######## apb_acq_sequencer_flat ########
Figure 1. The metal 3 layer (apb_acq_sequencer_flat).
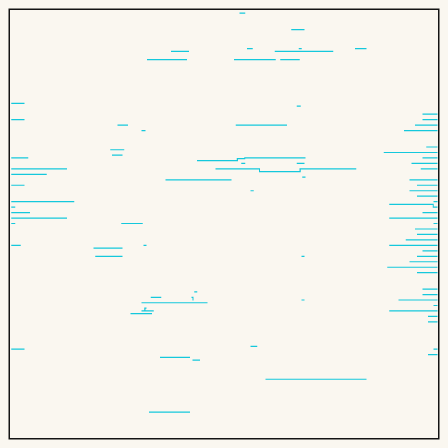

File: src/rtl/apb_acq_sequencer_if.sv
// APB bus between the acquisition sequencer (initiator) and the
// data-acquisition peripheral (completer).
interface apb_acq_sequencer_if;
  logic        PSEL;
  logic        PENABLE;
  logic        PWRITE;
  logic [7:0]  PADDR;
  logic [31:0] PWDATA;
  logic [3:0]  PSTRB;
  logic [31:0] PRDATA;
  logic        PREADY;
  logic        PSLVERR;

  modport master (
    output PSEL, PENABLE, PWRITE, PADDR, PWDATA, PSTRB,
    input  PRDATA, PREADY, PSLVERR
  );

  modport slave (
    input  PSEL, PENABLE, PWRITE, PADDR, PWDATA, PSTRB,
    output PRDATA, PREADY, PSLVERR
  );
endinterface

File: src/rtl/apb_acq_sequencer.sv
// Hardware APB initiator that runs one complete measurement on the
// acquisition peripheral: write CPU_CMD, poll STATUS, read RESULT,
// clear status, write CPU_CMD back to zero.
//
// state       | meaning
// ------------+----------------------------------------------------
// S_IDLE      | waiting for start; bus idle
// S_WR_CMD    | writing cmd_word to CPU_CMD (0x00)
// S_RD_STAT   | reading STATUS (0x04), bit0 = measurement done
// S_POLL_WAIT | bus idle for POLL_GAP cycles before the next poll
// S_RD_RES    | reading RESULT (0x08)
// S_WR_CLR    | writing 0x1 to CLEAR (0x0C)
// S_WR_ZERO   | writing 0 to CPU_CMD; always the last transfer
//
// In a transfer state, PSEL=0 means the bus is in its mandatory idle gap
// and the next edge launches SETUP for that state's transfer.
module apb_acq_sequencer #(
  parameter int MAX_POLLS = 1024,
  parameter int POLL_GAP  = 4,
  parameter int PCNT_W    = 11
) (
  input  logic                       PCLK,
  input  logic                       PRESETn,
  input  logic                       start,
  input  logic [31:0]                cmd_word,
  output logic                       busy,
  output logic                       done,
  output logic [15:0]                result_value,
  output logic [2:0]                 result_err,
  output logic                       err_slverr,
  output logic                       err_timeout,
  apb_acq_sequencer_if.master        apb
);

  localparam logic [7:0] ADDR_CMD  = 8'h00;
  localparam logic [7:0] ADDR_STAT = 8'h04;
  localparam logic [7:0] ADDR_RES  = 8'h08;
  localparam logic [7:0] ADDR_CLR  = 8'h0C;

  localparam int GAP_W = (POLL_GAP > 1) ? $clog2(POLL_GAP) : 1;
  localparam logic [GAP_W-1:0]  GAP_LOAD  = GAP_W'(POLL_GAP - 1);
  localparam logic [PCNT_W-1:0] POLL_LAST = PCNT_W'(MAX_POLLS - 1);

  typedef enum logic [2:0] {
    S_IDLE      = 3'd0,
    S_WR_CMD    = 3'd1,
    S_RD_STAT   = 3'd2,
    S_POLL_WAIT = 3'd3,
    S_RD_RES    = 3'd4,
    S_WR_CLR    = 3'd5,
    S_WR_ZERO   = 3'd6
  } state_t;

  state_t            state;
  logic [31:0]       cmd_q;
  logic [PCNT_W-1:0] poll_cnt;
  logic [GAP_W-1:0]  gap_cnt;

  // PRDATA bits between the done flag and the result error field carry nothing here
  logic unused_prdata;
  assign unused_prdata = ^apb.PRDATA[12:1];

  // Transfer attributes for a state, packed as {PWRITE, PADDR, PWDATA, PSTRB}
  function automatic logic [44:0] xfer_fields(state_t s, logic [31:0] cmd);
    case (s)
      S_WR_CMD:  return {1'b1, ADDR_CMD,  cmd,   4'b1111};
      S_RD_STAT: return {1'b0, ADDR_STAT, 32'h0, 4'b0000};
      S_RD_RES:  return {1'b0, ADDR_RES,  32'h0, 4'b0000};
      S_WR_CLR:  return {1'b1, ADDR_CLR,  32'h1, 4'b0001};
      default:   return {1'b1, ADDR_CMD,  32'h0, 4'b1111};
    endcase
  endfunction

  // Sequencer FSM: drives the APB master signals and the local status outputs
  always_ff @(posedge PCLK or negedge PRESETn) begin
    if (!PRESETn) begin
      state        <= S_IDLE;
      cmd_q        <= '0;
      poll_cnt     <= '0;
      gap_cnt      <= '0;
      busy         <= 1'b0;
      done         <= 1'b0;
      result_value <= '0;
      result_err   <= '0;
      err_slverr   <= 1'b0;
      err_timeout  <= 1'b0;
      apb.PSEL     <= 1'b0;
      apb.PENABLE  <= 1'b0;
      apb.PWRITE   <= 1'b0;
      apb.PADDR    <= '0;
      apb.PWDATA   <= '0;
      apb.PSTRB    <= '0;
    end else begin
      done <= 1'b0;
      case (state)
        S_IDLE: begin
          if (start) begin
            busy         <= 1'b1;
            cmd_q        <= cmd_word;
            poll_cnt     <= '0;
            result_value <= '0;
            result_err   <= '0;
            err_slverr   <= 1'b0;
            err_timeout  <= 1'b0;
            state        <= S_WR_CMD;
            apb.PSEL     <= 1'b1;
            {apb.PWRITE, apb.PADDR, apb.PWDATA, apb.PSTRB} <= xfer_fields(S_WR_CMD, cmd_word);
          end
        end

        S_POLL_WAIT: begin
          if (gap_cnt == '0) begin
            state    <= S_RD_STAT;
            apb.PSEL <= 1'b1;
            {apb.PWRITE, apb.PADDR, apb.PWDATA, apb.PSTRB} <= xfer_fields(S_RD_STAT, cmd_q);
          end else begin
            gap_cnt <= gap_cnt - 1'b1;
          end
        end

        default: begin
          if (!apb.PSEL) begin
            apb.PSEL <= 1'b1;
            {apb.PWRITE, apb.PADDR, apb.PWDATA, apb.PSTRB} <= xfer_fields(state, cmd_q);
          end else if (!apb.PENABLE) begin
            apb.PENABLE <= 1'b1;
          end else if (apb.PREADY) begin
            apb.PSEL    <= 1'b0;
            apb.PENABLE <= 1'b0;
            if (state == S_RD_STAT) poll_cnt <= poll_cnt + 1'b1;
            if (apb.PSLVERR) begin
              err_slverr <= 1'b1;
              if (state == S_WR_ZERO) begin
                busy  <= 1'b0;
                done  <= 1'b1;
                state <= S_IDLE;
              end else begin
                state <= S_WR_ZERO;
              end
            end else begin
              case (state)
                S_WR_CMD: state <= S_RD_STAT;
                S_RD_STAT: begin
                  if (apb.PRDATA[0]) begin
                    state <= S_RD_RES;
                  end else if (poll_cnt == POLL_LAST) begin
                    err_timeout <= 1'b1;
                    state       <= S_WR_ZERO;
                  end else begin
                    gap_cnt <= GAP_LOAD;
                    state   <= S_POLL_WAIT;
                  end
                end
                S_RD_RES: begin
                  result_value <= apb.PRDATA[31:16];
                  result_err   <= apb.PRDATA[15:13];
                  state        <= S_WR_CLR;
                end
                S_WR_CLR: state <= S_WR_ZERO;
                default: begin
                  busy  <= 1'b0;
                  done  <= 1'b1;
                  state <= S_IDLE;
                end
              endcase
            end
          end
        end
      endcase
    end
  end

endmodule
File: src/flat_wrapper.sv
// flat-port wrapper written by rule: the top's interface ports become plain ports
module apb_acq_sequencer_flat 
#(
  parameter int MAX_POLLS = 1024,
  parameter int POLL_GAP  = 4,
  parameter int PCNT_W    = 11
)
  (PCLK, PRESETn, start, cmd_word, busy, done, result_value, result_err, err_slverr, err_timeout, apb_PSEL, apb_PENABLE, apb_PWRITE, apb_PADDR, apb_PWDATA, apb_PSTRB, apb_PRDATA, apb_PREADY, apb_PSLVERR);
  apb_acq_sequencer_if apb_i ();
  input  logic PCLK;
  input  logic PRESETn;
  input  logic start;
  input  logic [31:0] cmd_word;
  output logic busy;
  output logic done;
  output logic [15:0] result_value;
  output logic [2:0] result_err;
  output logic err_slverr;
  output logic err_timeout;
  output wire logic [$bits(apb_i.PSEL)-1:0] apb_PSEL;
  output wire logic [$bits(apb_i.PENABLE)-1:0] apb_PENABLE;
  output wire logic [$bits(apb_i.PWRITE)-1:0] apb_PWRITE;
  output wire logic [$bits(apb_i.PADDR)-1:0] apb_PADDR;
  output wire logic [$bits(apb_i.PWDATA)-1:0] apb_PWDATA;
  output wire logic [$bits(apb_i.PSTRB)-1:0] apb_PSTRB;
  input wire logic [$bits(apb_i.PRDATA)-1:0] apb_PRDATA;
  input wire logic [$bits(apb_i.PREADY)-1:0] apb_PREADY;
  input wire logic [$bits(apb_i.PSLVERR)-1:0] apb_PSLVERR;
  assign apb_PSEL = apb_i.PSEL;
  assign apb_PENABLE = apb_i.PENABLE;
  assign apb_PWRITE = apb_i.PWRITE;
  assign apb_PADDR = apb_i.PADDR;
  assign apb_PWDATA = apb_i.PWDATA;
  assign apb_PSTRB = apb_i.PSTRB;
  assign apb_i.PRDATA = apb_PRDATA;
  assign apb_i.PREADY = apb_PREADY;
  assign apb_i.PSLVERR = apb_PSLVERR;
  apb_acq_sequencer #(.MAX_POLLS(MAX_POLLS), .POLL_GAP(POLL_GAP), .PCNT_W(PCNT_W)) u_core (.PCLK(PCLK), .PRESETn(PRESETn), .start(start), .cmd_word(cmd_word), .busy(busy), .done(done), .result_value(result_value), .result_err(result_err), .err_slverr(err_slverr), .err_timeout(err_timeout), .apb(apb_i));
endmodule
File: config.mk
export PLATFORM = sky130hd
export DESIGN_NAME = apb_acq_sequencer_flat
export DESIGN_NICKNAME = d
export VERILOG_FILES = /design/src/rtl/apb_acq_sequencer_if.sv /design/src/rtl/apb_acq_sequencer.sv /design/src/flat_wrapper.sv
export SDC_FILE = /design/constraint.sdc
export NUM_CORES = 1
export LEC_CHECK = 0
export CORE_MARGIN = 2
export CORE_UTILIZATION = 49
export DETAILED_ROUTE_END_ITERATION = 16
export PLACE_DENSITY = 0.81
export SLEW_MARGIN = 0
export SYNTH_ARGS = -nofsm -noshare
export SYNTH_HDL_FRONTEND = slang
export SYNTH_SLANG_ARGS = --single-unit
File: constraint.sdc
create_clock -name PCLK -period 3.13 [get_ports PCLK]
set_clock_uncertainty 0.15 [all_clocks]
set_input_delay 0.7825 -clock PCLK [delete_from_list [all_inputs] [get_ports PCLK]]
set_output_delay 0.7825 -clock PCLK [all_outputs]
set_load 0.05 [all_outputs]
######## pqr5_regfile_ctrl ########
$ cat src/rtl/pqr5_regfile_pkg.sv
// rtl/pqr5_regfile_pkg.sv - shared types and constants for the register-file front-end controller
package pqr5_regfile_pkg;

    // Controller phase: INIT clears the RAM after reset, RUN serves requests.
    typedef enum logic {
        INIT = 1'b0,
        RUN  = 1'b1
    } rf_state_t;

    // Source of a read port's output data for the cycle after a read.
    typedef enum logic [1:0] {
        SEL_ZERO = 2'd0,
        SEL_BYP  = 2'd1,
        SEL_RAM  = 2'd2
    } rf_sel_t;

    // Hardwired-zero register index.
    localparam int unsigned REG_X0 = 0;

endpackage

$ cat src/rtl/pqr5_rf_rdport.sv
// rtl/pqr5_rf_rdport.sv - one read port: select/bypass register and output mux
//
// Ports:
//   clk, rst      clock, synchronous active-high reset
//   load          a read is accepted this cycle (RUN and i_rden)
//   raddr         read address for this port
//   wren, waddr,  same-cycle write request, used for forwarding
//   wdata
//   bram_rdata    RAM read data for this port (1-cycle sync read)
//   rdata         read data presented to decode
module pqr5_rf_rdport
    import pqr5_regfile_pkg::*;
#(
    parameter int DTW = 32,
    parameter int ADW = 5
) (
    input  logic           clk,
    input  logic           rst,
    input  logic           load,
    input  logic [ADW-1:0] raddr,
    input  logic           wren,
    input  logic [ADW-1:0] waddr,
    input  logic [DTW-1:0] wdata,
    input  logic [DTW-1:0] bram_rdata,
    output logic [DTW-1:0] rdata
);

    localparam logic [ADW-1:0] X0 = ADW'(REG_X0);

    rf_sel_t        sel;
    logic [DTW-1:0] byp_data;

    // The select is only updated on an accepted read, so both sel and
    // byp_data hold while i_rden is low; together with the RAM holding its
    // read register this keeps rdata stable between reads.
    always_ff @(posedge clk) begin
        if (rst) begin
            sel      <= SEL_ZERO;
            byp_data <= '0;
        end else if (load) begin
            if (raddr == X0) begin
                sel <= SEL_ZERO;
            end else if (wren && (waddr == raddr)) begin
                // The RAM's read-during-write result is undefined for us, so
                // capture the write data and serve it from here.
                sel      <= SEL_BYP;
                byp_data <= wdata;
            end else begin
                sel <= SEL_RAM;
            end
        end
    end

    always_comb begin
        rdata = '0;
        case (sel)
            SEL_BYP: rdata = byp_data;
            SEL_RAM: rdata = bram_rdata;
            default: rdata = '0;
        endcase
    end

endmodule

$ cat src/rtl/pqr5_regfile_ctrl.sv
// rtl/pqr5_regfile_ctrl.sv - register-file front end: post-reset clear, x0 hardwiring, write forwarding
//
// Ports:
//   clk, rst                 clock, synchronous active-high reset
//   o_ready                  clear finished, requests accepted
//   i_wren/i_waddr/i_wdata   writeback write request
//   i_rden/i_raddr0/1        decode read request (shared enable)
//   o_rdata0/1               read data, one cycle after i_rden
//   o_bram_*                 RAM write and read control
//   i_bram_rdata0/1          RAM read data, 1-cycle sync read
module pqr5_regfile_ctrl
    import pqr5_regfile_pkg::*;
#(
    parameter  int DTW  = 32,
    parameter  int NREG = 32,
    localparam int ADW  = $clog2(NREG)
) (
    input  logic           clk,
    input  logic           rst,
    output logic           o_ready,
    input  logic           i_wren,
    input  logic [ADW-1:0] i_waddr,
    input  logic [DTW-1:0] i_wdata,
    input  logic           i_rden,
    input  logic [ADW-1:0] i_raddr0,
    input  logic [ADW-1:0] i_raddr1,
    output logic [DTW-1:0] o_rdata0,
    output logic [DTW-1:0] o_rdata1,
    output logic           o_bram_wren,
    output logic [ADW-1:0] o_bram_waddr,
    output logic [DTW-1:0] o_bram_wdata,
    output logic           o_bram_rden,
    output logic [ADW-1:0] o_bram_raddr0,
    output logic [ADW-1:0] o_bram_raddr1,
    input  logic [DTW-1:0] i_bram_rdata0,
    input  logic [DTW-1:0] i_bram_rdata1
);

    localparam logic [ADW-1:0] X0      = ADW'(REG_X0);
    // One bit wider than an address so the count can reach NREG itself.
    localparam logic [ADW:0]   CLR_END = (ADW+1)'(NREG);

    rf_state_t    state, state_nxt;
    logic [ADW:0] clr_cnt, clr_nxt;
    logic         rd_load;

    always_ff @(posedge clk) begin
        if (rst) begin
            state   <= INIT;
            clr_cnt <= '0;
        end else begin
            state   <= state_nxt;
            clr_cnt <= clr_nxt;
        end
    end

    // RAM outputs are masked while rst is high so nothing is written or read
    // until the clear actually starts on the first cycle after rst falls.
    always_comb begin
        state_nxt    = state;
        clr_nxt      = clr_cnt;
        o_ready      = 1'b0;
        o_bram_wren  = 1'b0;
        o_bram_waddr = i_waddr;
        o_bram_wdata = i_wdata;
        o_bram_rden  = 1'b0;
        rd_load      = 1'b0;
        case (state)
            INIT: begin
                o_bram_wren  = !rst;
                o_bram_waddr = clr_cnt[ADW-1:0];
                o_bram_wdata = '0;
                clr_nxt      = clr_cnt + 1'b1;
                if (clr_nxt == CLR_END) begin
                    state_nxt = RUN;
                end
            end
            RUN: begin
                o_ready     = 1'b1;
                o_bram_wren = !rst && i_wren && (i_waddr != X0);
                o_bram_rden = !rst && i_rden;
                rd_load     = i_rden;
            end
            default: begin
                state_nxt = INIT;
            end
        endcase
    end

    assign o_bram_raddr0 = i_raddr0;
    assign o_bram_raddr1 = i_raddr1;

    pqr5_rf_rdport #(.DTW(DTW), .ADW(ADW)) u_rdport0 (
        .clk        (clk),
        .rst        (rst),
        .load       (rd_load),
        .raddr      (i_raddr0),
        .wren       (i_wren),
        .waddr      (i_waddr),
        .wdata      (i_wdata),
        .bram_rdata (i_bram_rdata0),
        .rdata      (o_rdata0)
    );

    pqr5_rf_rdport #(.DTW(DTW), .ADW(ADW)) u_rdport1 (
        .clk        (clk),
        .rst        (rst),
        .load       (rd_load),
        .raddr      (i_raddr1),
        .wren       (i_wren),
        .waddr      (i_waddr),
        .wdata      (i_wdata),
        .bram_rdata (i_bram_rdata1),
        .rdata      (o_rdata1)
    );

endmodule

$ cat config.mk
export PLATFORM = sky130hd
export DESIGN_NAME = pqr5_regfile_ctrl
export DESIGN_NICKNAME = d
export VERILOG_FILES = /design/src/rtl/pqr5_regfile_pkg.sv /design/src/rtl/pqr5_rf_rdport.sv /design/src/rtl/pqr5_regfile_ctrl.sv
export SDC_FILE = /design/constraint.sdc
export NUM_CORES = 1
export LEC_CHECK = 0
export CAP_MARGIN = 20
export CORE_ASPECT_RATIO = 1.4
export CORE_MARGIN = 2
export CORE_UTILIZATION = 41
export CTS_CLUSTER_DIAMETER = 150
export DETAILED_ROUTE_END_ITERATION = 8
export PLACE_DENSITY = 0.82
export SLEW_MARGIN = 20
export SYNTH_ARGS = -nofsm -noshare
export SYNTH_HDL_FRONTEND = slang
export SYNTH_SLANG_ARGS = --single-unit
$ cat constraint.sdc
create_clock -name clk -period 1.6 [get_ports clk]
set_input_delay 0.16 -clock clk [delete_from_list [all_inputs] [get_ports clk]]
set_output_delay 0.16 -clock clk [all_outputs]
set_load 0.005 [all_outputs]
######## hack_run_ctrl_flat ########
`src/rtl/hack_pkg.sv`:
```
// Shared types and constants for the Hack CPU run/boot sequencer.
package hack_pkg;

  localparam int HACK_WORD_W = 16;
  localparam int HACK_ROM_AW = 15;

  typedef enum logic [3:0] {
    ST_IDLE    = 4'd0,
    ST_LEN_HI  = 4'd1,
    ST_LEN_LO  = 4'd2,
    ST_DATA_HI = 4'd3,
    ST_DATA_LO = 4'd4,
    ST_RST     = 4'd5,
    ST_RUN     = 4'd6,
    ST_HALT    = 4'd7,
    ST_STEP    = 4'd8
  } run_state_t;

  function automatic logic is_load_state(input run_state_t s);
    return (s == ST_LEN_HI) || (s == ST_LEN_LO) ||
           (s == ST_DATA_HI) || (s == ST_DATA_LO);
  endfunction

  // States in which the CPU is out of reset (it keeps its PC across HALT).
  function automatic logic is_released_state(input run_state_t s);
    return (s == ST_RUN) || (s == ST_HALT) || (s == ST_STEP);
  endfunction

endpackage

```
`src/rtl/hack_run_ctrl_if.sv`:
```
// Host byte stream and ROM write bus of the run/boot sequencer.
interface hack_run_ctrl_if
  import hack_pkg::*;
#(
  parameter int ROM_AW = HACK_ROM_AW
) ();

  // rx: a byte moves on every rising clk edge where rx_valid & rx_ready are both 1;
  // the host holds rx_data stable while rx_valid is high and no edge has accepted it.
  logic [7:0]             rx_data;
  logic                   rx_valid;
  logic                   rx_ready;
  logic                   rom_we;
  logic [ROM_AW-1:0]      rom_addr;
  logic [HACK_WORD_W-1:0] rom_wdata;

  modport master (
    output rx_data, rx_valid,
    input  rx_ready, rom_we, rom_addr, rom_wdata
  );

  modport slave (
    input  rx_data, rx_valid,
    output rx_ready, rom_we, rom_addr, rom_wdata
  );

endinterface

```
`src/rtl/hack_byte_packer.sv`:
```
// Assembles big-endian byte pairs into 16-bit words and strobes each finished word once.
module hack_byte_packer
  import hack_pkg::*;
(
  input  logic                   clk,
  input  logic                   reset_n,
  input  logic [7:0]             byte_data,
  input  logic                   hi_we,
  input  logic                   lo_we,
  output logic [HACK_WORD_W-1:0] pair,
  output logic                   word_we,
  output logic [HACK_WORD_W-1:0] word_data
);

  logic [7:0] hi_q;

  // hi_we/lo_we are already qualified by the byte handshake upstream.
  assign pair = {hi_q, byte_data};

  always_ff @(posedge clk or negedge reset_n) begin
    if (!reset_n) begin
      hi_q      <= '0;
      word_we   <= 1'b0;
      word_data <= '0;
    end else begin
      word_we <= lo_we;
      if (hi_we) hi_q <= byte_data;
      if (lo_we) word_data <= pair;
    end
  end

endmodule

```
`src/rtl/hack_run_ctrl.sv`:
```
// Run/boot sequencer for the Hack CPU: ROM load, reset release, run/halt/step clock enable.
// Optional breakpoint halt is built when HACK_RUN_CTRL_BKPT_EN is defined.
module hack_run_ctrl
  import hack_pkg::*;
#(
  parameter int ROM_AW       = HACK_ROM_AW,
  parameter int RESET_CYCLES = 2
) (
  input  logic                   clk,
  input  logic                   reset_n,
  input  logic                   load_start,
  input  logic                   run_cmd,
  input  logic                   halt_cmd,
  input  logic                   step_cmd,
  hack_run_ctrl_if.slave         bus,
  input  logic [HACK_WORD_W-1:0] pc,
  input  logic [HACK_WORD_W-1:0] bkpt_addr,
  input  logic                   bkpt_valid,
  output logic                   cpu_reset,
  output logic                   cpu_ce,
  output logic                   halted,
  output logic                   load_err,
  output logic [31:0]            cycle_count,
  output run_state_t             state
);

  localparam logic [31:0] ROM_DEPTH = 32'd1 << ROM_AW;
  localparam logic [3:0]  RST_LAST  = 4'(RESET_CYCLES - 1);

  run_state_t             state_q, state_d;
  logic                   rx_ready_q;
  logic                   fire;
  logic                   hi_we, lo_we;
  logic                   len_fire, oversize;
  logic [HACK_WORD_W-1:0] pair;
  logic [HACK_WORD_W-1:0] words_left_q;
  logic [3:0]             rst_cnt_q;
  logic [ROM_AW-1:0]      rom_addr_q;
  logic                   word_we;
  logic [HACK_WORD_W-1:0] word_data;
  logic                   bkpt_hit;

  assign fire         = bus.rx_valid & rx_ready_q;
  assign len_fire     = (state_q == ST_LEN_LO) && fire && !load_start;
  assign oversize     = 32'(pair) > ROM_DEPTH;
  assign bus.rx_ready = rx_ready_q;
  assign bus.rom_we   = word_we;
  assign bus.rom_addr = rom_addr_q;
  assign bus.rom_wdata = word_data;
  assign state        = state_q;

  hack_byte_packer u_packer (
    .clk       (clk),
    .reset_n   (reset_n),
    .byte_data (bus.rx_data),
    .hi_we     (hi_we),
    .lo_we     (lo_we),
    .pair      (pair),
    .word_we   (word_we),
    .word_data (word_data)
  );

`ifdef HACK_RUN_CTRL_BKPT_EN
  // The first RUN cycle after HALT ignores the match so the breakpoint instruction executes.
  logic from_halt_q;

  always_ff @(posedge clk or negedge reset_n) begin
    if (!reset_n) from_halt_q <= 1'b0;
    else          from_halt_q <= (state_q == ST_HALT);
  end

  assign bkpt_hit = (state_q == ST_RUN) && bkpt_valid &&
                    (pc == bkpt_addr) && !from_halt_q;
`else
  logic bkpt_unused;
  assign bkpt_unused = ^{pc, bkpt_addr, bkpt_valid};
  assign bkpt_hit    = 1'b0;
`endif

  always_comb begin
    state_d = state_q;
    hi_we   = 1'b0;
    lo_we   = 1'b0;
    cpu_ce  = 1'b0;
    if (load_start) begin
      state_d = ST_LEN_HI;
    end else begin
      case (state_q)
        ST_IDLE:    if (run_cmd) state_d = ST_RST;
        ST_LEN_HI: begin
          if (fire) begin
            hi_we   = 1'b1;
            state_d = ST_LEN_LO;
          end
        end
        ST_LEN_LO: begin
          if (fire) state_d = (pair == '0 || oversize) ? ST_IDLE : ST_DATA_HI;
        end
        ST_DATA_HI: begin
          if (fire) begin
            hi_we   = 1'b1;
            state_d = ST_DATA_LO;
          end
        end
        ST_DATA_LO: begin
          if (fire) begin
            lo_we   = 1'b1;
            state_d = (words_left_q == 16'd1) ? ST_IDLE : ST_DATA_HI;
          end
        end
        ST_RST:     if (rst_cnt_q == RST_LAST) state_d = ST_RUN;
        ST_RUN:     if (halt_cmd || bkpt_hit) state_d = ST_HALT;
        ST_HALT: begin
          if (halt_cmd)      state_d = ST_HALT;
          else if (step_cmd) state_d = ST_STEP;
          else if (run_cmd)  state_d = ST_RUN;
        end
        ST_STEP:    state_d = ST_HALT;
        default:    state_d = ST_IDLE;
      endcase
      cpu_ce = ((state_q == ST_RST) || (state_q == ST_RUN) || (state_q == ST_STEP))
               && !bkpt_hit;
    end
  end

  always_ff @(posedge clk or negedge reset_n) begin
    if (!reset_n) begin
      state_q      <= ST_IDLE;
      rx_ready_q   <= 1'b0;
      cpu_reset    <= 1'b1;
      halted       <= 1'b0;
      load_err     <= 1'b0;
      cycle_count  <= '0;
      rom_addr_q   <= '0;
      words_left_q <= '0;
      rst_cnt_q    <= '0;
    end else begin
      state_q    <= state_d;
      rx_ready_q <= is_load_state(state_d);
      cpu_reset  <= !is_released_state(state_d);
      halted     <= (state_d == ST_HALT);
      rst_cnt_q  <= (state_q == ST_RST) ? rst_cnt_q + 4'd1 : 4'd0;

      if (len_fire)   words_left_q <= pair;
      else if (lo_we) words_left_q <= words_left_q - 16'd1;

      if (load_start)              load_err <= 1'b0;
      else if (len_fire && oversize) load_err <= 1'b1;

      if (load_start)   rom_addr_q <= '0;
      else if (word_we) rom_addr_q <= rom_addr_q + 1'b1;

      if (load_start) cycle_count <= '0;
      else if (cpu_ce && !cpu_reset && cycle_count != 32'hFFFF_FFFF)
        cycle_count <= cycle_count + 32'd1;
    end
  end

endmodule

```
`src/flat_wrapper.sv`:
```
// flat-port wrapper written by rule: the top's interface ports become plain ports
module hack_run_ctrl_flat import hack_pkg::*;
#(
  parameter int ROM_AW       = HACK_ROM_AW,
  parameter int RESET_CYCLES = 2
)
  (clk, reset_n, load_start, run_cmd, halt_cmd, step_cmd, pc, bkpt_addr, bkpt_valid, cpu_reset, cpu_ce, halted, load_err, cycle_count, state, bus_rx_data, bus_rx_valid, bus_rx_ready, bus_rom_we, bus_rom_addr, bus_rom_wdata);
  hack_run_ctrl_if #(.ROM_AW(ROM_AW)) bus_i ();
  input  logic clk;
  input  logic reset_n;
  input  logic load_start;
  input  logic run_cmd;
  input  logic halt_cmd;
  input  logic step_cmd;
  input  logic [HACK_WORD_W-1:0] pc;
  input  logic [HACK_WORD_W-1:0] bkpt_addr;
  input  logic bkpt_valid;
  output logic cpu_reset;
  output logic cpu_ce;
  output logic halted;
  output logic load_err;
  output logic [31:0] cycle_count;
  output run_state_t state;
  input wire logic [$bits(bus_i.rx_data)-1:0] bus_rx_data;
  input wire logic [$bits(bus_i.rx_valid)-1:0] bus_rx_valid;
  output wire logic [$bits(bus_i.rx_ready)-1:0] bus_rx_ready;
  output wire logic [$bits(bus_i.rom_we)-1:0] bus_rom_we;
  output wire logic [$bits(bus_i.rom_addr)-1:0] bus_rom_addr;
  output wire logic [$bits(bus_i.rom_wdata)-1:0] bus_rom_wdata;
  assign bus_i.rx_data = bus_rx_data;
  assign bus_i.rx_valid = bus_rx_valid;
  assign bus_rx_ready = bus_i.rx_ready;
  assign bus_rom_we = bus_i.rom_we;
  assign bus_rom_addr = bus_i.rom_addr;
  assign bus_rom_wdata = bus_i.rom_wdata;
  hack_run_ctrl #(.ROM_AW(ROM_AW), .RESET_CYCLES(RESET_CYCLES)) u_core (.clk(clk), .reset_n(reset_n), .load_start(load_start), .run_cmd(run_cmd), .halt_cmd(halt_cmd), .step_cmd(step_cmd), .bus(bus_i), .pc(pc), .bkpt_addr(bkpt_addr), .bkpt_valid(bkpt_valid), .cpu_reset(cpu_reset), .cpu_ce(cpu_ce), .halted(halted), .load_err(load_err), .cycle_count(cycle_count), .state(state));
endmodule
```
`config.mk`:
```
export PLATFORM = sky130hd
export DESIGN_NAME = hack_run_ctrl_flat
export DESIGN_NICKNAME = d
export VERILOG_FILES = /design/src/rtl/hack_pkg.sv /design/src/rtl/hack_run_ctrl_if.sv /design/src/rtl/hack_byte_packer.sv /design/src/rtl/hack_run_ctrl.sv /design/src/flat_wrapper.sv
export SDC_FILE = /design/constraint.sdc
export NUM_CORES = 1
export LEC_CHECK = 0
export CORE_ASPECT_RATIO = 0.8
export CORE_MARGIN = 2
export CORE_UTILIZATION = 41
export DETAILED_ROUTE_END_ITERATION = 12
export GPL_ROUTABILITY_DRIVEN = 1
export GPL_TIMING_DRIVEN = 0
export HOLD_SLACK_MARGIN = 0.03
export PLACE_DENSITY = 0.65
export SYNTH_ARGS = -nofsm -noshare
export SYNTH_HDL_FRONTEND = slang
export SYNTH_SLANG_ARGS = --single-unit
```
`constraint.sdc`:
```
create_clock -name clk -period 5.1 [get_ports clk]
set_clock_uncertainty 0.2 [all_clocks]
set_input_delay 1.275 -clock clk [delete_from_list [all_inputs] [get_ports clk]]
set_output_delay 1.275 -clock clk [all_outputs]
set_load 0.01 [all_outputs]
```
######## red_acc ########
### config.mk
export PLATFORM = sky130hd
export DESIGN_NAME = red_acc
export DESIGN_NICKNAME = d
export VERILOG_FILES = /design/src/rtl/red_acc.sv
export SDC_FILE = /design/constraint.sdc
export NUM_CORES = 1
export LEC_CHECK = 0
export CAP_MARGIN = 5
export CORE_MARGIN = 3
export CORE_UTILIZATION = 55
export DETAILED_ROUTE_END_ITERATION = 12
export GPL_ROUTABILITY_DRIVEN = 0
export GPL_TIMING_DRIVEN = 1
export MAX_ROUTING_LAYER = met4
export PLACE_DENSITY_LB_ADDON = 0.1
export SYNTH_ARGS = -nofsm -noshare
export SYNTH_HDL_FRONTEND = slang
export SYNTH_SLANG_ARGS = --single-unit
### constraint.sdc
create_clock -name clk -period 4.9 [get_ports clk]
set_input_delay 0.49 -clock clk [delete_from_list [all_inputs] [get_ports clk]]
set_output_delay 0.49 -clock clk [all_outputs]
set_load 0.01 [all_outputs]
### src/rtl/red_acc.sv
// Iterative signed lane-reduction unit: sums 2*LANES signed lanes, one lane pair
// per clock, into an OUT_W-bit result with optional running accumulation.
module red_acc #(
  parameter int LANE_W = 4,
  parameter int LANES  = 4,
  parameter int OUT_W  = 16,
  parameter bit SAT    = 1'b0
) (
  input  logic                     clk,
  input  logic                     rst,
  input  logic                     in_valid,
  output logic                     in_ready,
  input  logic [LANES*LANE_W-1:0]  A,
  input  logic [LANES*LANE_W-1:0]  B,
  input  logic                     acc_en,
  input  logic                     acc_clr,
  output logic                     out_valid,
  input  logic                     out_ready,
  output logic [OUT_W-1:0]         R,
  output logic                     ovf
);

  localparam int IDX_W = (LANES > 1) ? $clog2(LANES) : 1;
  localparam logic [IDX_W-1:0] LAST_IDX = IDX_W'(LANES - 1);
  localparam logic [OUT_W-1:0] SUM_MAX = {1'b0, {(OUT_W-1){1'b1}}};
  localparam logic [OUT_W-1:0] SUM_MIN = {1'b1, {(OUT_W-1){1'b0}}};

  typedef enum logic [1:0] {IDLE, SUM, DONE} state_t;

  state_t                    state;
  logic [LANES*LANE_W-1:0]   a_reg;
  logic [LANES*LANE_W-1:0]   b_reg;
  logic [IDX_W-1:0]          idx;
  logic [OUT_W-1:0]          acc;

  logic [LANE_W-1:0]         a_lane [LANES];
  logic [LANE_W-1:0]         b_lane [LANES];
  logic [LANE_W-1:0]         a_cur;
  logic [LANE_W-1:0]         b_cur;
  logic [OUT_W:0]            wide;
  logic                      step_ovf;
  logic [OUT_W-1:0]          step_val;

  genvar gi;
  generate
    for (gi = 0; gi < LANES; gi++) begin : g_lane
      assign a_lane[gi] = a_reg[gi*LANE_W +: LANE_W];
      assign b_lane[gi] = b_reg[gi*LANE_W +: LANE_W];
    end
  endgenerate

  assign a_cur = a_lane[idx];
  assign b_cur = b_lane[idx];

  // One extra bit of headroom: the top two bits disagree exactly on signed overflow.
  assign wide = {R[OUT_W-1], R}
              + {{(OUT_W+1-LANE_W){a_cur[LANE_W-1]}}, a_cur}
              + {{(OUT_W+1-LANE_W){b_cur[LANE_W-1]}}, b_cur};
  assign step_ovf = wide[OUT_W] ^ wide[OUT_W-1];

  always_comb begin
    step_val = wide[OUT_W-1:0];
    if (SAT && step_ovf) begin
      step_val = wide[OUT_W] ? SUM_MIN : SUM_MAX;
    end
  end

  assign in_ready = (state == IDLE) && !rst;

  always_ff @(posedge clk) begin
    if (rst) begin
      state     <= IDLE;
      out_valid <= 1'b0;
      R         <= '0;
      ovf       <= 1'b0;
      acc       <= '0;
      idx       <= '0;
      a_reg     <= '0;
      b_reg     <= '0;
    end else begin
      case (state)
        IDLE: begin
          if (acc_clr) begin
            acc <= '0;
          end
          if (in_valid) begin
            a_reg <= A;
            b_reg <= B;
            // A coincident clear beats acc_en: the transaction starts from zero.
            R     <= (acc_en && !acc_clr) ? acc : '0;
            ovf   <= 1'b0;
            idx   <= '0;
            state <= SUM;
          end
        end
        SUM: begin
          R   <= step_val;
          ovf <= ovf | step_ovf;
          if (idx == LAST_IDX) begin
            out_valid <= 1'b1;
            state     <= DONE;
          end else begin
            idx <= idx + IDX_W'(1);
          end
        end
        DONE: begin
          if (out_ready) begin
            acc       <= R;
            out_valid <= 1'b0;
            state     <= IDLE;
          end
        end
        default: begin
          out_valid <= 1'b0;
          state     <= IDLE;
        end
      endcase
    end
  end

endmodule

Figure 2. Signal wires on met1 (red_acc).
The bar under the picture is 20 um long. Supply wires on this layer in grey.
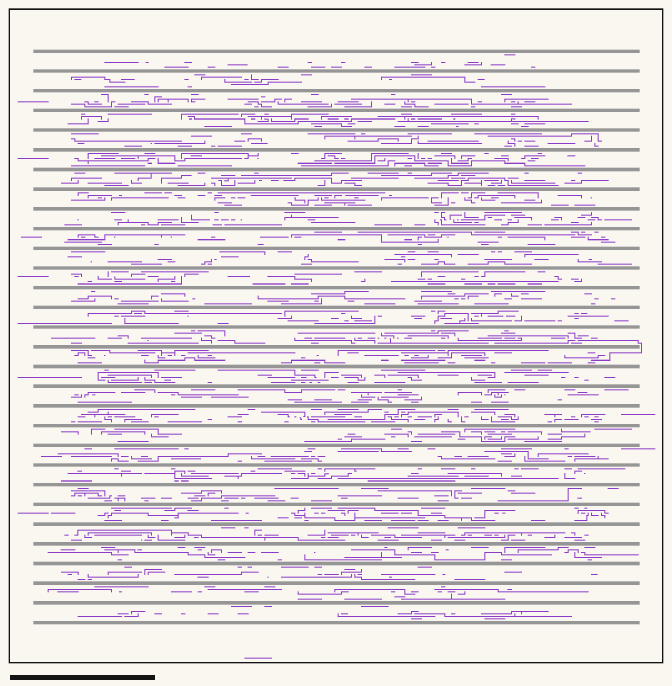
wire length on this layer: 3920 um
nets with wire on the layer: 529
share of all routed wire: 42%
main direction: horizontal

==> deck_impl_summary.md, red_acc <==
Synthesis and Place & Route Summary

Route
  • WL final: 9288 um
  • Metal3 WL: 487 um

Critical path
  • Critical Path Slowest Stage Cell: dfxtp_1
  • Max incr delay on CP: 720 ps
  • R2R Path End: R[15]
  • R2R depth: 12

Final timing
  • Setup ws final: 797.6 ps
  • Max Clock Freq: 0.2438 GHz
  • RSZ-0062 raised after global routing: false

Final layout
  • Flop count: 70
  • Non-filler cells, final: 599
  • Fraction of area in registers: 0.2997
  • Most instantiated logic cells after routing: nand2_1, a21oi_1, dfxtp_1

Clock network
  • H-Tree Depth: 3
  • Clock sinks: 70

GRT
  • Most Used Layer, Global Route: met2

Floorplanning
  • DIE AREA: 0.008104 mm2
  • Tapcell Cnt: 93

Synth
  • Yosys Chip Area: 0.003882 mm2
  • Ys flop type: dfxtp_1
  • Top cell area share: 0.3609
  • Synth top cell by count: nand2_1
  • Synth logic family: simple AND/OR/NAND/NOR gates
  • Adder Area Share: 0.1392
  • Synth flops: 70
  • Basic Gates by Area: 0.1995
  • Syn avg cell area: 8.404 um2

Power
  • Final Power: 1.537 mW
  • Switch Pwr: 473.2 uW

Status
  • Outcome: completed
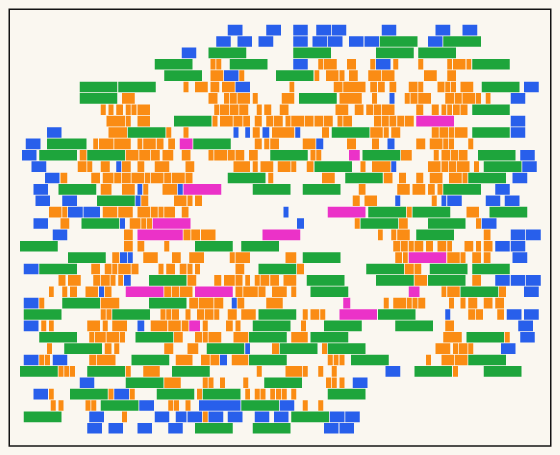
Figure 3: hack_run_ctrl_flat, cell classes on the final placement.
[orange] all other logic | cells: 428
[blue] other buffers and delay cells | cells: 115
[green] flops | cells: 100
[magenta] clock drivers and dummy loads | cells: 15
Finished Core Util: 0.5352
fraction of area in registers: 0.3833
Final Cell Area: 0.006533 mm2

==> deck_impl_summary.md, hack_run_ctrl_flat <==
Synthesis and Place & Route Summary

Status
  • Outcome: completed

GRT
  • GRT met2 Usage: 0.3000
  • First-pass GRT wire length: 21660 um

Synth
  • Seq/Total Area, Yosys: 0.4877
  • Syn avg cell area: 9.233 um2
  • Yosys aoi share: 0.08262

Route
  • Top sig layer: met4
  • Routed WL per cell: 15.52 um

Final timing
  • Post-route minimum period: 4778 ps
  • Setup ws final: 322.2 ps
  • Max_slew headroom: 0.3153

Clock network
  • CTS tree: yes
  • TritonCTS buffer count: 9
  • CTS Root Buffer Type: clkbuf_16
  • H-Tree Depth: 3

Final layout
  • Largest register FFs: 32
  • ClkCell Share: 0.04463
  • Fill count: 1117
  • Clock buf count: 9

Power
  • Int Pwr: 1.601 mW
  • Switch Pwr: 767.9 uW
  • Clock power frac: 0.284

Critical path
  • Cell family with most CP delay: buffers and inverters
  • R2R Path Start: u_core.cycle_count[22]
  • Max incr delay on CP: 540 ps

Place
  • Dpl hpwl: 9224 um
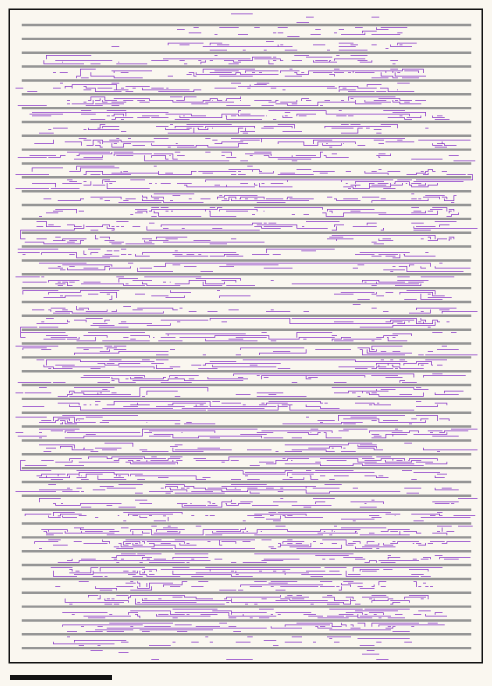
Figure 4: pqr5_regfile_ctrl, signal wires on met1.
The bar under the picture is 20 um long. Supply wires on this layer in grey.
wire length on this layer: 6930 um
nets with wire on the layer: 822

Figure 5. M4 wires (pqr5_regfile_ctrl).
The bar under the picture is 20 um long. Supply wires on this layer in grey.
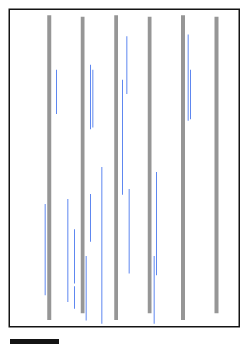
nets with wire on the layer: 16
longest straight run: 63.2 um
main direction: vertical
WL final: 18260 um
routed vias: 5007

==> deck_impl_summary.md, pqr5_regfile_ctrl <==
Synthesis and Place & Route Summary

Final layout
  • Non-filler cells, final: 954
  • Area growth, synth to finish: 84.29%
  • Most instantiated logic cells after routing: clkdlybuf4s50_1, nand2b_1, nor2_1, dfxtp_1, buf_2
  • ClkCell Share: 0.03810

Floorplanning
  • Row Count: 45
  • IO Count: 229

Synth
  • Synth top cell by count: nand2b_1
  • Yosys Instances: 524
  • Synth logic family: simple AND/OR/NAND/NOR gates
  • Yosys top cell by area: dfxtp_1

Route
  • # DRC: 0

Hold path
  • Worst Hold Path Cells: 3

Place
  • Pre-CTS setup slack: -510.5 ps
  • IO buf count: 228

Final timing
  • Post-route minimum period: 1747 ps
  • Period utilization: 1.092
  • Setup ws final: -147.2 ps
  • Endpoints failing setup: 64

Critical path
  • Worst setup path endpoint: o_rdata1[24]
  • Cell family with most CP delay: buffers and inverters

Clock network
  • TritonCTS buffer count: 9
  • Clock Tree Buf Depth: 2

Power
  • Clock power frac: 0.468

Status
  • Failing checks: setup timing
  • Outcome: complete, but fails checks

GRT
  • Total gr overflow: 0
Figure 6. Routing congestion (apb_acq_sequencer_flat).
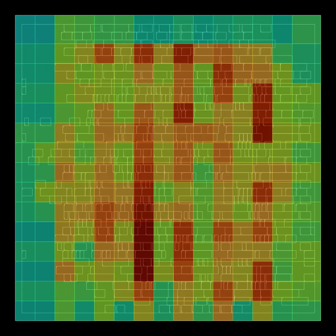
Routed WL per cell: 16.75 um
Most Used Layer, Global Route: met2
GRT met2 Usage: 0.3567

## Picture notes: Figure 1
nets with wire on the layer: 73
wire length on this layer: 520 um
longest straight run: 24.8 um

==> deck_impl_summary.md, apb_acq_sequencer_flat <==
Synthesis and Place & Route Summary

Synth
  • Yosys Chip Area: 0.005150 mm2
  • Number of enable flip-flop cells: 0
  • Synth flops: 109
  • Post-Syn Area: 0.005150 mm2
  • Synth Warn #: 0
  • Top cells, area: dfrtp_1, a22o_1, mux2_4

Power
  • Power per cell area: 989.2 mW/mm2
  • Flop pwr share: 0.333
  • Seq. pwr: 2.19 mW
  • Top pwr grp: combinational cells
  • Leak: 3.114 nW
  • Switch Pwr: 2.843 mW

Route
  • Final ANT Viol Nets: 0
  • # DRC: 0
  • Vias per cell: 5.456

Clock network
  • Clock Tree Buf Depth: 2
  • Post-cts sizing count: 0

Critical path
  • Max incr delay on CP: 870 ps
  • Cell family with most CP delay: buffers and inverters
  • Slack of the worst reg-to-reg path: 600 ps
  • R2R Path Start: u_core.state[1]
  • Worst setup path endpoint: apb_PSEL
  • Stages on the worst setup path: 1

Floorplanning
  • Row Count: 37

Status
  • Outcome: completed

Final layout
  • Layout non-clock buf frac: 0.1997
  • Finished Core Util: 0.6473
  • Non-clock buffer count: 134

Place
  • IO buf count: 120

GRT
  • Total gr overflow: 0

==> gallery <==
Met2 routing.
Cells faint in the background.
Plate I
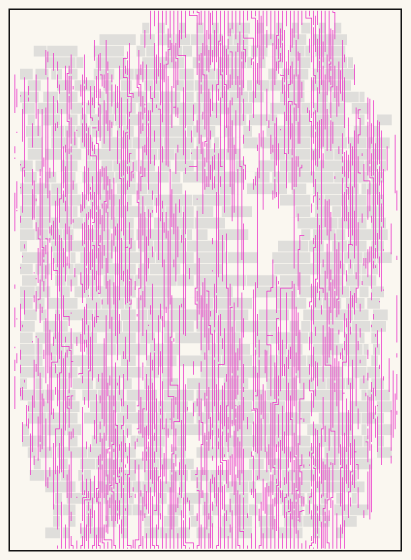
Plate II
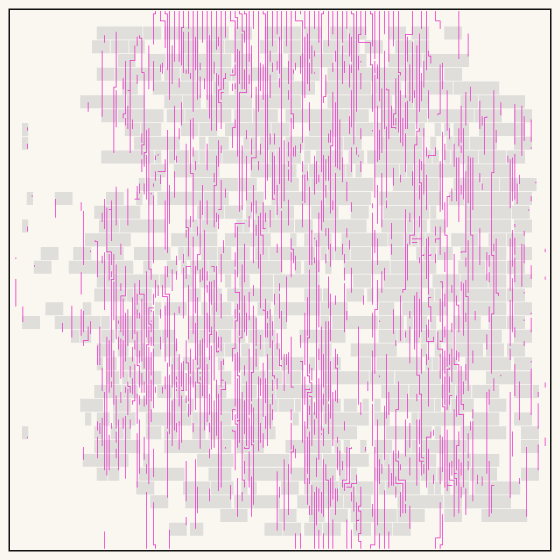
Plate III
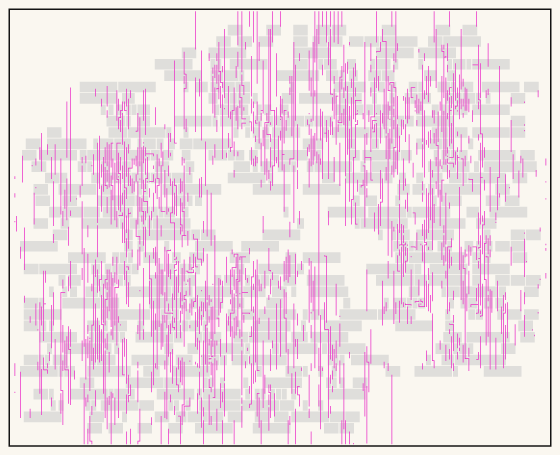
Plate IV
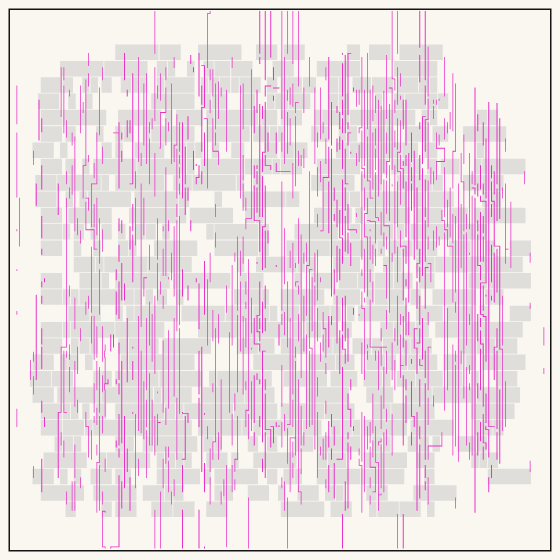
Plate I: pqr5_regfile_ctrl
Plate IV: red_acc
Plate III: hack_run_ctrl_flat
Plate II: apb_acq_sequencer_flat


######## cipher_result_viewer ########
--- src/rtl/cipher_result_viewer_pkg.sv ---
// Shared encodings and helpers for the ciphertext history viewer.
package cipher_result_viewer_pkg;

    localparam int DEFAULT_DEPTH      = 4;
    localparam int DEFAULT_SCROLL_DIV = 50_000_000;

    // Viewer modes: IDLE until the first capture, then SHOW or SCROLL by auto_scroll.
    typedef enum logic [1:0] {
        ST_IDLE   = 2'd0,
        ST_SHOW   = 2'd1,
        ST_SCROLL = 2'd2
    } state_e;

    // 16-bit chunk of the 64-bit ciphertext, chunk 0 is the least significant.
    typedef enum logic [1:0] {
        CHUNK_0 = 2'd0,
        CHUNK_1 = 2'd1,
        CHUNK_2 = 2'd2,
        CHUNK_3 = 2'd3
    } chunk_e;

    // Pick one 16-bit chunk out of a 64-bit word.
    function automatic logic [15:0] get_chunk(input logic [63:0] word, input logic [1:0] sel);
        logic [15:0] res;
        case (sel)
            2'd0:    res = word[15:0];
            2'd1:    res = word[31:16];
            2'd2:    res = word[47:32];
            2'd3:    res = word[63:48];
            default: res = 16'h0000;
        endcase
        return res;
    endfunction

endpackage

--- src/rtl/cipher_result_viewer_edge_detect.sv ---
// One-flop edge detector: single-cycle pulse on the active edge of sig_i.
// ACTIVE_LOW=0 fires on 0->1, ACTIVE_LOW=1 fires on 1->0 (idle-high buttons).
module cipher_result_viewer_edge_detect #(
    parameter bit ACTIVE_LOW = 1'b0
) (
    input  logic clk_i,
    input  logic rst_ni,
    input  logic sig_i,
    output logic pulse_o
);

    logic hist_q;

    // History flop resets to the input's idle level so reset release never fires.
    always_ff @(posedge clk_i or negedge rst_ni) begin
        if (!rst_ni) begin
            hist_q <= ACTIVE_LOW;
        end else begin
            hist_q <= sig_i;
        end
    end

    assign pulse_o = ACTIVE_LOW ? (hist_q & ~sig_i) : (sig_i & ~hist_q);

endmodule

--- src/rtl/cipher_result_viewer.sv ---
// Ciphertext history viewer: captures each ciphertext into a circular buffer and
// drives a 16-bit chunk of the selected entry to the hex display, either under
// manual control or by timed auto-scroll.
module cipher_result_viewer
    import cipher_result_viewer_pkg::*;
#(
    parameter int DEPTH      = DEFAULT_DEPTH,
    parameter int SCROLL_DIV = DEFAULT_SCROLL_DIV,
    localparam int AW        = $clog2(DEPTH)
) (
    input  logic          clk,
    input  logic          rst,
    input  logic [63:0]   msg_in,
    input  logic          msg_valid,
    input  logic          next_entry,
    input  logic [1:0]    select_disp,
    input  logic          auto_scroll,
    output logic [15:0]   disp,
    output logic [AW-1:0] entry_idx,
    output logic [AW:0]   count,
    output logic          buf_full,
    output logic          overflow
);

    localparam int            CW   = $clog2(SCROLL_DIV);
    localparam logic [CW-1:0] TERM = CW'(SCROLL_DIV - 1);
    localparam logic [AW:0]   FULL = (AW + 1)'(DEPTH);

    logic [63:0]   mem [0:DEPTH-1];

    state_e        state_q,     state_d;
    logic [AW-1:0] wr_ptr_q,    wr_ptr_d;
    logic [AW:0]   count_q,     count_d;
    logic [AW-1:0] entry_idx_q, entry_idx_d;
    chunk_e        chunk_q,     chunk_d;
    logic [CW-1:0] cnt_q,       cnt_d;
    logic          overflow_q,  overflow_d;
    logic          buf_full_q,  buf_full_d;
    logic [15:0]   disp_q,      disp_d;

    logic          cap_s;
    logic          btn_s;
    logic [AW-1:0] oldest_s;
    logic [AW-1:0] newest_s;
    logic [AW-1:0] adv_idx_s;
    logic [1:0]    sel_s;

    cipher_result_viewer_edge_detect #(.ACTIVE_LOW(1'b0)) u_valid_edge (
        .clk_i   (clk),
        .rst_ni  (rst),
        .sig_i   (msg_valid),
        .pulse_o (cap_s)
    );

    cipher_result_viewer_edge_detect #(.ACTIVE_LOW(1'b1)) u_btn_edge (
        .clk_i   (clk),
        .rst_ni  (rst),
        .sig_i   (next_entry),
        .pulse_o (btn_s)
    );

    // Next-older entry, wrapping from the oldest valid entry back to the newest.
    always_comb begin
        oldest_s = wr_ptr_q - count_q[AW-1:0];
        newest_s = wr_ptr_q - AW'(1);
        if (entry_idx_q == oldest_s) begin
            adv_idx_s = newest_s;
        end else begin
            adv_idx_s = entry_idx_q - AW'(1);
        end
    end

    // Mode selection plus capture, entry navigation and scroll timing.
    always_comb begin
        state_d     = state_q;
        wr_ptr_d    = wr_ptr_q;
        count_d     = count_q;
        entry_idx_d = entry_idx_q;
        chunk_d     = chunk_q;
        cnt_d       = cnt_q;
        overflow_d  = overflow_q;

        case (state_q)
            ST_IDLE: begin
                if (cap_s) begin
                    state_d = auto_scroll ? ST_SCROLL : ST_SHOW;
                end else begin
                    state_d = ST_IDLE;
                end
            end
            ST_SHOW, ST_SCROLL: begin
                state_d = auto_scroll ? ST_SCROLL : ST_SHOW;
            end
            default: begin
                state_d = ST_IDLE;
            end
        endcase

        if (cap_s) begin
            // A capture beats a same-cycle button edge or scroll terminal count.
            wr_ptr_d    = wr_ptr_q + AW'(1);
            entry_idx_d = wr_ptr_q;
            chunk_d     = CHUNK_0;
            cnt_d       = '0;
            if (count_q == FULL) begin
                overflow_d = 1'b1;
            end else begin
                count_d = count_q + (AW + 1)'(1);
            end
        end else if ((state_q != ST_IDLE) && btn_s) begin
            entry_idx_d = adv_idx_s;
            chunk_d     = CHUNK_0;
            cnt_d       = '0;
        end else if ((state_q == ST_SCROLL) && (state_d == ST_SCROLL)) begin
            if (cnt_q == TERM) begin
                cnt_d = '0;
                if (chunk_q == CHUNK_3) begin
                    chunk_d     = CHUNK_0;
                    entry_idx_d = adv_idx_s;
                end else begin
                    chunk_d = chunk_e'(chunk_q + 2'd1);
                end
            end else begin
                cnt_d = cnt_q + CW'(1);
            end
        end else begin
            // Outside a running scroll the timer and chunk sit at zero, so
            // entering SCROLL always starts from chunk 0 with a fresh count.
            cnt_d   = '0;
            chunk_d = CHUNK_0;
        end
    end

    assign buf_full_d = (count_d == FULL);

    // Display mux: blank while idle, scroll chunk in SCROLL, user chunk in SHOW.
    always_comb begin
        if (state_q == ST_SCROLL) begin
            sel_s = chunk_q;
        end else begin
            sel_s = select_disp;
        end
        if (state_q == ST_IDLE) begin
            disp_d = 16'h0000;
        end else begin
            disp_d = get_chunk(mem[entry_idx_q], sel_s);
        end
    end

    // History buffer write port; contents need no reset since count gates visibility.
    always_ff @(posedge clk) begin
        if (cap_s) begin
            mem[wr_ptr_q] <= msg_in;
        end
    end

    // Control and output registers.
    always_ff @(posedge clk or negedge rst) begin
        if (!rst) begin
            state_q     <= ST_IDLE;
            wr_ptr_q    <= '0;
            count_q     <= '0;
            entry_idx_q <= '0;
            chunk_q     <= CHUNK_0;
            cnt_q       <= '0;
            overflow_q  <= 1'b0;
            buf_full_q  <= 1'b0;
            disp_q      <= 16'h0000;
        end else begin
            state_q     <= state_d;
            wr_ptr_q    <= wr_ptr_d;
            count_q     <= count_d;
            entry_idx_q <= entry_idx_d;
            chunk_q     <= chunk_d;
            cnt_q       <= cnt_d;
            overflow_q  <= overflow_d;
            buf_full_q  <= buf_full_d;
            disp_q      <= disp_d;
        end
    end

    assign disp      = disp_q;
    assign entry_idx = entry_idx_q;
    assign count     = count_q;
    assign buf_full  = buf_full_q;
    assign overflow  = overflow_q;

endmodule

--- config.mk ---
export PLATFORM = sky130hd
export DESIGN_NAME = cipher_result_viewer
export DESIGN_NICKNAME = d
export VERILOG_FILES = /design/src/rtl/cipher_result_viewer_pkg.sv /design/src/rtl/cipher_result_viewer_edge_detect.sv /design/src/rtl/cipher_result_viewer.sv
export SDC_FILE = /design/constraint.sdc
export NUM_CORES = 1
export LEC_CHECK = 0
export ABC_AREA = 1
export ABC_CLOCK_PERIOD_IN_PS = 2800
export CAP_MARGIN = 40
export CORE_MARGIN = 2
export CORE_UTILIZATION = 45
export DETAILED_ROUTE_END_ITERATION = 10
export PLACE_DENSITY = 0.75
export SYNTH_ARGS = -nofsm -noshare
export SYNTH_HDL_FRONTEND = slang
export SYNTH_HIERARCHICAL = 1
export SYNTH_SLANG_ARGS = --single-unit
--- constraint.sdc ---
create_clock -name clk -period 2.8 [get_ports clk]
set_input_delay 0.56 -clock clk [delete_from_list [all_inputs] [get_ports clk]]
set_output_delay 0.56 -clock clk [all_outputs]
set_load 0.005 [all_outputs]
######## led_driver ########
**src/rtl/led_driver.sv**
```systemverilog
// LED output stage: turns the latched led register value into board pin levels,
// with global PWM dimming and optional blinking set through a config write port.
module led_driver #(
    parameter int unsigned NUM_LEDS    = 6,
    parameter int unsigned PWM_BITS    = 8,
    parameter int unsigned BLINK_TICKS = 13500000,
    parameter bit          ACTIVE_LOW  = 1'b1
) (
    input  logic                clk,
    input  logic                rst_n,
    input  logic [NUM_LEDS-1:0] led_in,
    input  logic                cfg_write_enable,
    input  logic [31:0]         cfg_data_in,
    output logic [NUM_LEDS-1:0] led_pins,
    output logic                pwm_wrap
);

    localparam int unsigned         BLINK_W    = (BLINK_TICKS > 2) ? $clog2(BLINK_TICKS) : 1;
    localparam logic [BLINK_W-1:0]  BLINK_LAST = BLINK_W'(BLINK_TICKS - 1);
    localparam logic [PWM_BITS-1:0] PWM_MAX    = '1;
    localparam logic [NUM_LEDS-1:0] PIN_INVERT = {NUM_LEDS{ACTIVE_LOW}};

    logic [PWM_BITS-1:0] pwm_cnt;
    logic [PWM_BITS-1:0] duty_reg;
    logic [PWM_BITS-1:0] duty_shadow;
    logic                blink_en;
    logic [BLINK_W-1:0]  blink_cnt;
    logic                blink_phase;
    logic                pwm_on;
    logic [NUM_LEDS-1:0] lit;

    // Config bits above the blink enable carry no meaning for this block.
    logic unused_cfg_bits;
    assign unused_cfg_bits = ^cfg_data_in[31:9];

    // Full-scale and zero duty are special-cased so 0xFF is truly always on.
    always_comb begin
        pwm_on = 1'b0;
        if (duty_shadow == PWM_MAX) begin
            pwm_on = 1'b1;
        end else if (duty_shadow != '0) begin
            pwm_on = (pwm_cnt < duty_shadow);
        end
        lit = led_in & {NUM_LEDS{pwm_on & blink_phase}};
    end

    always_ff @(posedge clk) begin
        if (!rst_n) begin
            pwm_cnt     <= '0;
            pwm_wrap    <= 1'b0;
            duty_reg    <= '1;
            duty_shadow <= '1;
            blink_en    <= 1'b0;
            blink_cnt   <= '0;
            blink_phase <= 1'b1;
            led_pins    <= PIN_INVERT;
        end else begin
            pwm_cnt  <= pwm_cnt + PWM_BITS'(1);
            pwm_wrap <= (pwm_cnt == PWM_MAX);
            // Duty only changes at a period boundary to avoid glitching a period.
            if (pwm_cnt == PWM_MAX) begin
                duty_shadow <= duty_reg;
            end

            if (cfg_write_enable) begin
                duty_reg <= cfg_data_in[PWM_BITS-1:0];
                blink_en <= cfg_data_in[8];
            end

            // While disabled the counter is parked so enabling starts in the on phase.
            if (!blink_en) begin
                blink_cnt   <= '0;
                blink_phase <= 1'b1;
            end else if (blink_cnt == BLINK_LAST) begin
                blink_cnt   <= '0;
                blink_phase <= ~blink_phase;
            end else begin
                blink_cnt <= blink_cnt + BLINK_W'(1);
            end

            led_pins <= lit ^ PIN_INVERT;
        end
    end

endmodule

```
**config.mk**
```make
export PLATFORM = sky130hd
export DESIGN_NAME = led_driver
export DESIGN_NICKNAME = d
export VERILOG_FILES = /design/src/rtl/led_driver.sv
export SDC_FILE = /design/constraint.sdc
export NUM_CORES = 1
export LEC_CHECK = 0
export ABC_AREA = 1
export CORE_ASPECT_RATIO = 1.75
export CORE_MARGIN = 5
export CORE_UTILIZATION = 48
export CTS_CLUSTER_SIZE = 30
export DETAILED_ROUTE_END_ITERATION = 6
export GPL_TIMING_DRIVEN = 0
export HOLD_SLACK_MARGIN = 0.15
export PLACE_DENSITY = 0.77
export SYNTH_ARGS = -nofsm -noshare
export SYNTH_HDL_FRONTEND = slang
export SYNTH_SLANG_ARGS = --single-unit
```
**constraint.sdc**
```tcl
create_clock -name clk -period 1.5 [get_ports clk]
set_input_delay 0.225 -clock clk [delete_from_list [all_inputs] [get_ports clk]]
set_output_delay 0.225 -clock clk [all_outputs]
set_load 0.005 [all_outputs]
```
######## mem_unit_hs ########
<file path="config.mk">
export PLATFORM = sky130hd
export DESIGN_NAME = mem_unit_hs
export DESIGN_NICKNAME = d
export VERILOG_FILES = /design/src/rtl/mem_unit_hs.sv
export SDC_FILE = /design/constraint.sdc
export NUM_CORES = 2
export LEC_CHECK = 0
export CAP_MARGIN = 0
export CORE_AREA = 3 3 350 352
export DETAILED_ROUTE_END_ITERATION = 16
export DIE_AREA = 0 0 353 355
export PLACE_DENSITY_LB_ADDON = 0.1
export SETUP_SLACK_MARGIN = 0.1
export SLEW_MARGIN = 40
export SYNTH_ARGS = -nofsm -noshare
export SYNTH_HDL_FRONTEND = slang
export SYNTH_SLANG_ARGS = --single-unit
export TNS_END_PERCENT = 50
</file>
<file path="constraint.sdc">
create_clock -name clk -period 6.95 [get_ports clk]
set_input_delay 1.39 -clock clk [delete_from_list [all_inputs] [get_ports clk]]
set_output_delay 1.39 -clock clk [all_outputs]
set_load 0.02 [all_outputs]
</file>
<file path="src/rtl/mem_unit_hs.sv">
// mem_unit_hs: request/ready memory with programmable wait states before each access.
// Define MEM_UNIT_HS_PARITY_EN to store an even-parity bit per word and flag read errors.
module mem_unit_hs #(
    parameter int word_size   = 8,
    parameter int addr_size   = 8,
    parameter int wait_states = 2
) (
    input  logic                 clk,
    input  logic                 rst,
    input  logic                 req,
    input  logic                 write,
    input  logic [addr_size-1:0] address,
    input  logic [word_size-1:0] data_in,
    output logic [word_size-1:0] data_out,
    output logic                 ready,
    output logic                 busy,
    output logic                 err
);
`ifdef MEM_UNIT_HS_PARITY_EN
    localparam int mw = word_size + 1;
`else
    localparam int mw = word_size;
`endif
    typedef enum logic {IDLE, WAIT} state_t;
    state_t state, next;
    logic [3:0] cnt;
    logic wr_q;
    logic [addr_size-1:0] addr_q;
    logic [word_size-1:0] data_q;
    logic [mw-1:0] mem [2**addr_size];
    logic [mw-1:0] word_in, word_rd;
    logic done;
    always_ff @(posedge clk or posedge rst)
        if (rst) state <= IDLE;
        else state <= next;
    always_comb begin
        next = state == IDLE ? (req ? WAIT : IDLE) : (cnt == 4'd0 ? IDLE : WAIT);
        done = state == WAIT && cnt == 4'd0;
        busy = state == WAIT;
    end
    always_ff @(posedge clk or posedge rst)
        if (rst) begin
            cnt      <= '0;
            ready    <= 1'b0;
            data_out <= '0;
            wr_q     <= 1'b0;
            addr_q   <= '0;
            data_q   <= '0;
        end else begin
            ready <= done;
            if (state == IDLE && req) begin
                wr_q   <= write;
                addr_q <= address;
                data_q <= data_in;
                cnt    <= 4'(wait_states);
            end else if (state == WAIT && cnt != 4'd0)
                cnt <= cnt - 4'd1;
            if (done && !wr_q) data_out <= word_rd[word_size-1:0];
        end
    // Array has no reset so contents survive rst; an aborted write never reaches done.
    always_ff @(posedge clk)
        if (done && wr_q) mem[addr_q] <= word_in;
    assign word_rd = mem[addr_q];
`ifdef MEM_UNIT_HS_PARITY_EN
    assign word_in = {^data_q, data_q};
    always_ff @(posedge clk or posedge rst)
        if (rst) err <= 1'b0;
        else if (done) err <= wr_q ? 1'b0 : ^word_rd;
`else
    assign word_in = data_q;
    assign err = 1'b0;
`endif
endmodule

</file>

==> notes/layouts.md <==
Pictures saved along the way, in no particular order.

M4 wires.
image #1
The bar under the picture is 50 um long. Supply wires on this layer in grey.
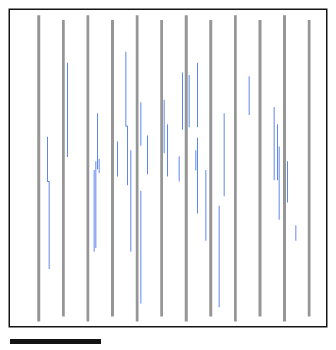
image #2
The bar under the picture is 20 um long. Supply wires on this layer in grey.
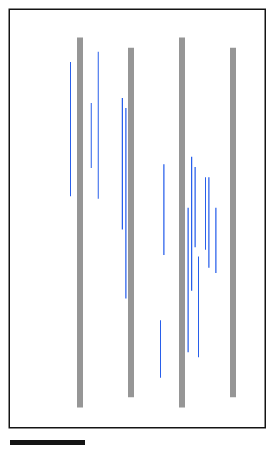
image #3
The bar under the picture is 100 um long. Supply wires on this layer in grey.
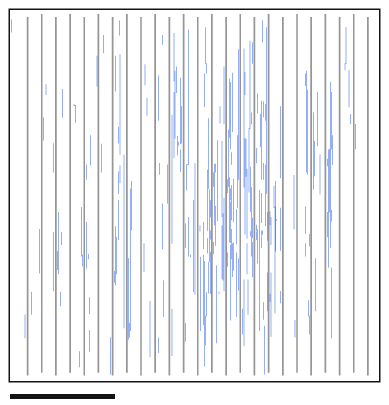
mem_unit_hs -> image #3
led_driver -> image #2
cipher_result_viewer -> image #1

Figure 7. Signal wires on met1 (mem_unit_hs).
The bar under the picture is 100 um long. Supply wires on this layer in grey.
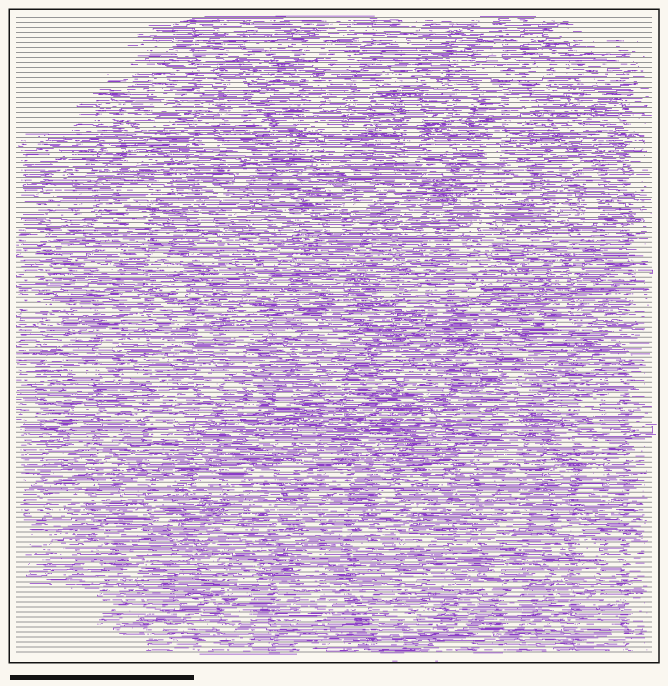
wire length on this layer: 73.8 mm
nets with wire on the layer: 3834
WL final: 199800 um
routed vias: 40600
met1 Usage GRT: 0.4843

==> deck_impl_summary.md, mem_unit_hs <==
Synthesis and Place & Route Summary

Status
  • Outcome: completed

Floorplanning
  • IO Count: 31
  • Core area: 0.1197 mm2

Synth
  • Yosys Chip Area: 0.08116 mm2
  • Cells after Synth: 3829
  • Syn avg cell area: 21.19 um2
  • Adder Area Share: 0.0001542
  • Post-Syn Area: 0.08116 mm2
  • Top cell area share: 0.7578
  • Number of enable flip-flop cells: 2048
  • Mux cell area share: 0.1610
  • Seq/Total Area, Yosys: 0.7674
  • Top cells, area: edfxtp_1, mux4_2, mux2i_1

Final layout
  • Layout non-clock buf frac: 0.01383
  • Flop count: 2079
  • Finished Core Util: 0.7503
  • Reg with most FFs: mem
  • Non-filler cells, final: 5676

Clock network
  • Post-cts sizing count: 0

Final timing
  • Setup ws final: 2337 ps
  • Final Max Slew Viols: 0
  • Post-route minimum period: 4613 ps

Hold path
  • Worst hold path class: reg -> reg
  • Hold Crit Start: cnt[0]

Critical path
  • R2R Path End: data_out[6]
  • Cell family with most CP delay: AND-OR/OR-AND gates

Route
  • Routed WL per cell: 35.21 um
  • Vias per cell: 7.153
  • Met1 wire length: 73820 um

Power
  • Comb pwr: 11.8 mW
Figure 8. Met2 routing (cipher_result_viewer).
Cells faint in the background.
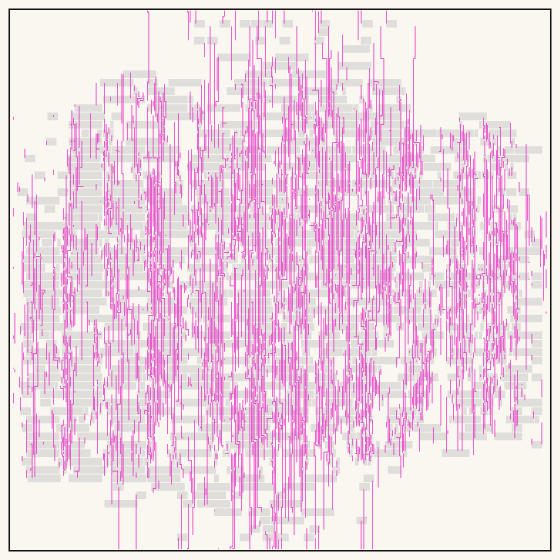
nets with wire on the layer: 1075
wire length on this layer: 16300 um
WL final: 31940 um
routed vias: 9045
GRT met2 Usage: 0.3654

==> deck_impl_summary.md, cipher_result_viewer <==
Synthesis and Place & Route Summary

Critical path
  • Critical Path Fanout Max: 25
  • R2R Path End: disp[6]
  • CP required: 2240 ps

Route
  • Drt initial violations: 931

Synth
  • XOR/XNOR Area Share: 0.007944
  • Synth Warn #: 6
  • Mux cell area share: 0
  • Ys flop type: edfxtp_1

Final layout
  • Logic area: 0.003465 mm2
  • Largest class: flip-flops and latches
  • Layout non-clock buf frac: 0.08186
  • Fill count: 2295
  • Comb/total area: 0.2231

Clock network
  • CTS tree: yes
  • Post-CTS Setup Bufs: 0
  • CTS Root Buffer Type: clkbuf_16

Final timing
  • Endpoints failing hold: 0
  • Max_slew headroom: 0.4587

GRT
  • Vias in the first global route: 8885

Floorplanning
  • Row Count: 62
  • Core area: 0.02863 mm2
  • Init Core Util: 0.4567

Status
  • Outcome: completed
Figure 9. Met2 routing (led_driver).
Cells faint in the background.
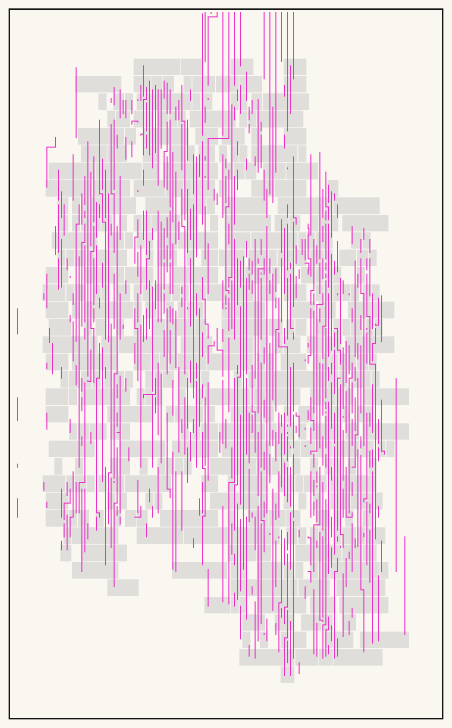
nets with wire on the layer: 390
longest straight run: 49.0 um
share of all routed wire: 58%
GRT met2 Usage: 0.3780
WL final: 6931 um
routed vias: 2664

Figure 10. Signal wires on met1 (led_driver).
The bar under the picture is 20 um long. Supply wires on this layer in grey.
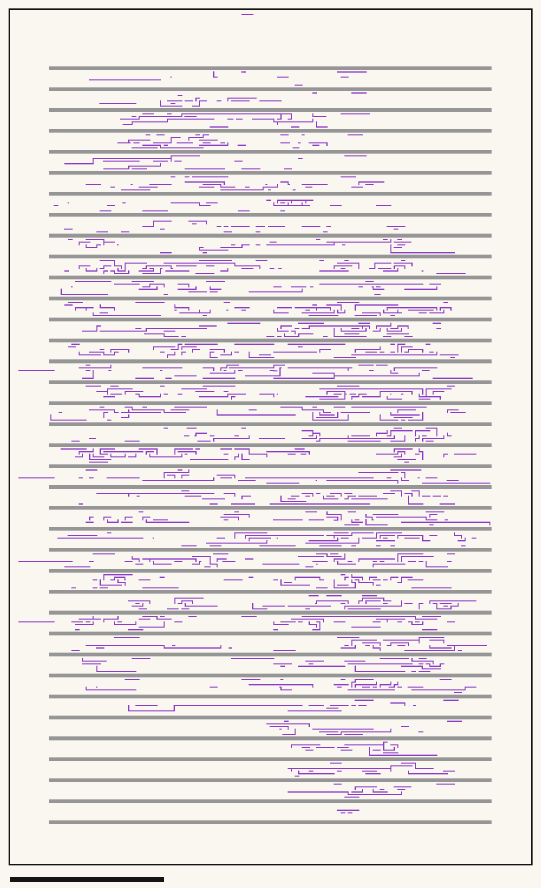
nets with wire on the layer: 448
wire length on this layer: 2250 um
share of all routed wire: 32%
met1 Usage GRT: 0.1759

==> deck_impl_summary.md, led_driver <==
Synthesis and Place & Route Summary

Power
  • Final Power: 3.185 mW
  • Flop pwr share: 0.493

Critical path
  • Worst path bufs/invs: 1
  • Startpoint Class: flip-flop
  • CP Class: reg -> reg

Status
  • Outcome: completed

Synth
  • Top cells, area: dfxtp_1, nand2_1, nor2_1
  • Synth cell count leaders: nand2_1, dfxtp_1, nor2_1
  • XOR/XNOR Area Share: 0.02195
  • Post-Synthesis Net Count: 444

Final layout
  • Fraction of area in registers: 0.3260
  • Area growth, synth to finish: 27.96%

Floorplanning
  • Row Count: 36
  • IO Count: 48
  • Height of the chip: 110.9 um
  • Tapcell Cnt: 76

GRT
  • First-pass GRT wire length: 11640 um

Route
  • Routed WL per cell: 13.15 um
  • DRT Pass-1 Iters: 4

Hold path
  • Worst hold path class: in -> reg

######## sram_btn_seq ########
File: src/rtl/sram_btn_seq.sv
// Button-driven SRAM access sequencer: turns debounced command pulses into
// single req/ack transactions with a timeout and holds the last read word.
module sram_btn_seq #(
  parameter int AW      = 18,
  parameter int DW      = 16,
  parameter int TIMEOUT = 16
) (
  input  logic          clk,
  input  logic          rst_n,
  input  logic          wr_btn,
  input  logic          rd_btn,
  input  logic          inc_btn,
  input  logic          clr_btn,
  input  logic [DW-1:0] sw_data,
  output logic          mem_req,
  output logic          mem_we,
  output logic [AW-1:0] mem_addr,
  output logic [DW-1:0] mem_wdata,
  input  logic          mem_ack,
  input  logic [DW-1:0] mem_rdata,
  output logic [DW-1:0] disp_data,
  output logic          busy,
  output logic          err
);

  localparam int CW = (TIMEOUT > 1) ? $clog2(TIMEOUT) : 1;
  localparam logic [CW-1:0] TMAX = CW'(TIMEOUT - 1);

  localparam logic [0:0] S_IDLE = 1'b0;
  localparam logic [0:0] S_REQ  = 1'b1;

  logic [0:0]    state_q, state_d;
  logic          we_q, we_d;
  logic [AW-1:0] addr_q, addr_d;
  logic [DW-1:0] wdata_q, wdata_d;
  logic [DW-1:0] disp_q, disp_d;
  logic          err_q, err_d;
  logic [CW-1:0] cnt_q, cnt_d;

  // Strict priority clr > wr > rd > inc, reduced to one-hot
  logic do_clr, do_wr, do_rd, do_inc;
  assign do_clr = clr_btn;
  assign do_wr  = wr_btn & ~clr_btn;
  assign do_rd  = rd_btn & ~wr_btn & ~clr_btn;
  assign do_inc = inc_btn & ~rd_btn & ~wr_btn & ~clr_btn;

  always_comb begin
    state_d = state_q;
    we_d    = we_q;
    addr_d  = addr_q;
    wdata_d = wdata_q;
    disp_d  = disp_q;
    err_d   = err_q;
    cnt_d   = cnt_q;
    unique case (state_q)
      S_IDLE: begin
        unique case (1'b1)
          do_clr: begin
            addr_d = '0;
            err_d  = 1'b0;
          end
          do_wr: begin
            we_d    = 1'b1;
            wdata_d = sw_data;
            cnt_d   = '0;
            state_d = S_REQ;
          end
          do_rd: begin
            we_d    = 1'b0;
            cnt_d   = '0;
            state_d = S_REQ;
          end
          do_inc: addr_d = addr_q + AW'(1);
          default: ;
        endcase
      end
      S_REQ: begin
        if (mem_ack) begin
          if (we_q) addr_d = addr_q + AW'(1);
          else      disp_d = mem_rdata;
          state_d = S_IDLE;
        end else if (cnt_q == TMAX) begin
          err_d   = 1'b1;
          state_d = S_IDLE;
        end else begin
          cnt_d = cnt_q + CW'(1);
        end
      end
      default: state_d = S_IDLE;
    endcase
  end

  always_ff @(posedge clk or negedge rst_n) begin
    if (!rst_n) begin
      state_q <= S_IDLE;
      we_q    <= 1'b0;
      addr_q  <= '0;
      wdata_q <= '0;
      disp_q  <= '0;
      err_q   <= 1'b0;
      cnt_q   <= '0;
    end else begin
      state_q <= state_d;
      we_q    <= we_d;
      addr_q  <= addr_d;
      wdata_q <= wdata_d;
      disp_q  <= disp_d;
      err_q   <= err_d;
      cnt_q   <= cnt_d;
    end
  end

  assign mem_req   = (state_q == S_REQ);
  assign busy      = (state_q == S_REQ);
  assign mem_we    = we_q;
  assign mem_addr  = addr_q;
  assign mem_wdata = wdata_q;
  assign disp_data = disp_q;
  assign err       = err_q;

endmodule

File: config.mk
export PLATFORM = sky130hd
export DESIGN_NAME = sram_btn_seq
export DESIGN_NICKNAME = d
export VERILOG_FILES = /design/src/rtl/sram_btn_seq.sv
export SDC_FILE = /design/constraint.sdc
export NUM_CORES = 1
export LEC_CHECK = 0
export CELL_PAD_IN_SITES_DETAIL_PLACEMENT = 1
export CELL_PAD_IN_SITES_GLOBAL_PLACEMENT = 1
export CORE_MARGIN = 5
export CORE_UTILIZATION = 34
export CTS_CLUSTER_SIZE = 8
export DETAILED_ROUTE_END_ITERATION = 10
export GPL_TIMING_DRIVEN = 0
export PLACE_DENSITY_LB_ADDON = 0.2
export SETUP_SLACK_MARGIN = 0.3
export SLEW_MARGIN = 5
export SYNTH_ARGS = -nofsm -noshare
export SYNTH_HDL_FRONTEND = slang
export SYNTH_SLANG_ARGS = --single-unit
File: constraint.sdc
create_clock -name clk -period 2 [get_ports clk]
set_clock_uncertainty 0.1 [all_clocks]
set_input_delay 0.2 -clock clk [delete_from_list [all_inputs] [get_ports clk]]
set_output_delay 0.2 -clock clk [all_outputs]
set_load 0.05 [all_outputs]
######## mul4x4_seq_sched_flat ########
==> config.mk <==
export PLATFORM = sky130hd
export DESIGN_NAME = mul4x4_seq_sched_flat
export DESIGN_NICKNAME = d
export VERILOG_FILES = /design/src/rtl/mul4x4_seq_sched_if.sv /design/src/rtl/mul4x4_seq_sched.sv /design/src/flat_wrapper.sv
export SDC_FILE = /design/constraint.sdc
export NUM_CORES = 1
export LEC_CHECK = 0
export CAP_MARGIN = 0
export CORE_UTILIZATION = 40
export CTS_CLUSTER_SIZE = 8
export DETAILED_ROUTE_END_ITERATION = 7
export GPL_ROUTABILITY_DRIVEN = 0
export PLACE_DENSITY = 0.66
export RECOVER_POWER = 100
export SETUP_SLACK_MARGIN = 0.5
export SYNTH_ARGS = -nofsm -noshare
export SYNTH_HDL_FRONTEND = slang
export SYNTH_SLANG_ARGS = --single-unit
==> constraint.sdc <==
create_clock -name clk -period 3.42 [get_ports clk]
set_input_delay 0.855 -clock clk [delete_from_list [all_inputs] [get_ports clk]]
set_output_delay 0.855 -clock clk [all_outputs]
set_load 0.03 [all_outputs]
==> src/rtl/mul4x4_seq_sched_if.sv <==
// Operand/product handshake bundle for mul4x4_seq_sched.
// slave = the multiplier, master = the producer/consumer driving it.
interface mul4x4_seq_sched_if;
  logic       in_valid;
  logic       in_ready;
  logic [3:0] in_a;
  logic [3:0] in_b;
  logic       out_valid;
  logic       out_ready;
  logic [7:0] out_p;
  logic       busy;

  modport slave (
    input  in_valid, in_a, in_b, out_ready,
    output in_ready, out_valid, out_p, busy
  );

  modport master (
    output in_valid, in_a, in_b, out_ready,
    input  in_ready, out_valid, out_p, busy
  );
endinterface

==> src/rtl/mul4x4_seq_sched.sv <==
// 4x4 unsigned multiplier that reuses one 2x2 partial-product unit over four steps.
// Define MUL4X4_SEQ_EXACT_EN for an exact 2x2 unit; default is approximate (3x3 -> 7).
module mul4x4_seq_sched (
  input  logic                 clk,
  input  logic                 rst_n,
  mul4x4_seq_sched_if.slave    bus
);

  typedef enum logic [1:0] {IDLE, CALC, DONE} state_e;

  state_e      state_q, state_d;
  logic [1:0]  step_q,  step_d;
  logic [7:0]  acc_q,   acc_d;
  logic [3:0]  a_q,     a_d;
  logic [3:0]  b_q,     b_d;

  logic        accept;
  logic [1:0]  pp_x, pp_y;
  logic [2:0]  pp_sh;
  logic [3:0]  pp_exact;
  logic [3:0]  pp;
  logic [7:0]  pp_shifted;

  always_ff @(posedge clk or negedge rst_n) begin
    if (!rst_n) begin
      state_q <= IDLE;
    end else begin
      state_q <= state_d;
    end
  end

  always_comb begin
    accept  = bus.in_valid && (state_q == IDLE);
    state_d = state_q;
    case (state_q)
      IDLE:    if (accept)            state_d = CALC;
      CALC:    if (step_q == 2'd3)    state_d = DONE;
      DONE:    if (bus.out_ready)     state_d = IDLE;
      default:                        state_d = IDLE;
    endcase
  end

  always_comb begin
    bus.in_ready  = (state_q == IDLE);
    bus.busy      = (state_q != IDLE);
    bus.out_valid = (state_q == DONE);
    bus.out_p     = acc_q;
  end

  // Step order: lo*lo, hi*lo, lo*hi, hi*hi with weights 1, 4, 4, 16.
  always_comb begin
    pp_x  = a_q[1:0];
    pp_y  = b_q[1:0];
    pp_sh = 3'd0;
    case (step_q)
      2'd0: begin pp_x = a_q[1:0]; pp_y = b_q[1:0]; pp_sh = 3'd0; end
      2'd1: begin pp_x = a_q[3:2]; pp_y = b_q[1:0]; pp_sh = 3'd2; end
      2'd2: begin pp_x = a_q[1:0]; pp_y = b_q[3:2]; pp_sh = 3'd2; end
      default: begin pp_x = a_q[3:2]; pp_y = b_q[3:2]; pp_sh = 3'd4; end
    endcase
  end

  always_comb begin
    pp_exact = {2'b00, pp_x} * {2'b00, pp_y};
`ifdef MUL4X4_SEQ_EXACT_EN
    pp = pp_exact;
`else
    // 3x3 is the only product needing a fourth bit; saturate it to 3'b111.
    pp = ((pp_x == 2'd3) && (pp_y == 2'd3)) ? 4'd7 : pp_exact;
`endif
    pp_shifted = {4'b0000, pp} << pp_sh;
  end

  always_comb begin
    a_d    = a_q;
    b_d    = b_q;
    acc_d  = acc_q;
    step_d = step_q;
    case (state_q)
      IDLE: begin
        if (accept) begin
          a_d    = bus.in_a;
          b_d    = bus.in_b;
          acc_d  = 8'd0;
          step_d = 2'd0;
        end
      end
      CALC: begin
        acc_d  = acc_q + pp_shifted;
        step_d = step_q + 2'd1;
      end
      default: begin
        acc_d  = acc_q;
        step_d = step_q;
      end
    endcase
  end

  always_ff @(posedge clk or negedge rst_n) begin
    if (!rst_n) begin
      a_q    <= 4'd0;
      b_q    <= 4'd0;
      acc_q  <= 8'd0;
      step_q <= 2'd0;
    end else begin
      a_q    <= a_d;
      b_q    <= b_d;
      acc_q  <= acc_d;
      step_q <= step_d;
    end
  end

endmodule

==> src/flat_wrapper.sv <==
// flat-port wrapper written by rule: the top's interface ports become plain ports
module mul4x4_seq_sched_flat 
  (clk, rst_n, bus_in_valid, bus_in_a, bus_in_b, bus_out_ready, bus_in_ready, bus_out_valid, bus_out_p, bus_busy);
  mul4x4_seq_sched_if bus_i ();
  input  logic clk;
  input  logic rst_n;
  input wire logic [$bits(bus_i.in_valid)-1:0] bus_in_valid;
  input wire logic [$bits(bus_i.in_a)-1:0] bus_in_a;
  input wire logic [$bits(bus_i.in_b)-1:0] bus_in_b;
  input wire logic [$bits(bus_i.out_ready)-1:0] bus_out_ready;
  output wire logic [$bits(bus_i.in_ready)-1:0] bus_in_ready;
  output wire logic [$bits(bus_i.out_valid)-1:0] bus_out_valid;
  output wire logic [$bits(bus_i.out_p)-1:0] bus_out_p;
  output wire logic [$bits(bus_i.busy)-1:0] bus_busy;
  assign bus_i.in_valid = bus_in_valid;
  assign bus_i.in_a = bus_in_a;
  assign bus_i.in_b = bus_in_b;
  assign bus_i.out_ready = bus_out_ready;
  assign bus_in_ready = bus_i.in_ready;
  assign bus_out_valid = bus_i.out_valid;
  assign bus_out_p = bus_i.out_p;
  assign bus_busy = bus_i.busy;
  mul4x4_seq_sched u_core (.clk(clk), .rst_n(rst_n), .bus(bus_i));
endmodule
Figure 11. Cell classes on the final placement (sram_btn_seq).
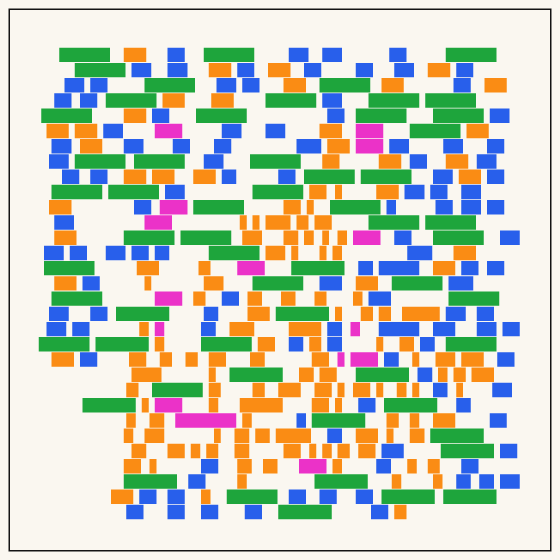
[magenta] clock drivers and dummy loads | cells: 15
[orange] all other logic | cells: 141
[green] flops | cells: 57
[blue] other buffers and delay cells | cells: 116

==> deck_impl_summary.md, sram_btn_seq <==
Synthesis and Place & Route Summary

Final timing
  • Post-route minimum period: 1679 ps
  • Endpoints failing hold: 0
  • Max_slew headroom: 0.5087
  • Slew @ Worst Pin: 736.9 ps

Route
  • Vias per cell: 4.970
  • DR WL met2: 3812 um
  • Drt initial violations: 36

Synth
  • Yosys Chip Area: 0.002539 mm2
  • Basic Gates by Area: 0.1286

Critical path
  • CP Class: reg -> out
  • Cell family with most CP delay: buffers and inverters
  • Worst setup path endpoint: busy

GRT
  • Largest net degree at the start of global routing: 58
  • Most Used Layer, Global Route: met2

Job
  • Max-cap violations: 0

Status
  • Outcome: completed

Floorplanning
  • Init Core Util: 0.3500

Clock network
  • Post-CTS Setup Bufs: 5
Figure 12. Cell classes on the final placement (mul4x4_seq_sched_flat).
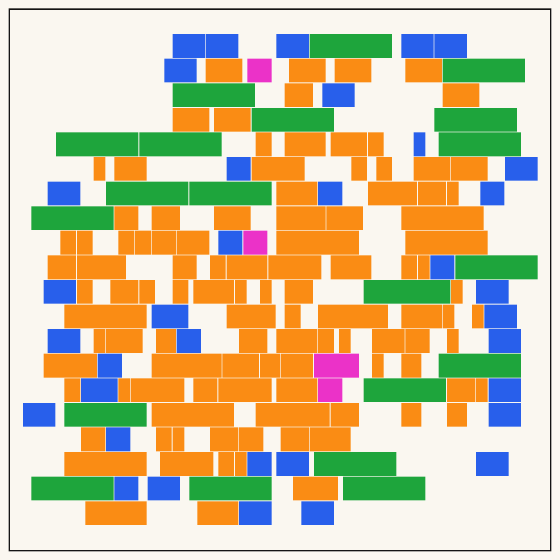
[blue] other buffers and delay cells | cells: 35
[green] flops | cells: 20
[orange] all other logic | cells: 106
[magenta] clock drivers and dummy loads | cells: 4
Row Count: 20
Final Cell Area: 0.001973 mm2
core area: 0.003103 mm2
fraction of area in registers: 0.2543
Finished Core Util: 0.6359

==> deck_impl_summary.md, mul4x4_seq_sched_flat <==
Synthesis and Place & Route Summary

Floorplanning
  • Height of the chip: 59.75 um

GRT
  • GRT Util Overall: 0.2004
  • Met1 Usage GRT: 0.2389
  • Total gr overflow: 0

Job
  • Max-cap violations: 0

Clock network
  • Post-cts sizing count: 27
  • CTS tree: yes

Final layout
  • Register area: 501.7 um2
  • Non-clock buffer count: 35

Synth
  • Adder Area Share: 0.1370
  • Post-Synthesis Net Count: 156

Status
  • Outcome: completed

Final timing
  • Post-route setup TNS: 0 ps
  • Setup ws final: 158.8 ps

Critical path
  • Worst setup path endpoint: u_core.bus.out_p[7]

Hold path
  • Worst Hold Path Cells: 1

==> notes/layouts.md <==
Pictures saved along the way, in no particular order.

Met2 routing.
Cells faint in the background.
shot_01.png
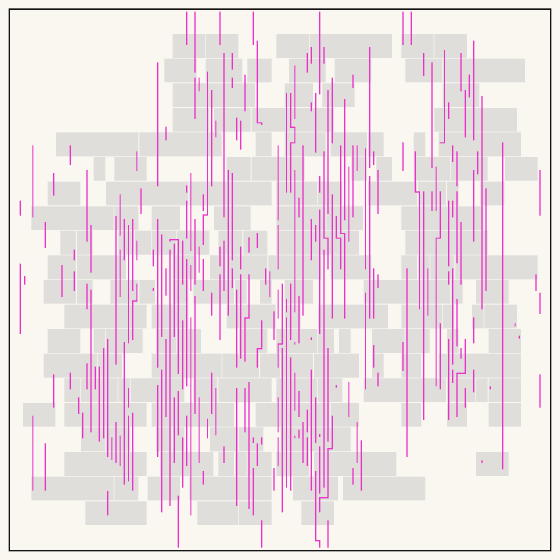
shot_02.png
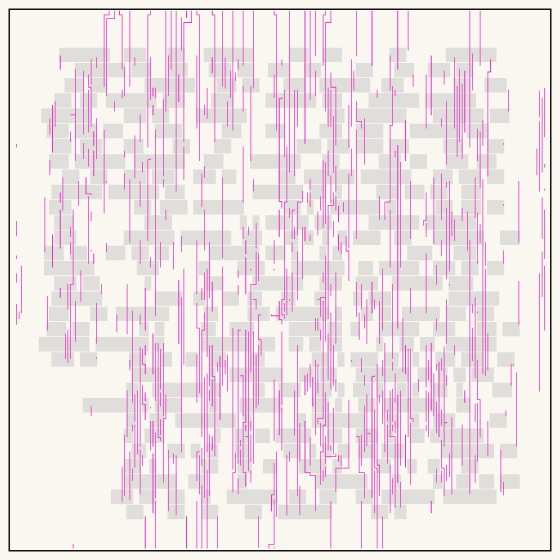
sram_btn_seq is shot_02.png.
mul4x4_seq_sched_flat is shot_01.png.

Key to shot_01.png:
longest straight run: 36.0 um
main direction: vertical
nets with wire on the layer: 171
share of all routed wire: 49%
wire length on this layer: 1570 um


######## chacha_keystream_xor_flat ########
[src/rtl/chacha_keystream_xor_if.sv]
// Message, keystream and output handshake bundle for chacha_keystream_xor.
// The slave modport is the XOR block; the master modport is its environment.
interface chacha_keystream_xor_if #(
  parameter int WIDTH       = 32,
  parameter int BLOCK_WIDTH = 512
);
  logic                   init;
  logic [31:0]            init_count;
  logic                   blk_req;
  logic [31:0]            blk_count;
  logic                   ks_valid;
  logic [BLOCK_WIDTH-1:0] ks_block;
  logic                   ks_ready;
  logic                   in_valid;
  logic [WIDTH-1:0]       in_data;
  logic                   in_last;
  logic                   in_ready;
  logic                   out_valid;
  logic [WIDTH-1:0]       out_data;
  logic                   out_last;
  logic                   out_ready;
  logic                   err;

  modport slave (
    input  init, init_count, ks_valid, ks_block, in_valid, in_data, in_last, out_ready,
    output blk_req, blk_count, ks_ready, in_ready, out_valid, out_data, out_last, err
  );

  modport master (
    output init, init_count, ks_valid, ks_block, in_valid, in_data, in_last, out_ready,
    input  blk_req, blk_count, ks_ready, in_ready, out_valid, out_data, out_last, err
  );
endinterface

[src/rtl/chacha_keystream_xor.sv]
// XORs a 32-bit message stream with 512-bit keystream blocks fetched by block counter.
// Define CHACHA_XOR_WRAP_ERR_EN to trap block-counter wrap (sticky err, HALT state).
module chacha_keystream_xor #(
  parameter int WIDTH       = 32,
  parameter int BLOCK_WIDTH = 512
) (
  input  logic                  clk,
  input  logic                  reset,
  chacha_keystream_xor_if.slave bus
);

  localparam int WORDS = BLOCK_WIDTH / WIDTH;
  localparam int IDX_W = $clog2(WORDS);

  typedef enum logic [1:0] {
    ST_IDLE   = 2'd0,
    ST_LOAD   = 2'd1,
    ST_STREAM = 2'd2,
    ST_HALT   = 2'd3
  } state_t;

  state_t                 state_r;
  state_t                 state_nxt_s;
  logic [31:0]            count_r;
  logic [IDX_W-1:0]       idx_r;
  logic [BLOCK_WIDTH-1:0] ks_r;
  logic                   out_valid_r;
  logic [WIDTH-1:0]       out_data_r;
  logic                   out_last_r;
  logic                   in_ready_s;
  logic                   in_fire_s;
  logic                   ks_fire_s;
  logic                   end_blk_s;
  logic                   cnt_step_s;
  logic                   wrap_hit_s;
  logic [WIDTH-1:0]       ks_word_s;

  assign in_ready_s = (state_r == ST_STREAM) && !bus.init && (!out_valid_r || bus.out_ready);
  assign in_fire_s  = bus.in_valid && in_ready_s;
  assign ks_fire_s  = (state_r == ST_LOAD) && bus.ks_valid && !bus.init;
  assign end_blk_s  = in_fire_s && (bus.in_last || (idx_r == IDX_W'(WORDS - 1)));
  assign ks_word_s  = ks_r[int'(idx_r) * WIDTH +: WIDTH];

`ifdef CHACHA_XOR_WRAP_ERR_EN
  assign wrap_hit_s = (count_r == 32'hFFFF_FFFF);
`else
  assign wrap_hit_s = 1'b0;
`endif

  assign bus.blk_req   = (state_r == ST_LOAD);
  assign bus.ks_ready  = (state_r == ST_LOAD);
  assign bus.blk_count = count_r;
  assign bus.in_ready  = in_ready_s;
  assign bus.out_valid = out_valid_r;
  assign bus.out_data  = out_data_r;
  assign bus.out_last  = out_last_r;

  // FSM state register
  always_ff @(posedge clk or posedge reset) begin
    if (reset) begin
      state_r <= ST_IDLE;
    end else begin
      state_r <= state_nxt_s;
    end
  end

  // FSM next-state; init overrides every state and drops the captured block
  always_comb begin
    state_nxt_s = state_r;
    cnt_step_s  = 1'b0;
    if (bus.init) begin
      state_nxt_s = ST_LOAD;
    end else begin
      case (state_r)
        ST_IDLE: begin
          if (bus.in_valid) begin
            state_nxt_s = ST_LOAD;
          end else begin
            state_nxt_s = ST_IDLE;
          end
        end
        ST_LOAD: begin
          if (bus.ks_valid) begin
            state_nxt_s = ST_STREAM;
          end else begin
            state_nxt_s = ST_LOAD;
          end
        end
        ST_STREAM: begin
          if (end_blk_s) begin
            cnt_step_s = 1'b1;
            if (wrap_hit_s) begin
              state_nxt_s = ST_HALT;
            end else if (bus.in_last) begin
              state_nxt_s = ST_IDLE;
            end else begin
              state_nxt_s = ST_LOAD;
            end
          end else begin
            state_nxt_s = ST_STREAM;
          end
        end
        ST_HALT: begin
          state_nxt_s = ST_HALT;
        end
        default: begin
          state_nxt_s = ST_IDLE;
        end
      endcase
    end
  end

  // Block counter, keystream capture and word index
  always_ff @(posedge clk or posedge reset) begin
    if (reset) begin
      count_r <= 32'd0;
      idx_r   <= {IDX_W{1'b0}};
      ks_r    <= {BLOCK_WIDTH{1'b0}};
    end else begin
      if (bus.init) begin
        count_r <= bus.init_count;
      end else if (cnt_step_s) begin
        count_r <= count_r + 32'd1;
      end
      if (ks_fire_s) begin
        ks_r  <= bus.ks_block;
        idx_r <= {IDX_W{1'b0}};
      end else if (in_fire_s) begin
        idx_r <= idx_r + IDX_W'(1);
      end
    end
  end

  // Output register: a fresh input word replaces the held one even while it drains
  always_ff @(posedge clk or posedge reset) begin
    if (reset) begin
      out_valid_r <= 1'b0;
      out_data_r  <= {WIDTH{1'b0}};
      out_last_r  <= 1'b0;
    end else begin
      if (in_fire_s) begin
        out_valid_r <= 1'b1;
        out_data_r  <= bus.in_data ^ ks_word_s;
        out_last_r  <= bus.in_last;
      end else if (out_valid_r && bus.out_ready) begin
        out_valid_r <= 1'b0;
      end
    end
  end

`ifdef CHACHA_XOR_WRAP_ERR_EN
  logic err_r;

  // Sticky wrap error, cleared only by init
  always_ff @(posedge clk or posedge reset) begin
    if (reset) begin
      err_r <= 1'b0;
    end else begin
      if (bus.init) begin
        err_r <= 1'b0;
      end else if (cnt_step_s && wrap_hit_s) begin
        err_r <= 1'b1;
      end
    end
  end

  assign bus.err = err_r;
`else
  assign bus.err = 1'b0;
`endif

endmodule

[src/flat_wrapper.sv]
// flat-port wrapper written by rule: the top's interface ports become plain ports
module chacha_keystream_xor_flat 
#(
  parameter int WIDTH       = 32,
  parameter int BLOCK_WIDTH = 512
)
  (clk, reset, bus_init, bus_init_count, bus_ks_valid, bus_ks_block, bus_in_valid, bus_in_data, bus_in_last, bus_out_ready, bus_blk_req, bus_blk_count, bus_ks_ready, bus_in_ready, bus_out_valid, bus_out_data, bus_out_last, bus_err);
  chacha_keystream_xor_if #(.WIDTH(WIDTH), .BLOCK_WIDTH(BLOCK_WIDTH)) bus_i ();
  input  logic clk;
  input  logic reset;
  input wire logic [$bits(bus_i.init)-1:0] bus_init;
  input wire logic [$bits(bus_i.init_count)-1:0] bus_init_count;
  input wire logic [$bits(bus_i.ks_valid)-1:0] bus_ks_valid;
  input wire logic [$bits(bus_i.ks_block)-1:0] bus_ks_block;
  input wire logic [$bits(bus_i.in_valid)-1:0] bus_in_valid;
  input wire logic [$bits(bus_i.in_data)-1:0] bus_in_data;
  input wire logic [$bits(bus_i.in_last)-1:0] bus_in_last;
  input wire logic [$bits(bus_i.out_ready)-1:0] bus_out_ready;
  output wire logic [$bits(bus_i.blk_req)-1:0] bus_blk_req;
  output wire logic [$bits(bus_i.blk_count)-1:0] bus_blk_count;
  output wire logic [$bits(bus_i.ks_ready)-1:0] bus_ks_ready;
  output wire logic [$bits(bus_i.in_ready)-1:0] bus_in_ready;
  output wire logic [$bits(bus_i.out_valid)-1:0] bus_out_valid;
  output wire logic [$bits(bus_i.out_data)-1:0] bus_out_data;
  output wire logic [$bits(bus_i.out_last)-1:0] bus_out_last;
  output wire logic [$bits(bus_i.err)-1:0] bus_err;
  assign bus_i.init = bus_init;
  assign bus_i.init_count = bus_init_count;
  assign bus_i.ks_valid = bus_ks_valid;
  assign bus_i.ks_block = bus_ks_block;
  assign bus_i.in_valid = bus_in_valid;
  assign bus_i.in_data = bus_in_data;
  assign bus_i.in_last = bus_in_last;
  assign bus_i.out_ready = bus_out_ready;
  assign bus_blk_req = bus_i.blk_req;
  assign bus_blk_count = bus_i.blk_count;
  assign bus_ks_ready = bus_i.ks_ready;
  assign bus_in_ready = bus_i.in_ready;
  assign bus_out_valid = bus_i.out_valid;
  assign bus_out_data = bus_i.out_data;
  assign bus_out_last = bus_i.out_last;
  assign bus_err = bus_i.err;
  chacha_keystream_xor #(.WIDTH(WIDTH), .BLOCK_WIDTH(BLOCK_WIDTH)) u_core (.clk(clk), .reset(reset), .bus(bus_i));
endmodule
[config.mk]
export PLATFORM = sky130hd
export DESIGN_NAME = chacha_keystream_xor_flat
export DESIGN_NICKNAME = d
export VERILOG_FILES = /design/src/rtl/chacha_keystream_xor_if.sv /design/src/rtl/chacha_keystream_xor.sv /design/src/flat_wrapper.sv
export SDC_FILE = /design/constraint.sdc
export NUM_CORES = 1
export LEC_CHECK = 0
export CAP_MARGIN = 20
export CELL_PAD_IN_SITES_DETAIL_PLACEMENT = 1
export CELL_PAD_IN_SITES_GLOBAL_PLACEMENT = 1
export CORE_AREA = 2 2 258 260
export DETAILED_ROUTE_END_ITERATION = 12
export DIE_AREA = 0 0 260 262
export GPL_TIMING_DRIVEN = 0
export MAX_ROUTING_LAYER = met4
export PLACE_DENSITY_LB_ADDON = 0.3
export SYNTH_ARGS = -nofsm -noshare
export SYNTH_HDL_FRONTEND = slang
export SYNTH_SLANG_ARGS = --single-unit
[constraint.sdc]
create_clock -name clk -period 40.1 [get_ports clk]
set_input_delay 12.03 -clock clk [delete_from_list [all_inputs] [get_ports clk]]
set_output_delay 12.03 -clock clk [all_outputs]
set_load 0.005 [all_outputs]
######## decode_stage_hz_flat ########
$ cat config.mk
export PLATFORM = sky130hd
export DESIGN_NAME = decode_stage_hz_flat
export DESIGN_NICKNAME = d
export VERILOG_FILES = /design/src/rtl/decode_stage_hz_pkg.sv /design/src/rtl/decode_stage_hz_if.sv /design/src/rtl/decode_stage_hz_classify.sv /design/src/rtl/decode_stage_hz.sv /design/src/flat_wrapper.sv
export SDC_FILE = /design/constraint.sdc
export NUM_CORES = 1
export LEC_CHECK = 0
export ABC_AREA = 0
export CORE_AREA = 4 4 134 136
export CTS_CLUSTER_SIZE = 40
export DETAILED_ROUTE_END_ITERATION = 16
export DIE_AREA = 0 0 138 140
export DONT_BUFFER_PORTS = 1
export GPL_TIMING_DRIVEN = 0
export SLEW_MARGIN = 0
export SYNTH_ARGS = -nofsm -noshare
export SYNTH_HDL_FRONTEND = slang
export SYNTH_SLANG_ARGS = --single-unit
$ cat constraint.sdc
create_clock -name clk -period 5.05 [get_ports clk]
set_input_delay 1.01 -clock clk [delete_from_list [all_inputs] [get_ports clk]]
set_output_delay 1.01 -clock clk [all_outputs]
set_load 0.005 [all_outputs]
$ cat src/rtl/decode_stage_hz_pkg.sv
// Shared pipeline definitions: opcodes, instruction classes, decode FSM encoding
// and the opcode-to-class helper used by decode and, later, by the EX/MEM hazard logic.
package pipe_pkg;

    localparam int OPC_W = 6;

    localparam logic [OPC_W-1:0] LW    = 6'd1;
    localparam logic [OPC_W-1:0] SW    = 6'd2;
    localparam logic [OPC_W-1:0] ADD   = 6'd3;
    localparam logic [OPC_W-1:0] SUB   = 6'd4;
    localparam logic [OPC_W-1:0] AND   = 6'd5;
    localparam logic [OPC_W-1:0] OR    = 6'd6;
    localparam logic [OPC_W-1:0] MUL   = 6'd7;
    localparam logic [OPC_W-1:0] SLT   = 6'd8;
    localparam logic [OPC_W-1:0] ADDI  = 6'd9;
    localparam logic [OPC_W-1:0] SUBI  = 6'd10;
    localparam logic [OPC_W-1:0] SLTI  = 6'd11;
    localparam logic [OPC_W-1:0] BEQZ  = 6'd12;
    localparam logic [OPC_W-1:0] BNEQZ = 6'd13;
    localparam logic [OPC_W-1:0] HLT   = 6'd63;

    localparam logic [2:0] TY_RR_ALU = 3'd0;
    localparam logic [2:0] TY_RI_ALU = 3'd1;
    localparam logic [2:0] TY_LOAD   = 3'd2;
    localparam logic [2:0] TY_STORE  = 3'd3;
    localparam logic [2:0] TY_BRANCH = 3'd4;
    localparam logic [2:0] TY_HALT   = 3'd5;

    localparam logic [0:0] ST_RUN    = 1'b0;
    localparam logic [0:0] ST_HALTED = 1'b1;

    typedef enum logic [1:0] {
        DSEL_NONE = 2'd0,
        DSEL_RT   = 2'd1,
        DSEL_RD   = 2'd2
    } dest_sel_e;

    typedef struct packed {
        logic [2:0] ty;
        dest_sel_e  dsel;
        logic       uses_rs;
        logic       uses_rt;
    } op_class_t;

    // Unknown opcodes fall into the halt class so a corrupted fetch stops the core.
    function automatic op_class_t classify_op(input logic [OPC_W-1:0] op);
        op_class_t c;
        c = '{TY_HALT, DSEL_NONE, 1'b0, 1'b0};
        case (op)
            ADD, SUB, AND, OR, SLT, MUL: c = '{TY_RR_ALU, DSEL_RD,   1'b1, 1'b1};
            ADDI, SUBI, SLTI:            c = '{TY_RI_ALU, DSEL_RT,   1'b1, 1'b0};
            LW:                          c = '{TY_LOAD,   DSEL_RT,   1'b1, 1'b0};
            SW:                          c = '{TY_STORE,  DSEL_NONE, 1'b1, 1'b1};
            BEQZ, BNEQZ:                 c = '{TY_BRANCH, DSEL_NONE, 1'b1, 1'b0};
            default:                     ;
        endcase
        return c;
    endfunction

endpackage

$ cat src/rtl/decode_stage_hz_if.sv
// IF/ID -> ID/EX decode bus: instruction in, register-file read/write-back, ID/EX registers out.
// master = surrounding pipeline, slave = decode stage.
interface decode_stage_hz_if #(
    parameter int DATA_W = 32,
    parameter int REG_AW = 5
);
    logic              halt_f;
    logic              flush;
    logic [DATA_W-1:0] ins_i;
    logic [DATA_W-1:0] npc_i;
    logic              valid_i;
    logic [REG_AW-1:0] rs_addr_o;
    logic [REG_AW-1:0] rt_addr_o;
    logic [DATA_W-1:0] rs_data;
    logic [DATA_W-1:0] rt_data;
    logic              wb_wren;
    logic [REG_AW-1:0] wb_addr;
    logic [DATA_W-1:0] wb_data;
    logic              stall_o;
    logic [DATA_W-1:0] ins_o;
    logic [DATA_W-1:0] npc_o;
    logic [DATA_W-1:0] imm_o;
    logic [DATA_W-1:0] a_o;
    logic [DATA_W-1:0] b_o;
    logic [2:0]        type_o;
    logic [REG_AW-1:0] dest_o;
    logic              valid_o;

    modport master (
        output halt_f, flush, ins_i, npc_i, valid_i,
        output rs_data, rt_data, wb_wren, wb_addr, wb_data,
        input  rs_addr_o, rt_addr_o, stall_o,
        input  ins_o, npc_o, imm_o, a_o, b_o, type_o, dest_o, valid_o
    );

    modport slave (
        input  halt_f, flush, ins_i, npc_i, valid_i,
        input  rs_data, rt_data, wb_wren, wb_addr, wb_data,
        output rs_addr_o, rt_addr_o, stall_o,
        output ins_o, npc_o, imm_o, a_o, b_o, type_o, dest_o, valid_o
    );

endinterface

$ cat src/rtl/decode_stage_hz_classify.sv
// Combinational instruction classifier: class, destination register and source usage.
module decode_classify
    import pipe_pkg::*;
#(
    parameter int DATA_W = 32,
    parameter int REG_AW = 5
) (
    input  logic [DATA_W-1:0] ins_i,
    output logic [2:0]        type_o,
    output logic [REG_AW-1:0] dest_o,
    output logic              uses_rs_o,
    output logic              uses_rt_o
);

    localparam int OPC_LSB = DATA_W - OPC_W;
    localparam int RS_LSB  = OPC_LSB - REG_AW;
    localparam int RT_LSB  = RS_LSB - REG_AW;
    localparam int RD_LSB  = RT_LSB - REG_AW;

    op_class_t cls;
    logic      unused_low;

    assign cls        = classify_op(ins_i[DATA_W-1 -: OPC_W]);
    assign unused_low = ^{ins_i[RD_LSB-1:0], ins_i[RS_LSB +: REG_AW]};

    assign type_o    = cls.ty;
    assign uses_rs_o = cls.uses_rs;
    assign uses_rt_o = cls.uses_rt;

    always_comb begin
        dest_o = '0;
        case (cls.dsel)
            DSEL_RT: dest_o = ins_i[RT_LSB +: REG_AW];
            DSEL_RD: dest_o = ins_i[RD_LSB +: REG_AW];
            default: dest_o = '0;
        endcase
    end

endmodule

$ cat src/rtl/decode_stage_hz.sv
// MIPS32 ID stage: decodes IF/ID into ID/EX with write-back bypass, load-use bubble,
// flush and a sticky HALTED state entered on a halt-class instruction.
//   state  | meaning
//   RUN    | normal decode; bubbles only on load-use hazards
//   HALTED | HLT issued; IF/ID held, bubbles until flush or rst
module decode_stage_hz
    import pipe_pkg::*;
#(
    parameter int DATA_W = 32,
    parameter int REG_AW = 5,
    parameter int IMM_W  = 16
) (
    input logic         clk,
    input logic         rst,
    decode_stage_hz_if.slave dif
);

    localparam int OPC_LSB = DATA_W - OPC_W;
    localparam int RS_LSB  = OPC_LSB - REG_AW;
    localparam int RT_LSB  = RS_LSB - REG_AW;

    logic [REG_AW-1:0] rs_f;
    logic [REG_AW-1:0] rt_f;
    logic [2:0]        cls_type;
    logic [REG_AW-1:0] cls_dest;
    logic              cls_uses_rs;
    logic              cls_uses_rt;

    logic [DATA_W-1:0] opa;
    logic [DATA_W-1:0] opb;
    logic [DATA_W-1:0] imm_ext;
    logic              hazard;

    logic [DATA_W-1:0] ins_q,   ins_d;
    logic [DATA_W-1:0] npc_q,   npc_d;
    logic [DATA_W-1:0] imm_q,   imm_d;
    logic [DATA_W-1:0] a_q,     a_d;
    logic [DATA_W-1:0] b_q,     b_d;
    logic [2:0]        type_q,  type_d;
    logic [REG_AW-1:0] dest_q,  dest_d;
    logic              valid_q, valid_d;
    logic [0:0]        state_q, state_d;

    assign rs_f = dif.ins_i[RS_LSB +: REG_AW];
    assign rt_f = dif.ins_i[RT_LSB +: REG_AW];

    decode_classify #(
        .DATA_W (DATA_W),
        .REG_AW (REG_AW)
    ) u_classify (
        .ins_i     (dif.ins_i),
        .type_o    (cls_type),
        .dest_o    (cls_dest),
        .uses_rs_o (cls_uses_rs),
        .uses_rt_o (cls_uses_rt)
    );

    // r0 reads as zero and is never bypassed, even if write-back targets it.
    always_comb begin
        opa = dif.rs_data;
        if (rs_f == '0) begin
            opa = '0;
        end else if (dif.wb_wren && (dif.wb_addr == rs_f)) begin
            opa = dif.wb_data;
        end
    end

    always_comb begin
        opb = dif.rt_data;
        if (rt_f == '0) begin
            opb = '0;
        end else if (dif.wb_wren && (dif.wb_addr == rt_f)) begin
            opb = dif.wb_data;
        end
    end

    assign imm_ext = {{(DATA_W-IMM_W){dif.ins_i[IMM_W-1]}}, dif.ins_i[IMM_W-1:0]};

    // Only sources the incoming opcode actually reads can collide with the load in EX.
    assign hazard = dif.valid_i && valid_q && (type_q == TY_LOAD) && (dest_q != '0) &&
                    ((cls_uses_rs && (rs_f == dest_q)) || (cls_uses_rt && (rt_f == dest_q)));

    assign dif.stall_o = (hazard && (state_q == ST_RUN) && !dif.halt_f) ||
                         (state_q == ST_HALTED);

    always_comb begin
        ins_d   = ins_q;
        npc_d   = npc_q;
        imm_d   = imm_q;
        a_d     = a_q;
        b_d     = b_q;
        type_d  = type_q;
        dest_d  = dest_q;
        valid_d = valid_q;
        state_d = state_q;
        if (dif.halt_f) begin
            state_d = state_q;
        end else if (dif.flush) begin
            valid_d = 1'b0;
            dest_d  = '0;
            state_d = ST_RUN;
        end else if ((state_q == ST_HALTED) || hazard) begin
            valid_d = 1'b0;
            dest_d  = '0;
        end else begin
            ins_d   = dif.ins_i;
            npc_d   = dif.npc_i;
            imm_d   = imm_ext;
            a_d     = opa;
            b_d     = opb;
            type_d  = cls_type;
            valid_d = dif.valid_i;
            dest_d  = dif.valid_i ? cls_dest : '0;
            if (dif.valid_i && (cls_type == TY_HALT)) begin
                state_d = ST_HALTED;
            end
        end
    end

    always_ff @(posedge clk or posedge rst) begin
        if (rst) begin
            ins_q   <= '0;
            npc_q   <= '0;
            imm_q   <= '0;
            a_q     <= '0;
            b_q     <= '0;
            type_q  <= '0;
            dest_q  <= '0;
            valid_q <= 1'b0;
            state_q <= ST_RUN;
        end else begin
            ins_q   <= ins_d;
            npc_q   <= npc_d;
            imm_q   <= imm_d;
            a_q     <= a_d;
            b_q     <= b_d;
            type_q  <= type_d;
            dest_q  <= dest_d;
            valid_q <= valid_d;
            state_q <= state_d;
        end
    end

    assign dif.rs_addr_o = rs_f;
    assign dif.rt_addr_o = rt_f;
    assign dif.ins_o     = ins_q;
    assign dif.npc_o     = npc_q;
    assign dif.imm_o     = imm_q;
    assign dif.a_o       = a_q;
    assign dif.b_o       = b_q;
    assign dif.type_o    = type_q;
    assign dif.dest_o    = dest_q;
    assign dif.valid_o   = valid_q;

endmodule

$ cat src/flat_wrapper.sv
// flat-port wrapper written by rule: the top's interface ports become plain ports
module decode_stage_hz_flat import pipe_pkg::*;
#(
    parameter int DATA_W = 32,
    parameter int REG_AW = 5,
    parameter int IMM_W  = 16
)
  (clk, rst, dif_halt_f, dif_flush, dif_ins_i, dif_npc_i, dif_valid_i, dif_rs_data, dif_rt_data, dif_wb_wren, dif_wb_addr, dif_wb_data, dif_rs_addr_o, dif_rt_addr_o, dif_stall_o, dif_ins_o, dif_npc_o, dif_imm_o, dif_a_o, dif_b_o, dif_type_o, dif_dest_o, dif_valid_o);
  decode_stage_hz_if #(.DATA_W(DATA_W), .REG_AW(REG_AW)) dif_i ();
  input logic clk;
  input logic rst;
  input wire logic [$bits(dif_i.halt_f)-1:0] dif_halt_f;
  input wire logic [$bits(dif_i.flush)-1:0] dif_flush;
  input wire logic [$bits(dif_i.ins_i)-1:0] dif_ins_i;
  input wire logic [$bits(dif_i.npc_i)-1:0] dif_npc_i;
  input wire logic [$bits(dif_i.valid_i)-1:0] dif_valid_i;
  input wire logic [$bits(dif_i.rs_data)-1:0] dif_rs_data;
  input wire logic [$bits(dif_i.rt_data)-1:0] dif_rt_data;
  input wire logic [$bits(dif_i.wb_wren)-1:0] dif_wb_wren;
  input wire logic [$bits(dif_i.wb_addr)-1:0] dif_wb_addr;
  input wire logic [$bits(dif_i.wb_data)-1:0] dif_wb_data;
  output wire logic [$bits(dif_i.rs_addr_o)-1:0] dif_rs_addr_o;
  output wire logic [$bits(dif_i.rt_addr_o)-1:0] dif_rt_addr_o;
  output wire logic [$bits(dif_i.stall_o)-1:0] dif_stall_o;
  output wire logic [$bits(dif_i.ins_o)-1:0] dif_ins_o;
  output wire logic [$bits(dif_i.npc_o)-1:0] dif_npc_o;
  output wire logic [$bits(dif_i.imm_o)-1:0] dif_imm_o;
  output wire logic [$bits(dif_i.a_o)-1:0] dif_a_o;
  output wire logic [$bits(dif_i.b_o)-1:0] dif_b_o;
  output wire logic [$bits(dif_i.type_o)-1:0] dif_type_o;
  output wire logic [$bits(dif_i.dest_o)-1:0] dif_dest_o;
  output wire logic [$bits(dif_i.valid_o)-1:0] dif_valid_o;
  assign dif_i.halt_f = dif_halt_f;
  assign dif_i.flush = dif_flush;
  assign dif_i.ins_i = dif_ins_i;
  assign dif_i.npc_i = dif_npc_i;
  assign dif_i.valid_i = dif_valid_i;
  assign dif_i.rs_data = dif_rs_data;
  assign dif_i.rt_data = dif_rt_data;
  assign dif_i.wb_wren = dif_wb_wren;
  assign dif_i.wb_addr = dif_wb_addr;
  assign dif_i.wb_data = dif_wb_data;
  assign dif_rs_addr_o = dif_i.rs_addr_o;
  assign dif_rt_addr_o = dif_i.rt_addr_o;
  assign dif_stall_o = dif_i.stall_o;
  assign dif_ins_o = dif_i.ins_o;
  assign dif_npc_o = dif_i.npc_o;
  assign dif_imm_o = dif_i.imm_o;
  assign dif_a_o = dif_i.a_o;
  assign dif_b_o = dif_i.b_o;
  assign dif_type_o = dif_i.type_o;
  assign dif_dest_o = dif_i.dest_o;
  assign dif_valid_o = dif_i.valid_o;
  decode_stage_hz #(.DATA_W(DATA_W), .REG_AW(REG_AW), .IMM_W(IMM_W)) u_core (.clk(clk), .rst(rst), .dif(dif_i));
endmodule

==> gallery <==
Routing congestion.
picture 1
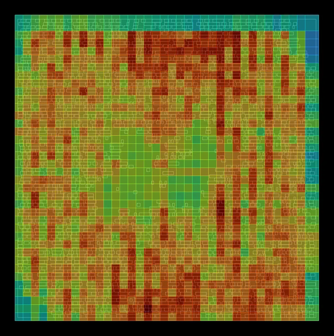
picture 2
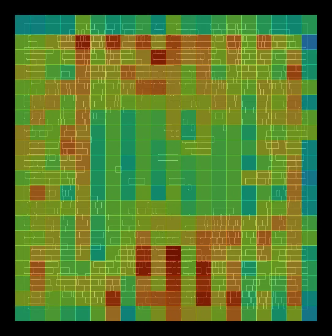
decode_stage_hz_flat -> picture 2
chacha_keystream_xor_flat -> picture 1

Figure 13. The metal 3 layer (decode_stage_hz_flat).
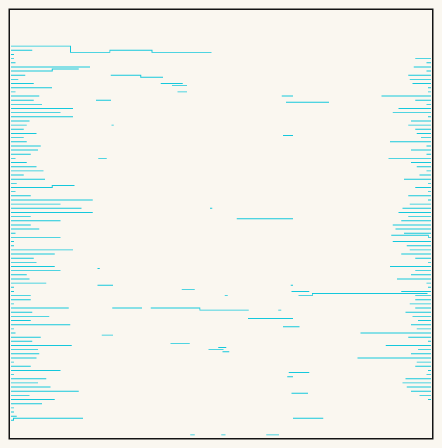
nets with wire on the layer: 190
share of all routed wire: 8.5%
main direction: horizontal

==> deck_impl_summary.md, decode_stage_hz_flat <==
Synthesis and Place & Route Summary

Synth
  • Seq/Total Area, Yosys: 0.4684
  • Post-Synthesis Net Count: 732
  • Synth Warn #: 0
  • Synth flops: 138

Floorplanning
  • Tapcell Cnt: 225
  • Core area: 0.01694 mm2

Final timing
  • WHS: 531.1 ps
  • Post-route setup TNS: 0 ps

Route
  • DR WL met2: 9769 um

Status
  • Outcome: completed

Final layout
  • Comb/total area: 0.3937
  • Non-clock inverter count: 4

Critical path
  • Worst setup path endpoint: dif_stall_o
  • Cell family with most CP delay: simple AND/OR/NAND/NOR gates
  • Worst path bufs/invs: 0

Power
  • Sw frac: 0.2700
  • Seq. pwr: 1.61 mW
  • Leak: 3.814 nW

Place
  • GP Congestion: 0.8143

GRT
  • GRT met2 Usage: 0.3291
Figure 14. Met2 routing (chacha_keystream_xor_flat).
Cells faint in the background.
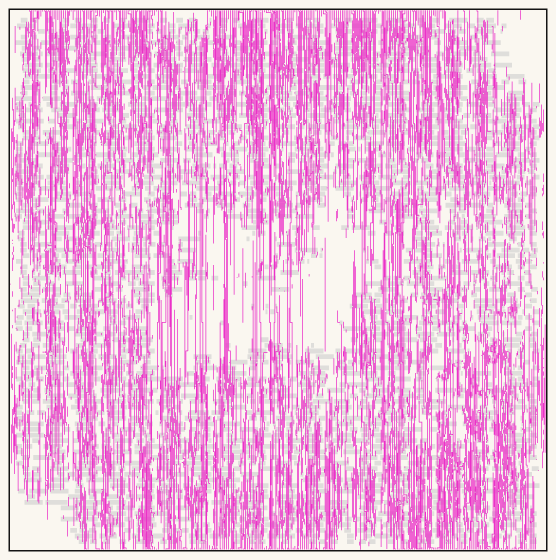
wire length on this layer: 55.1 mm
share of all routed wire: 53%
main direction: vertical

==> deck_impl_summary.md, chacha_keystream_xor_flat <==
Synthesis and Place & Route Summary

Final layout
  • Layout cells sized above 1: 0.3415
  • Non-clock buffer count: 778
  • Area growth, synth to finish: 38.41%
  • Reg with most FFs: u_core.ks_r
  • Most numerous logic cell after layout: clkdlybuf4s50_1

Route
  • WL final: 104400 um
  • Drt initial violations: 1106
  • Met1 wire length: 40330 um

Critical path
  • Max incr delay on CP: 500 ps
  • Crit path top cell by count: clkdlybuf4s50_1
  • R2R Path Start: u_core.idx_r[3]

Clock network
  • Clock sinks: 584

GRT
  • Largest net degree at the start of global routing: 132

Floorplanning
  • Init Core Util: 0.4104

Final timing
  • WHS: 485.9 ps

Synth
  • Synth cell count leaders: dfrtp_1, mux2_2, mux4_2
  • Synth flops: 584

Status
  • Outcome: completed


## Gallery

Signal wires on met1.
panel A
The bar under the picture is 100 um long. Supply wires on this layer in grey.
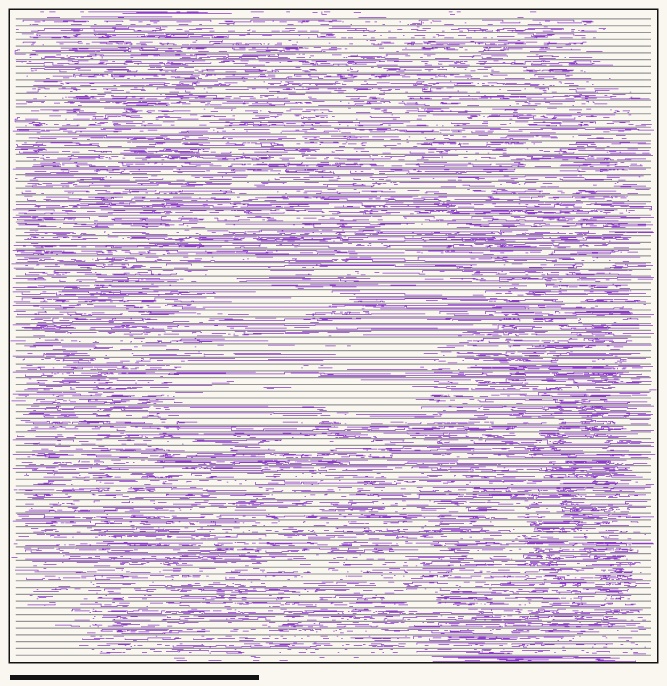
panel B
The bar under the picture is 50 um long. Supply wires on this layer in grey.
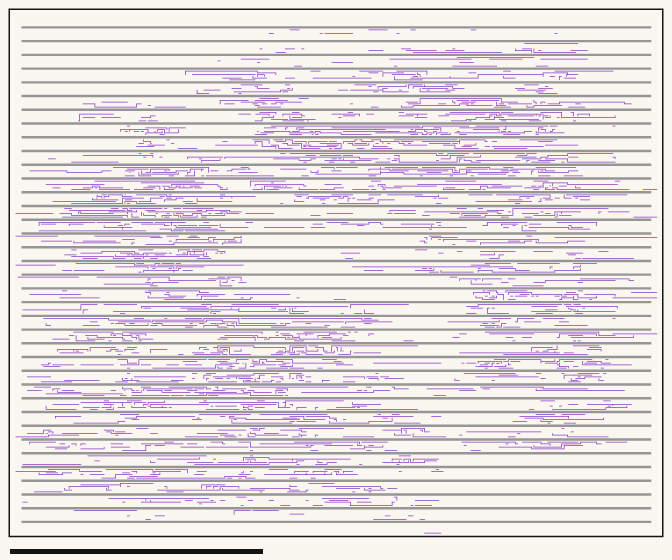
panel C
The bar under the picture is 50 um long. Supply wires on this layer in grey.
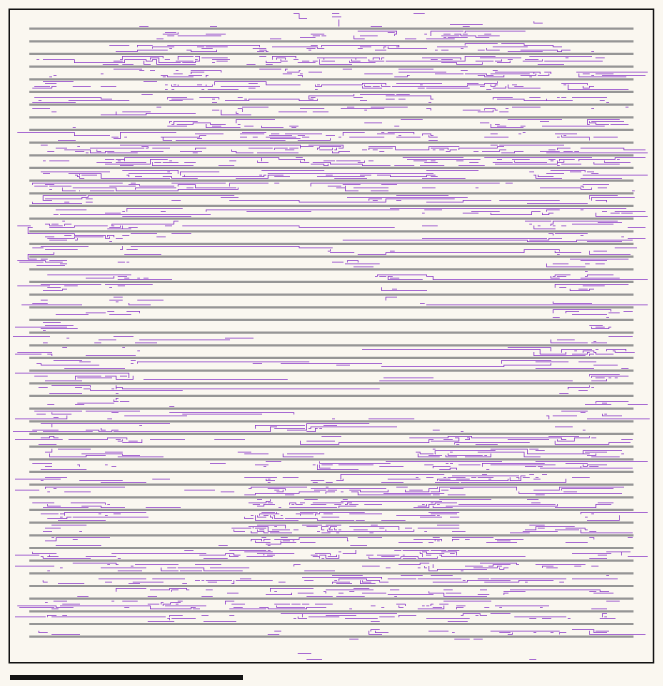
panel D
The bar under the picture is 20 um long. Supply wires on this layer in grey.
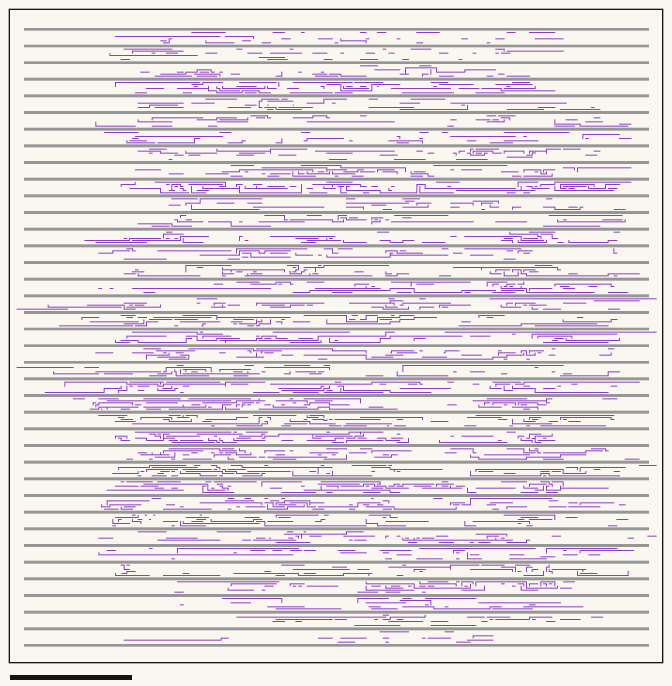
panel E
The bar under the picture is 50 um long. Supply wires on this layer in grey.
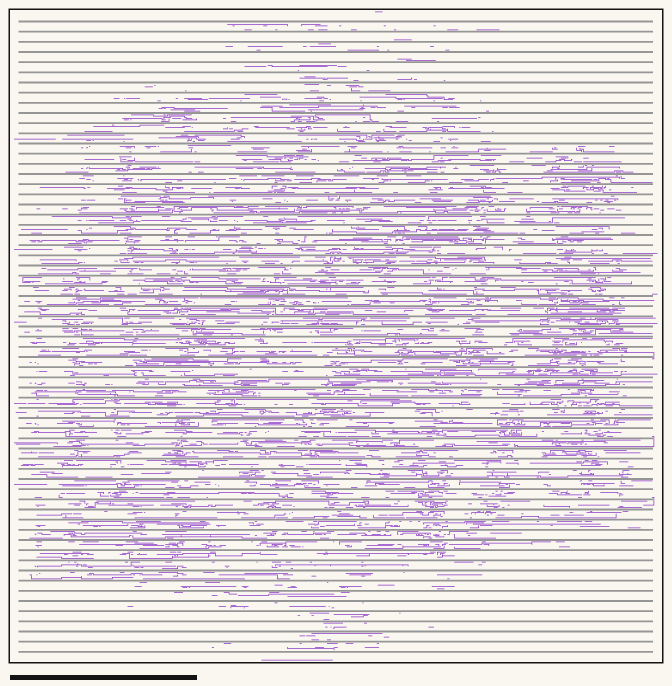
panel F
The bar under the picture is 20 um long. Supply wires on this layer in grey.
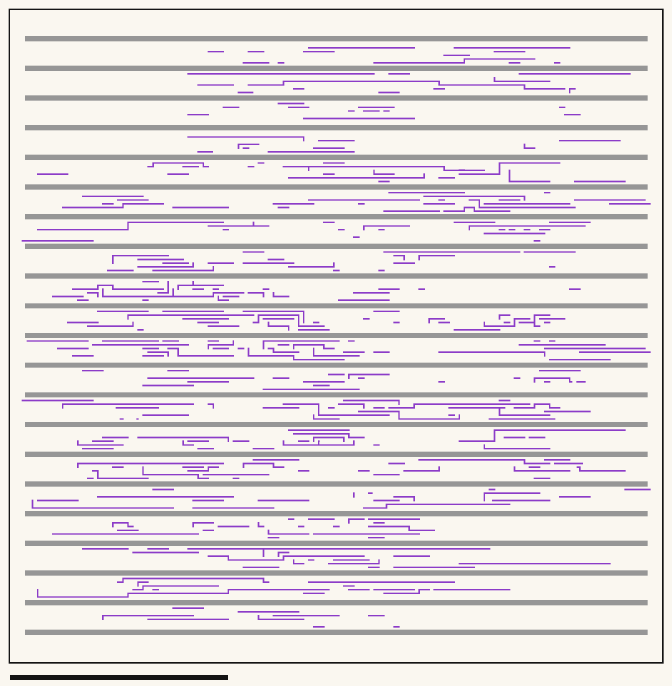
Panel B comes from hack_run_ctrl_flat.
Panel E comes from cipher_result_viewer.
Panel F comes from mul4x4_seq_sched_flat.
Panel D comes from apb_acq_sequencer_flat.
Panel C comes from decode_stage_hz_flat.
Panel A comes from chacha_keystream_xor_flat.
Of these, largest die: panel A


==> screenshots <==
M4 wires.
(a)
The bar under the picture is 20 um long. Supply wires on this layer in grey.
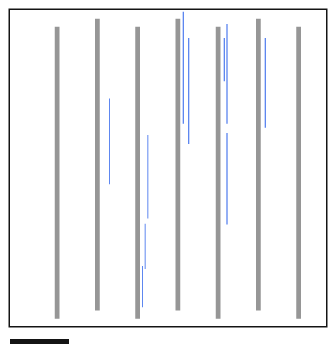
(b)
The bar under the picture is 100 um long. Supply wires on this layer in grey.
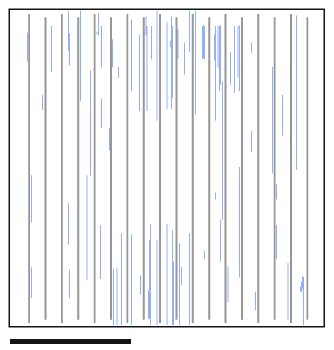
(c)
The bar under the picture is 50 um long. Supply wires on this layer in grey.
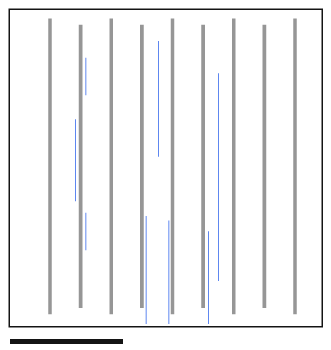
(d)
The bar under the picture is 20 um long. Supply wires on this layer in grey.
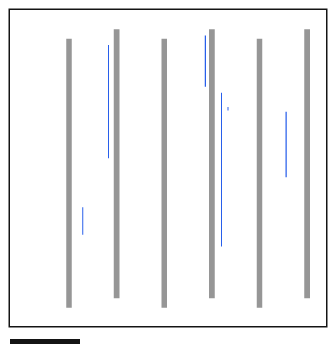
apb_acq_sequencer_flat: (a)
red_acc: (d)
decode_stage_hz_flat: (c)
chacha_keystream_xor_flat: (b)
The one with the smallest die is (d).
The one with the largest die is (b).

Power and IR drop assume default switching activity.
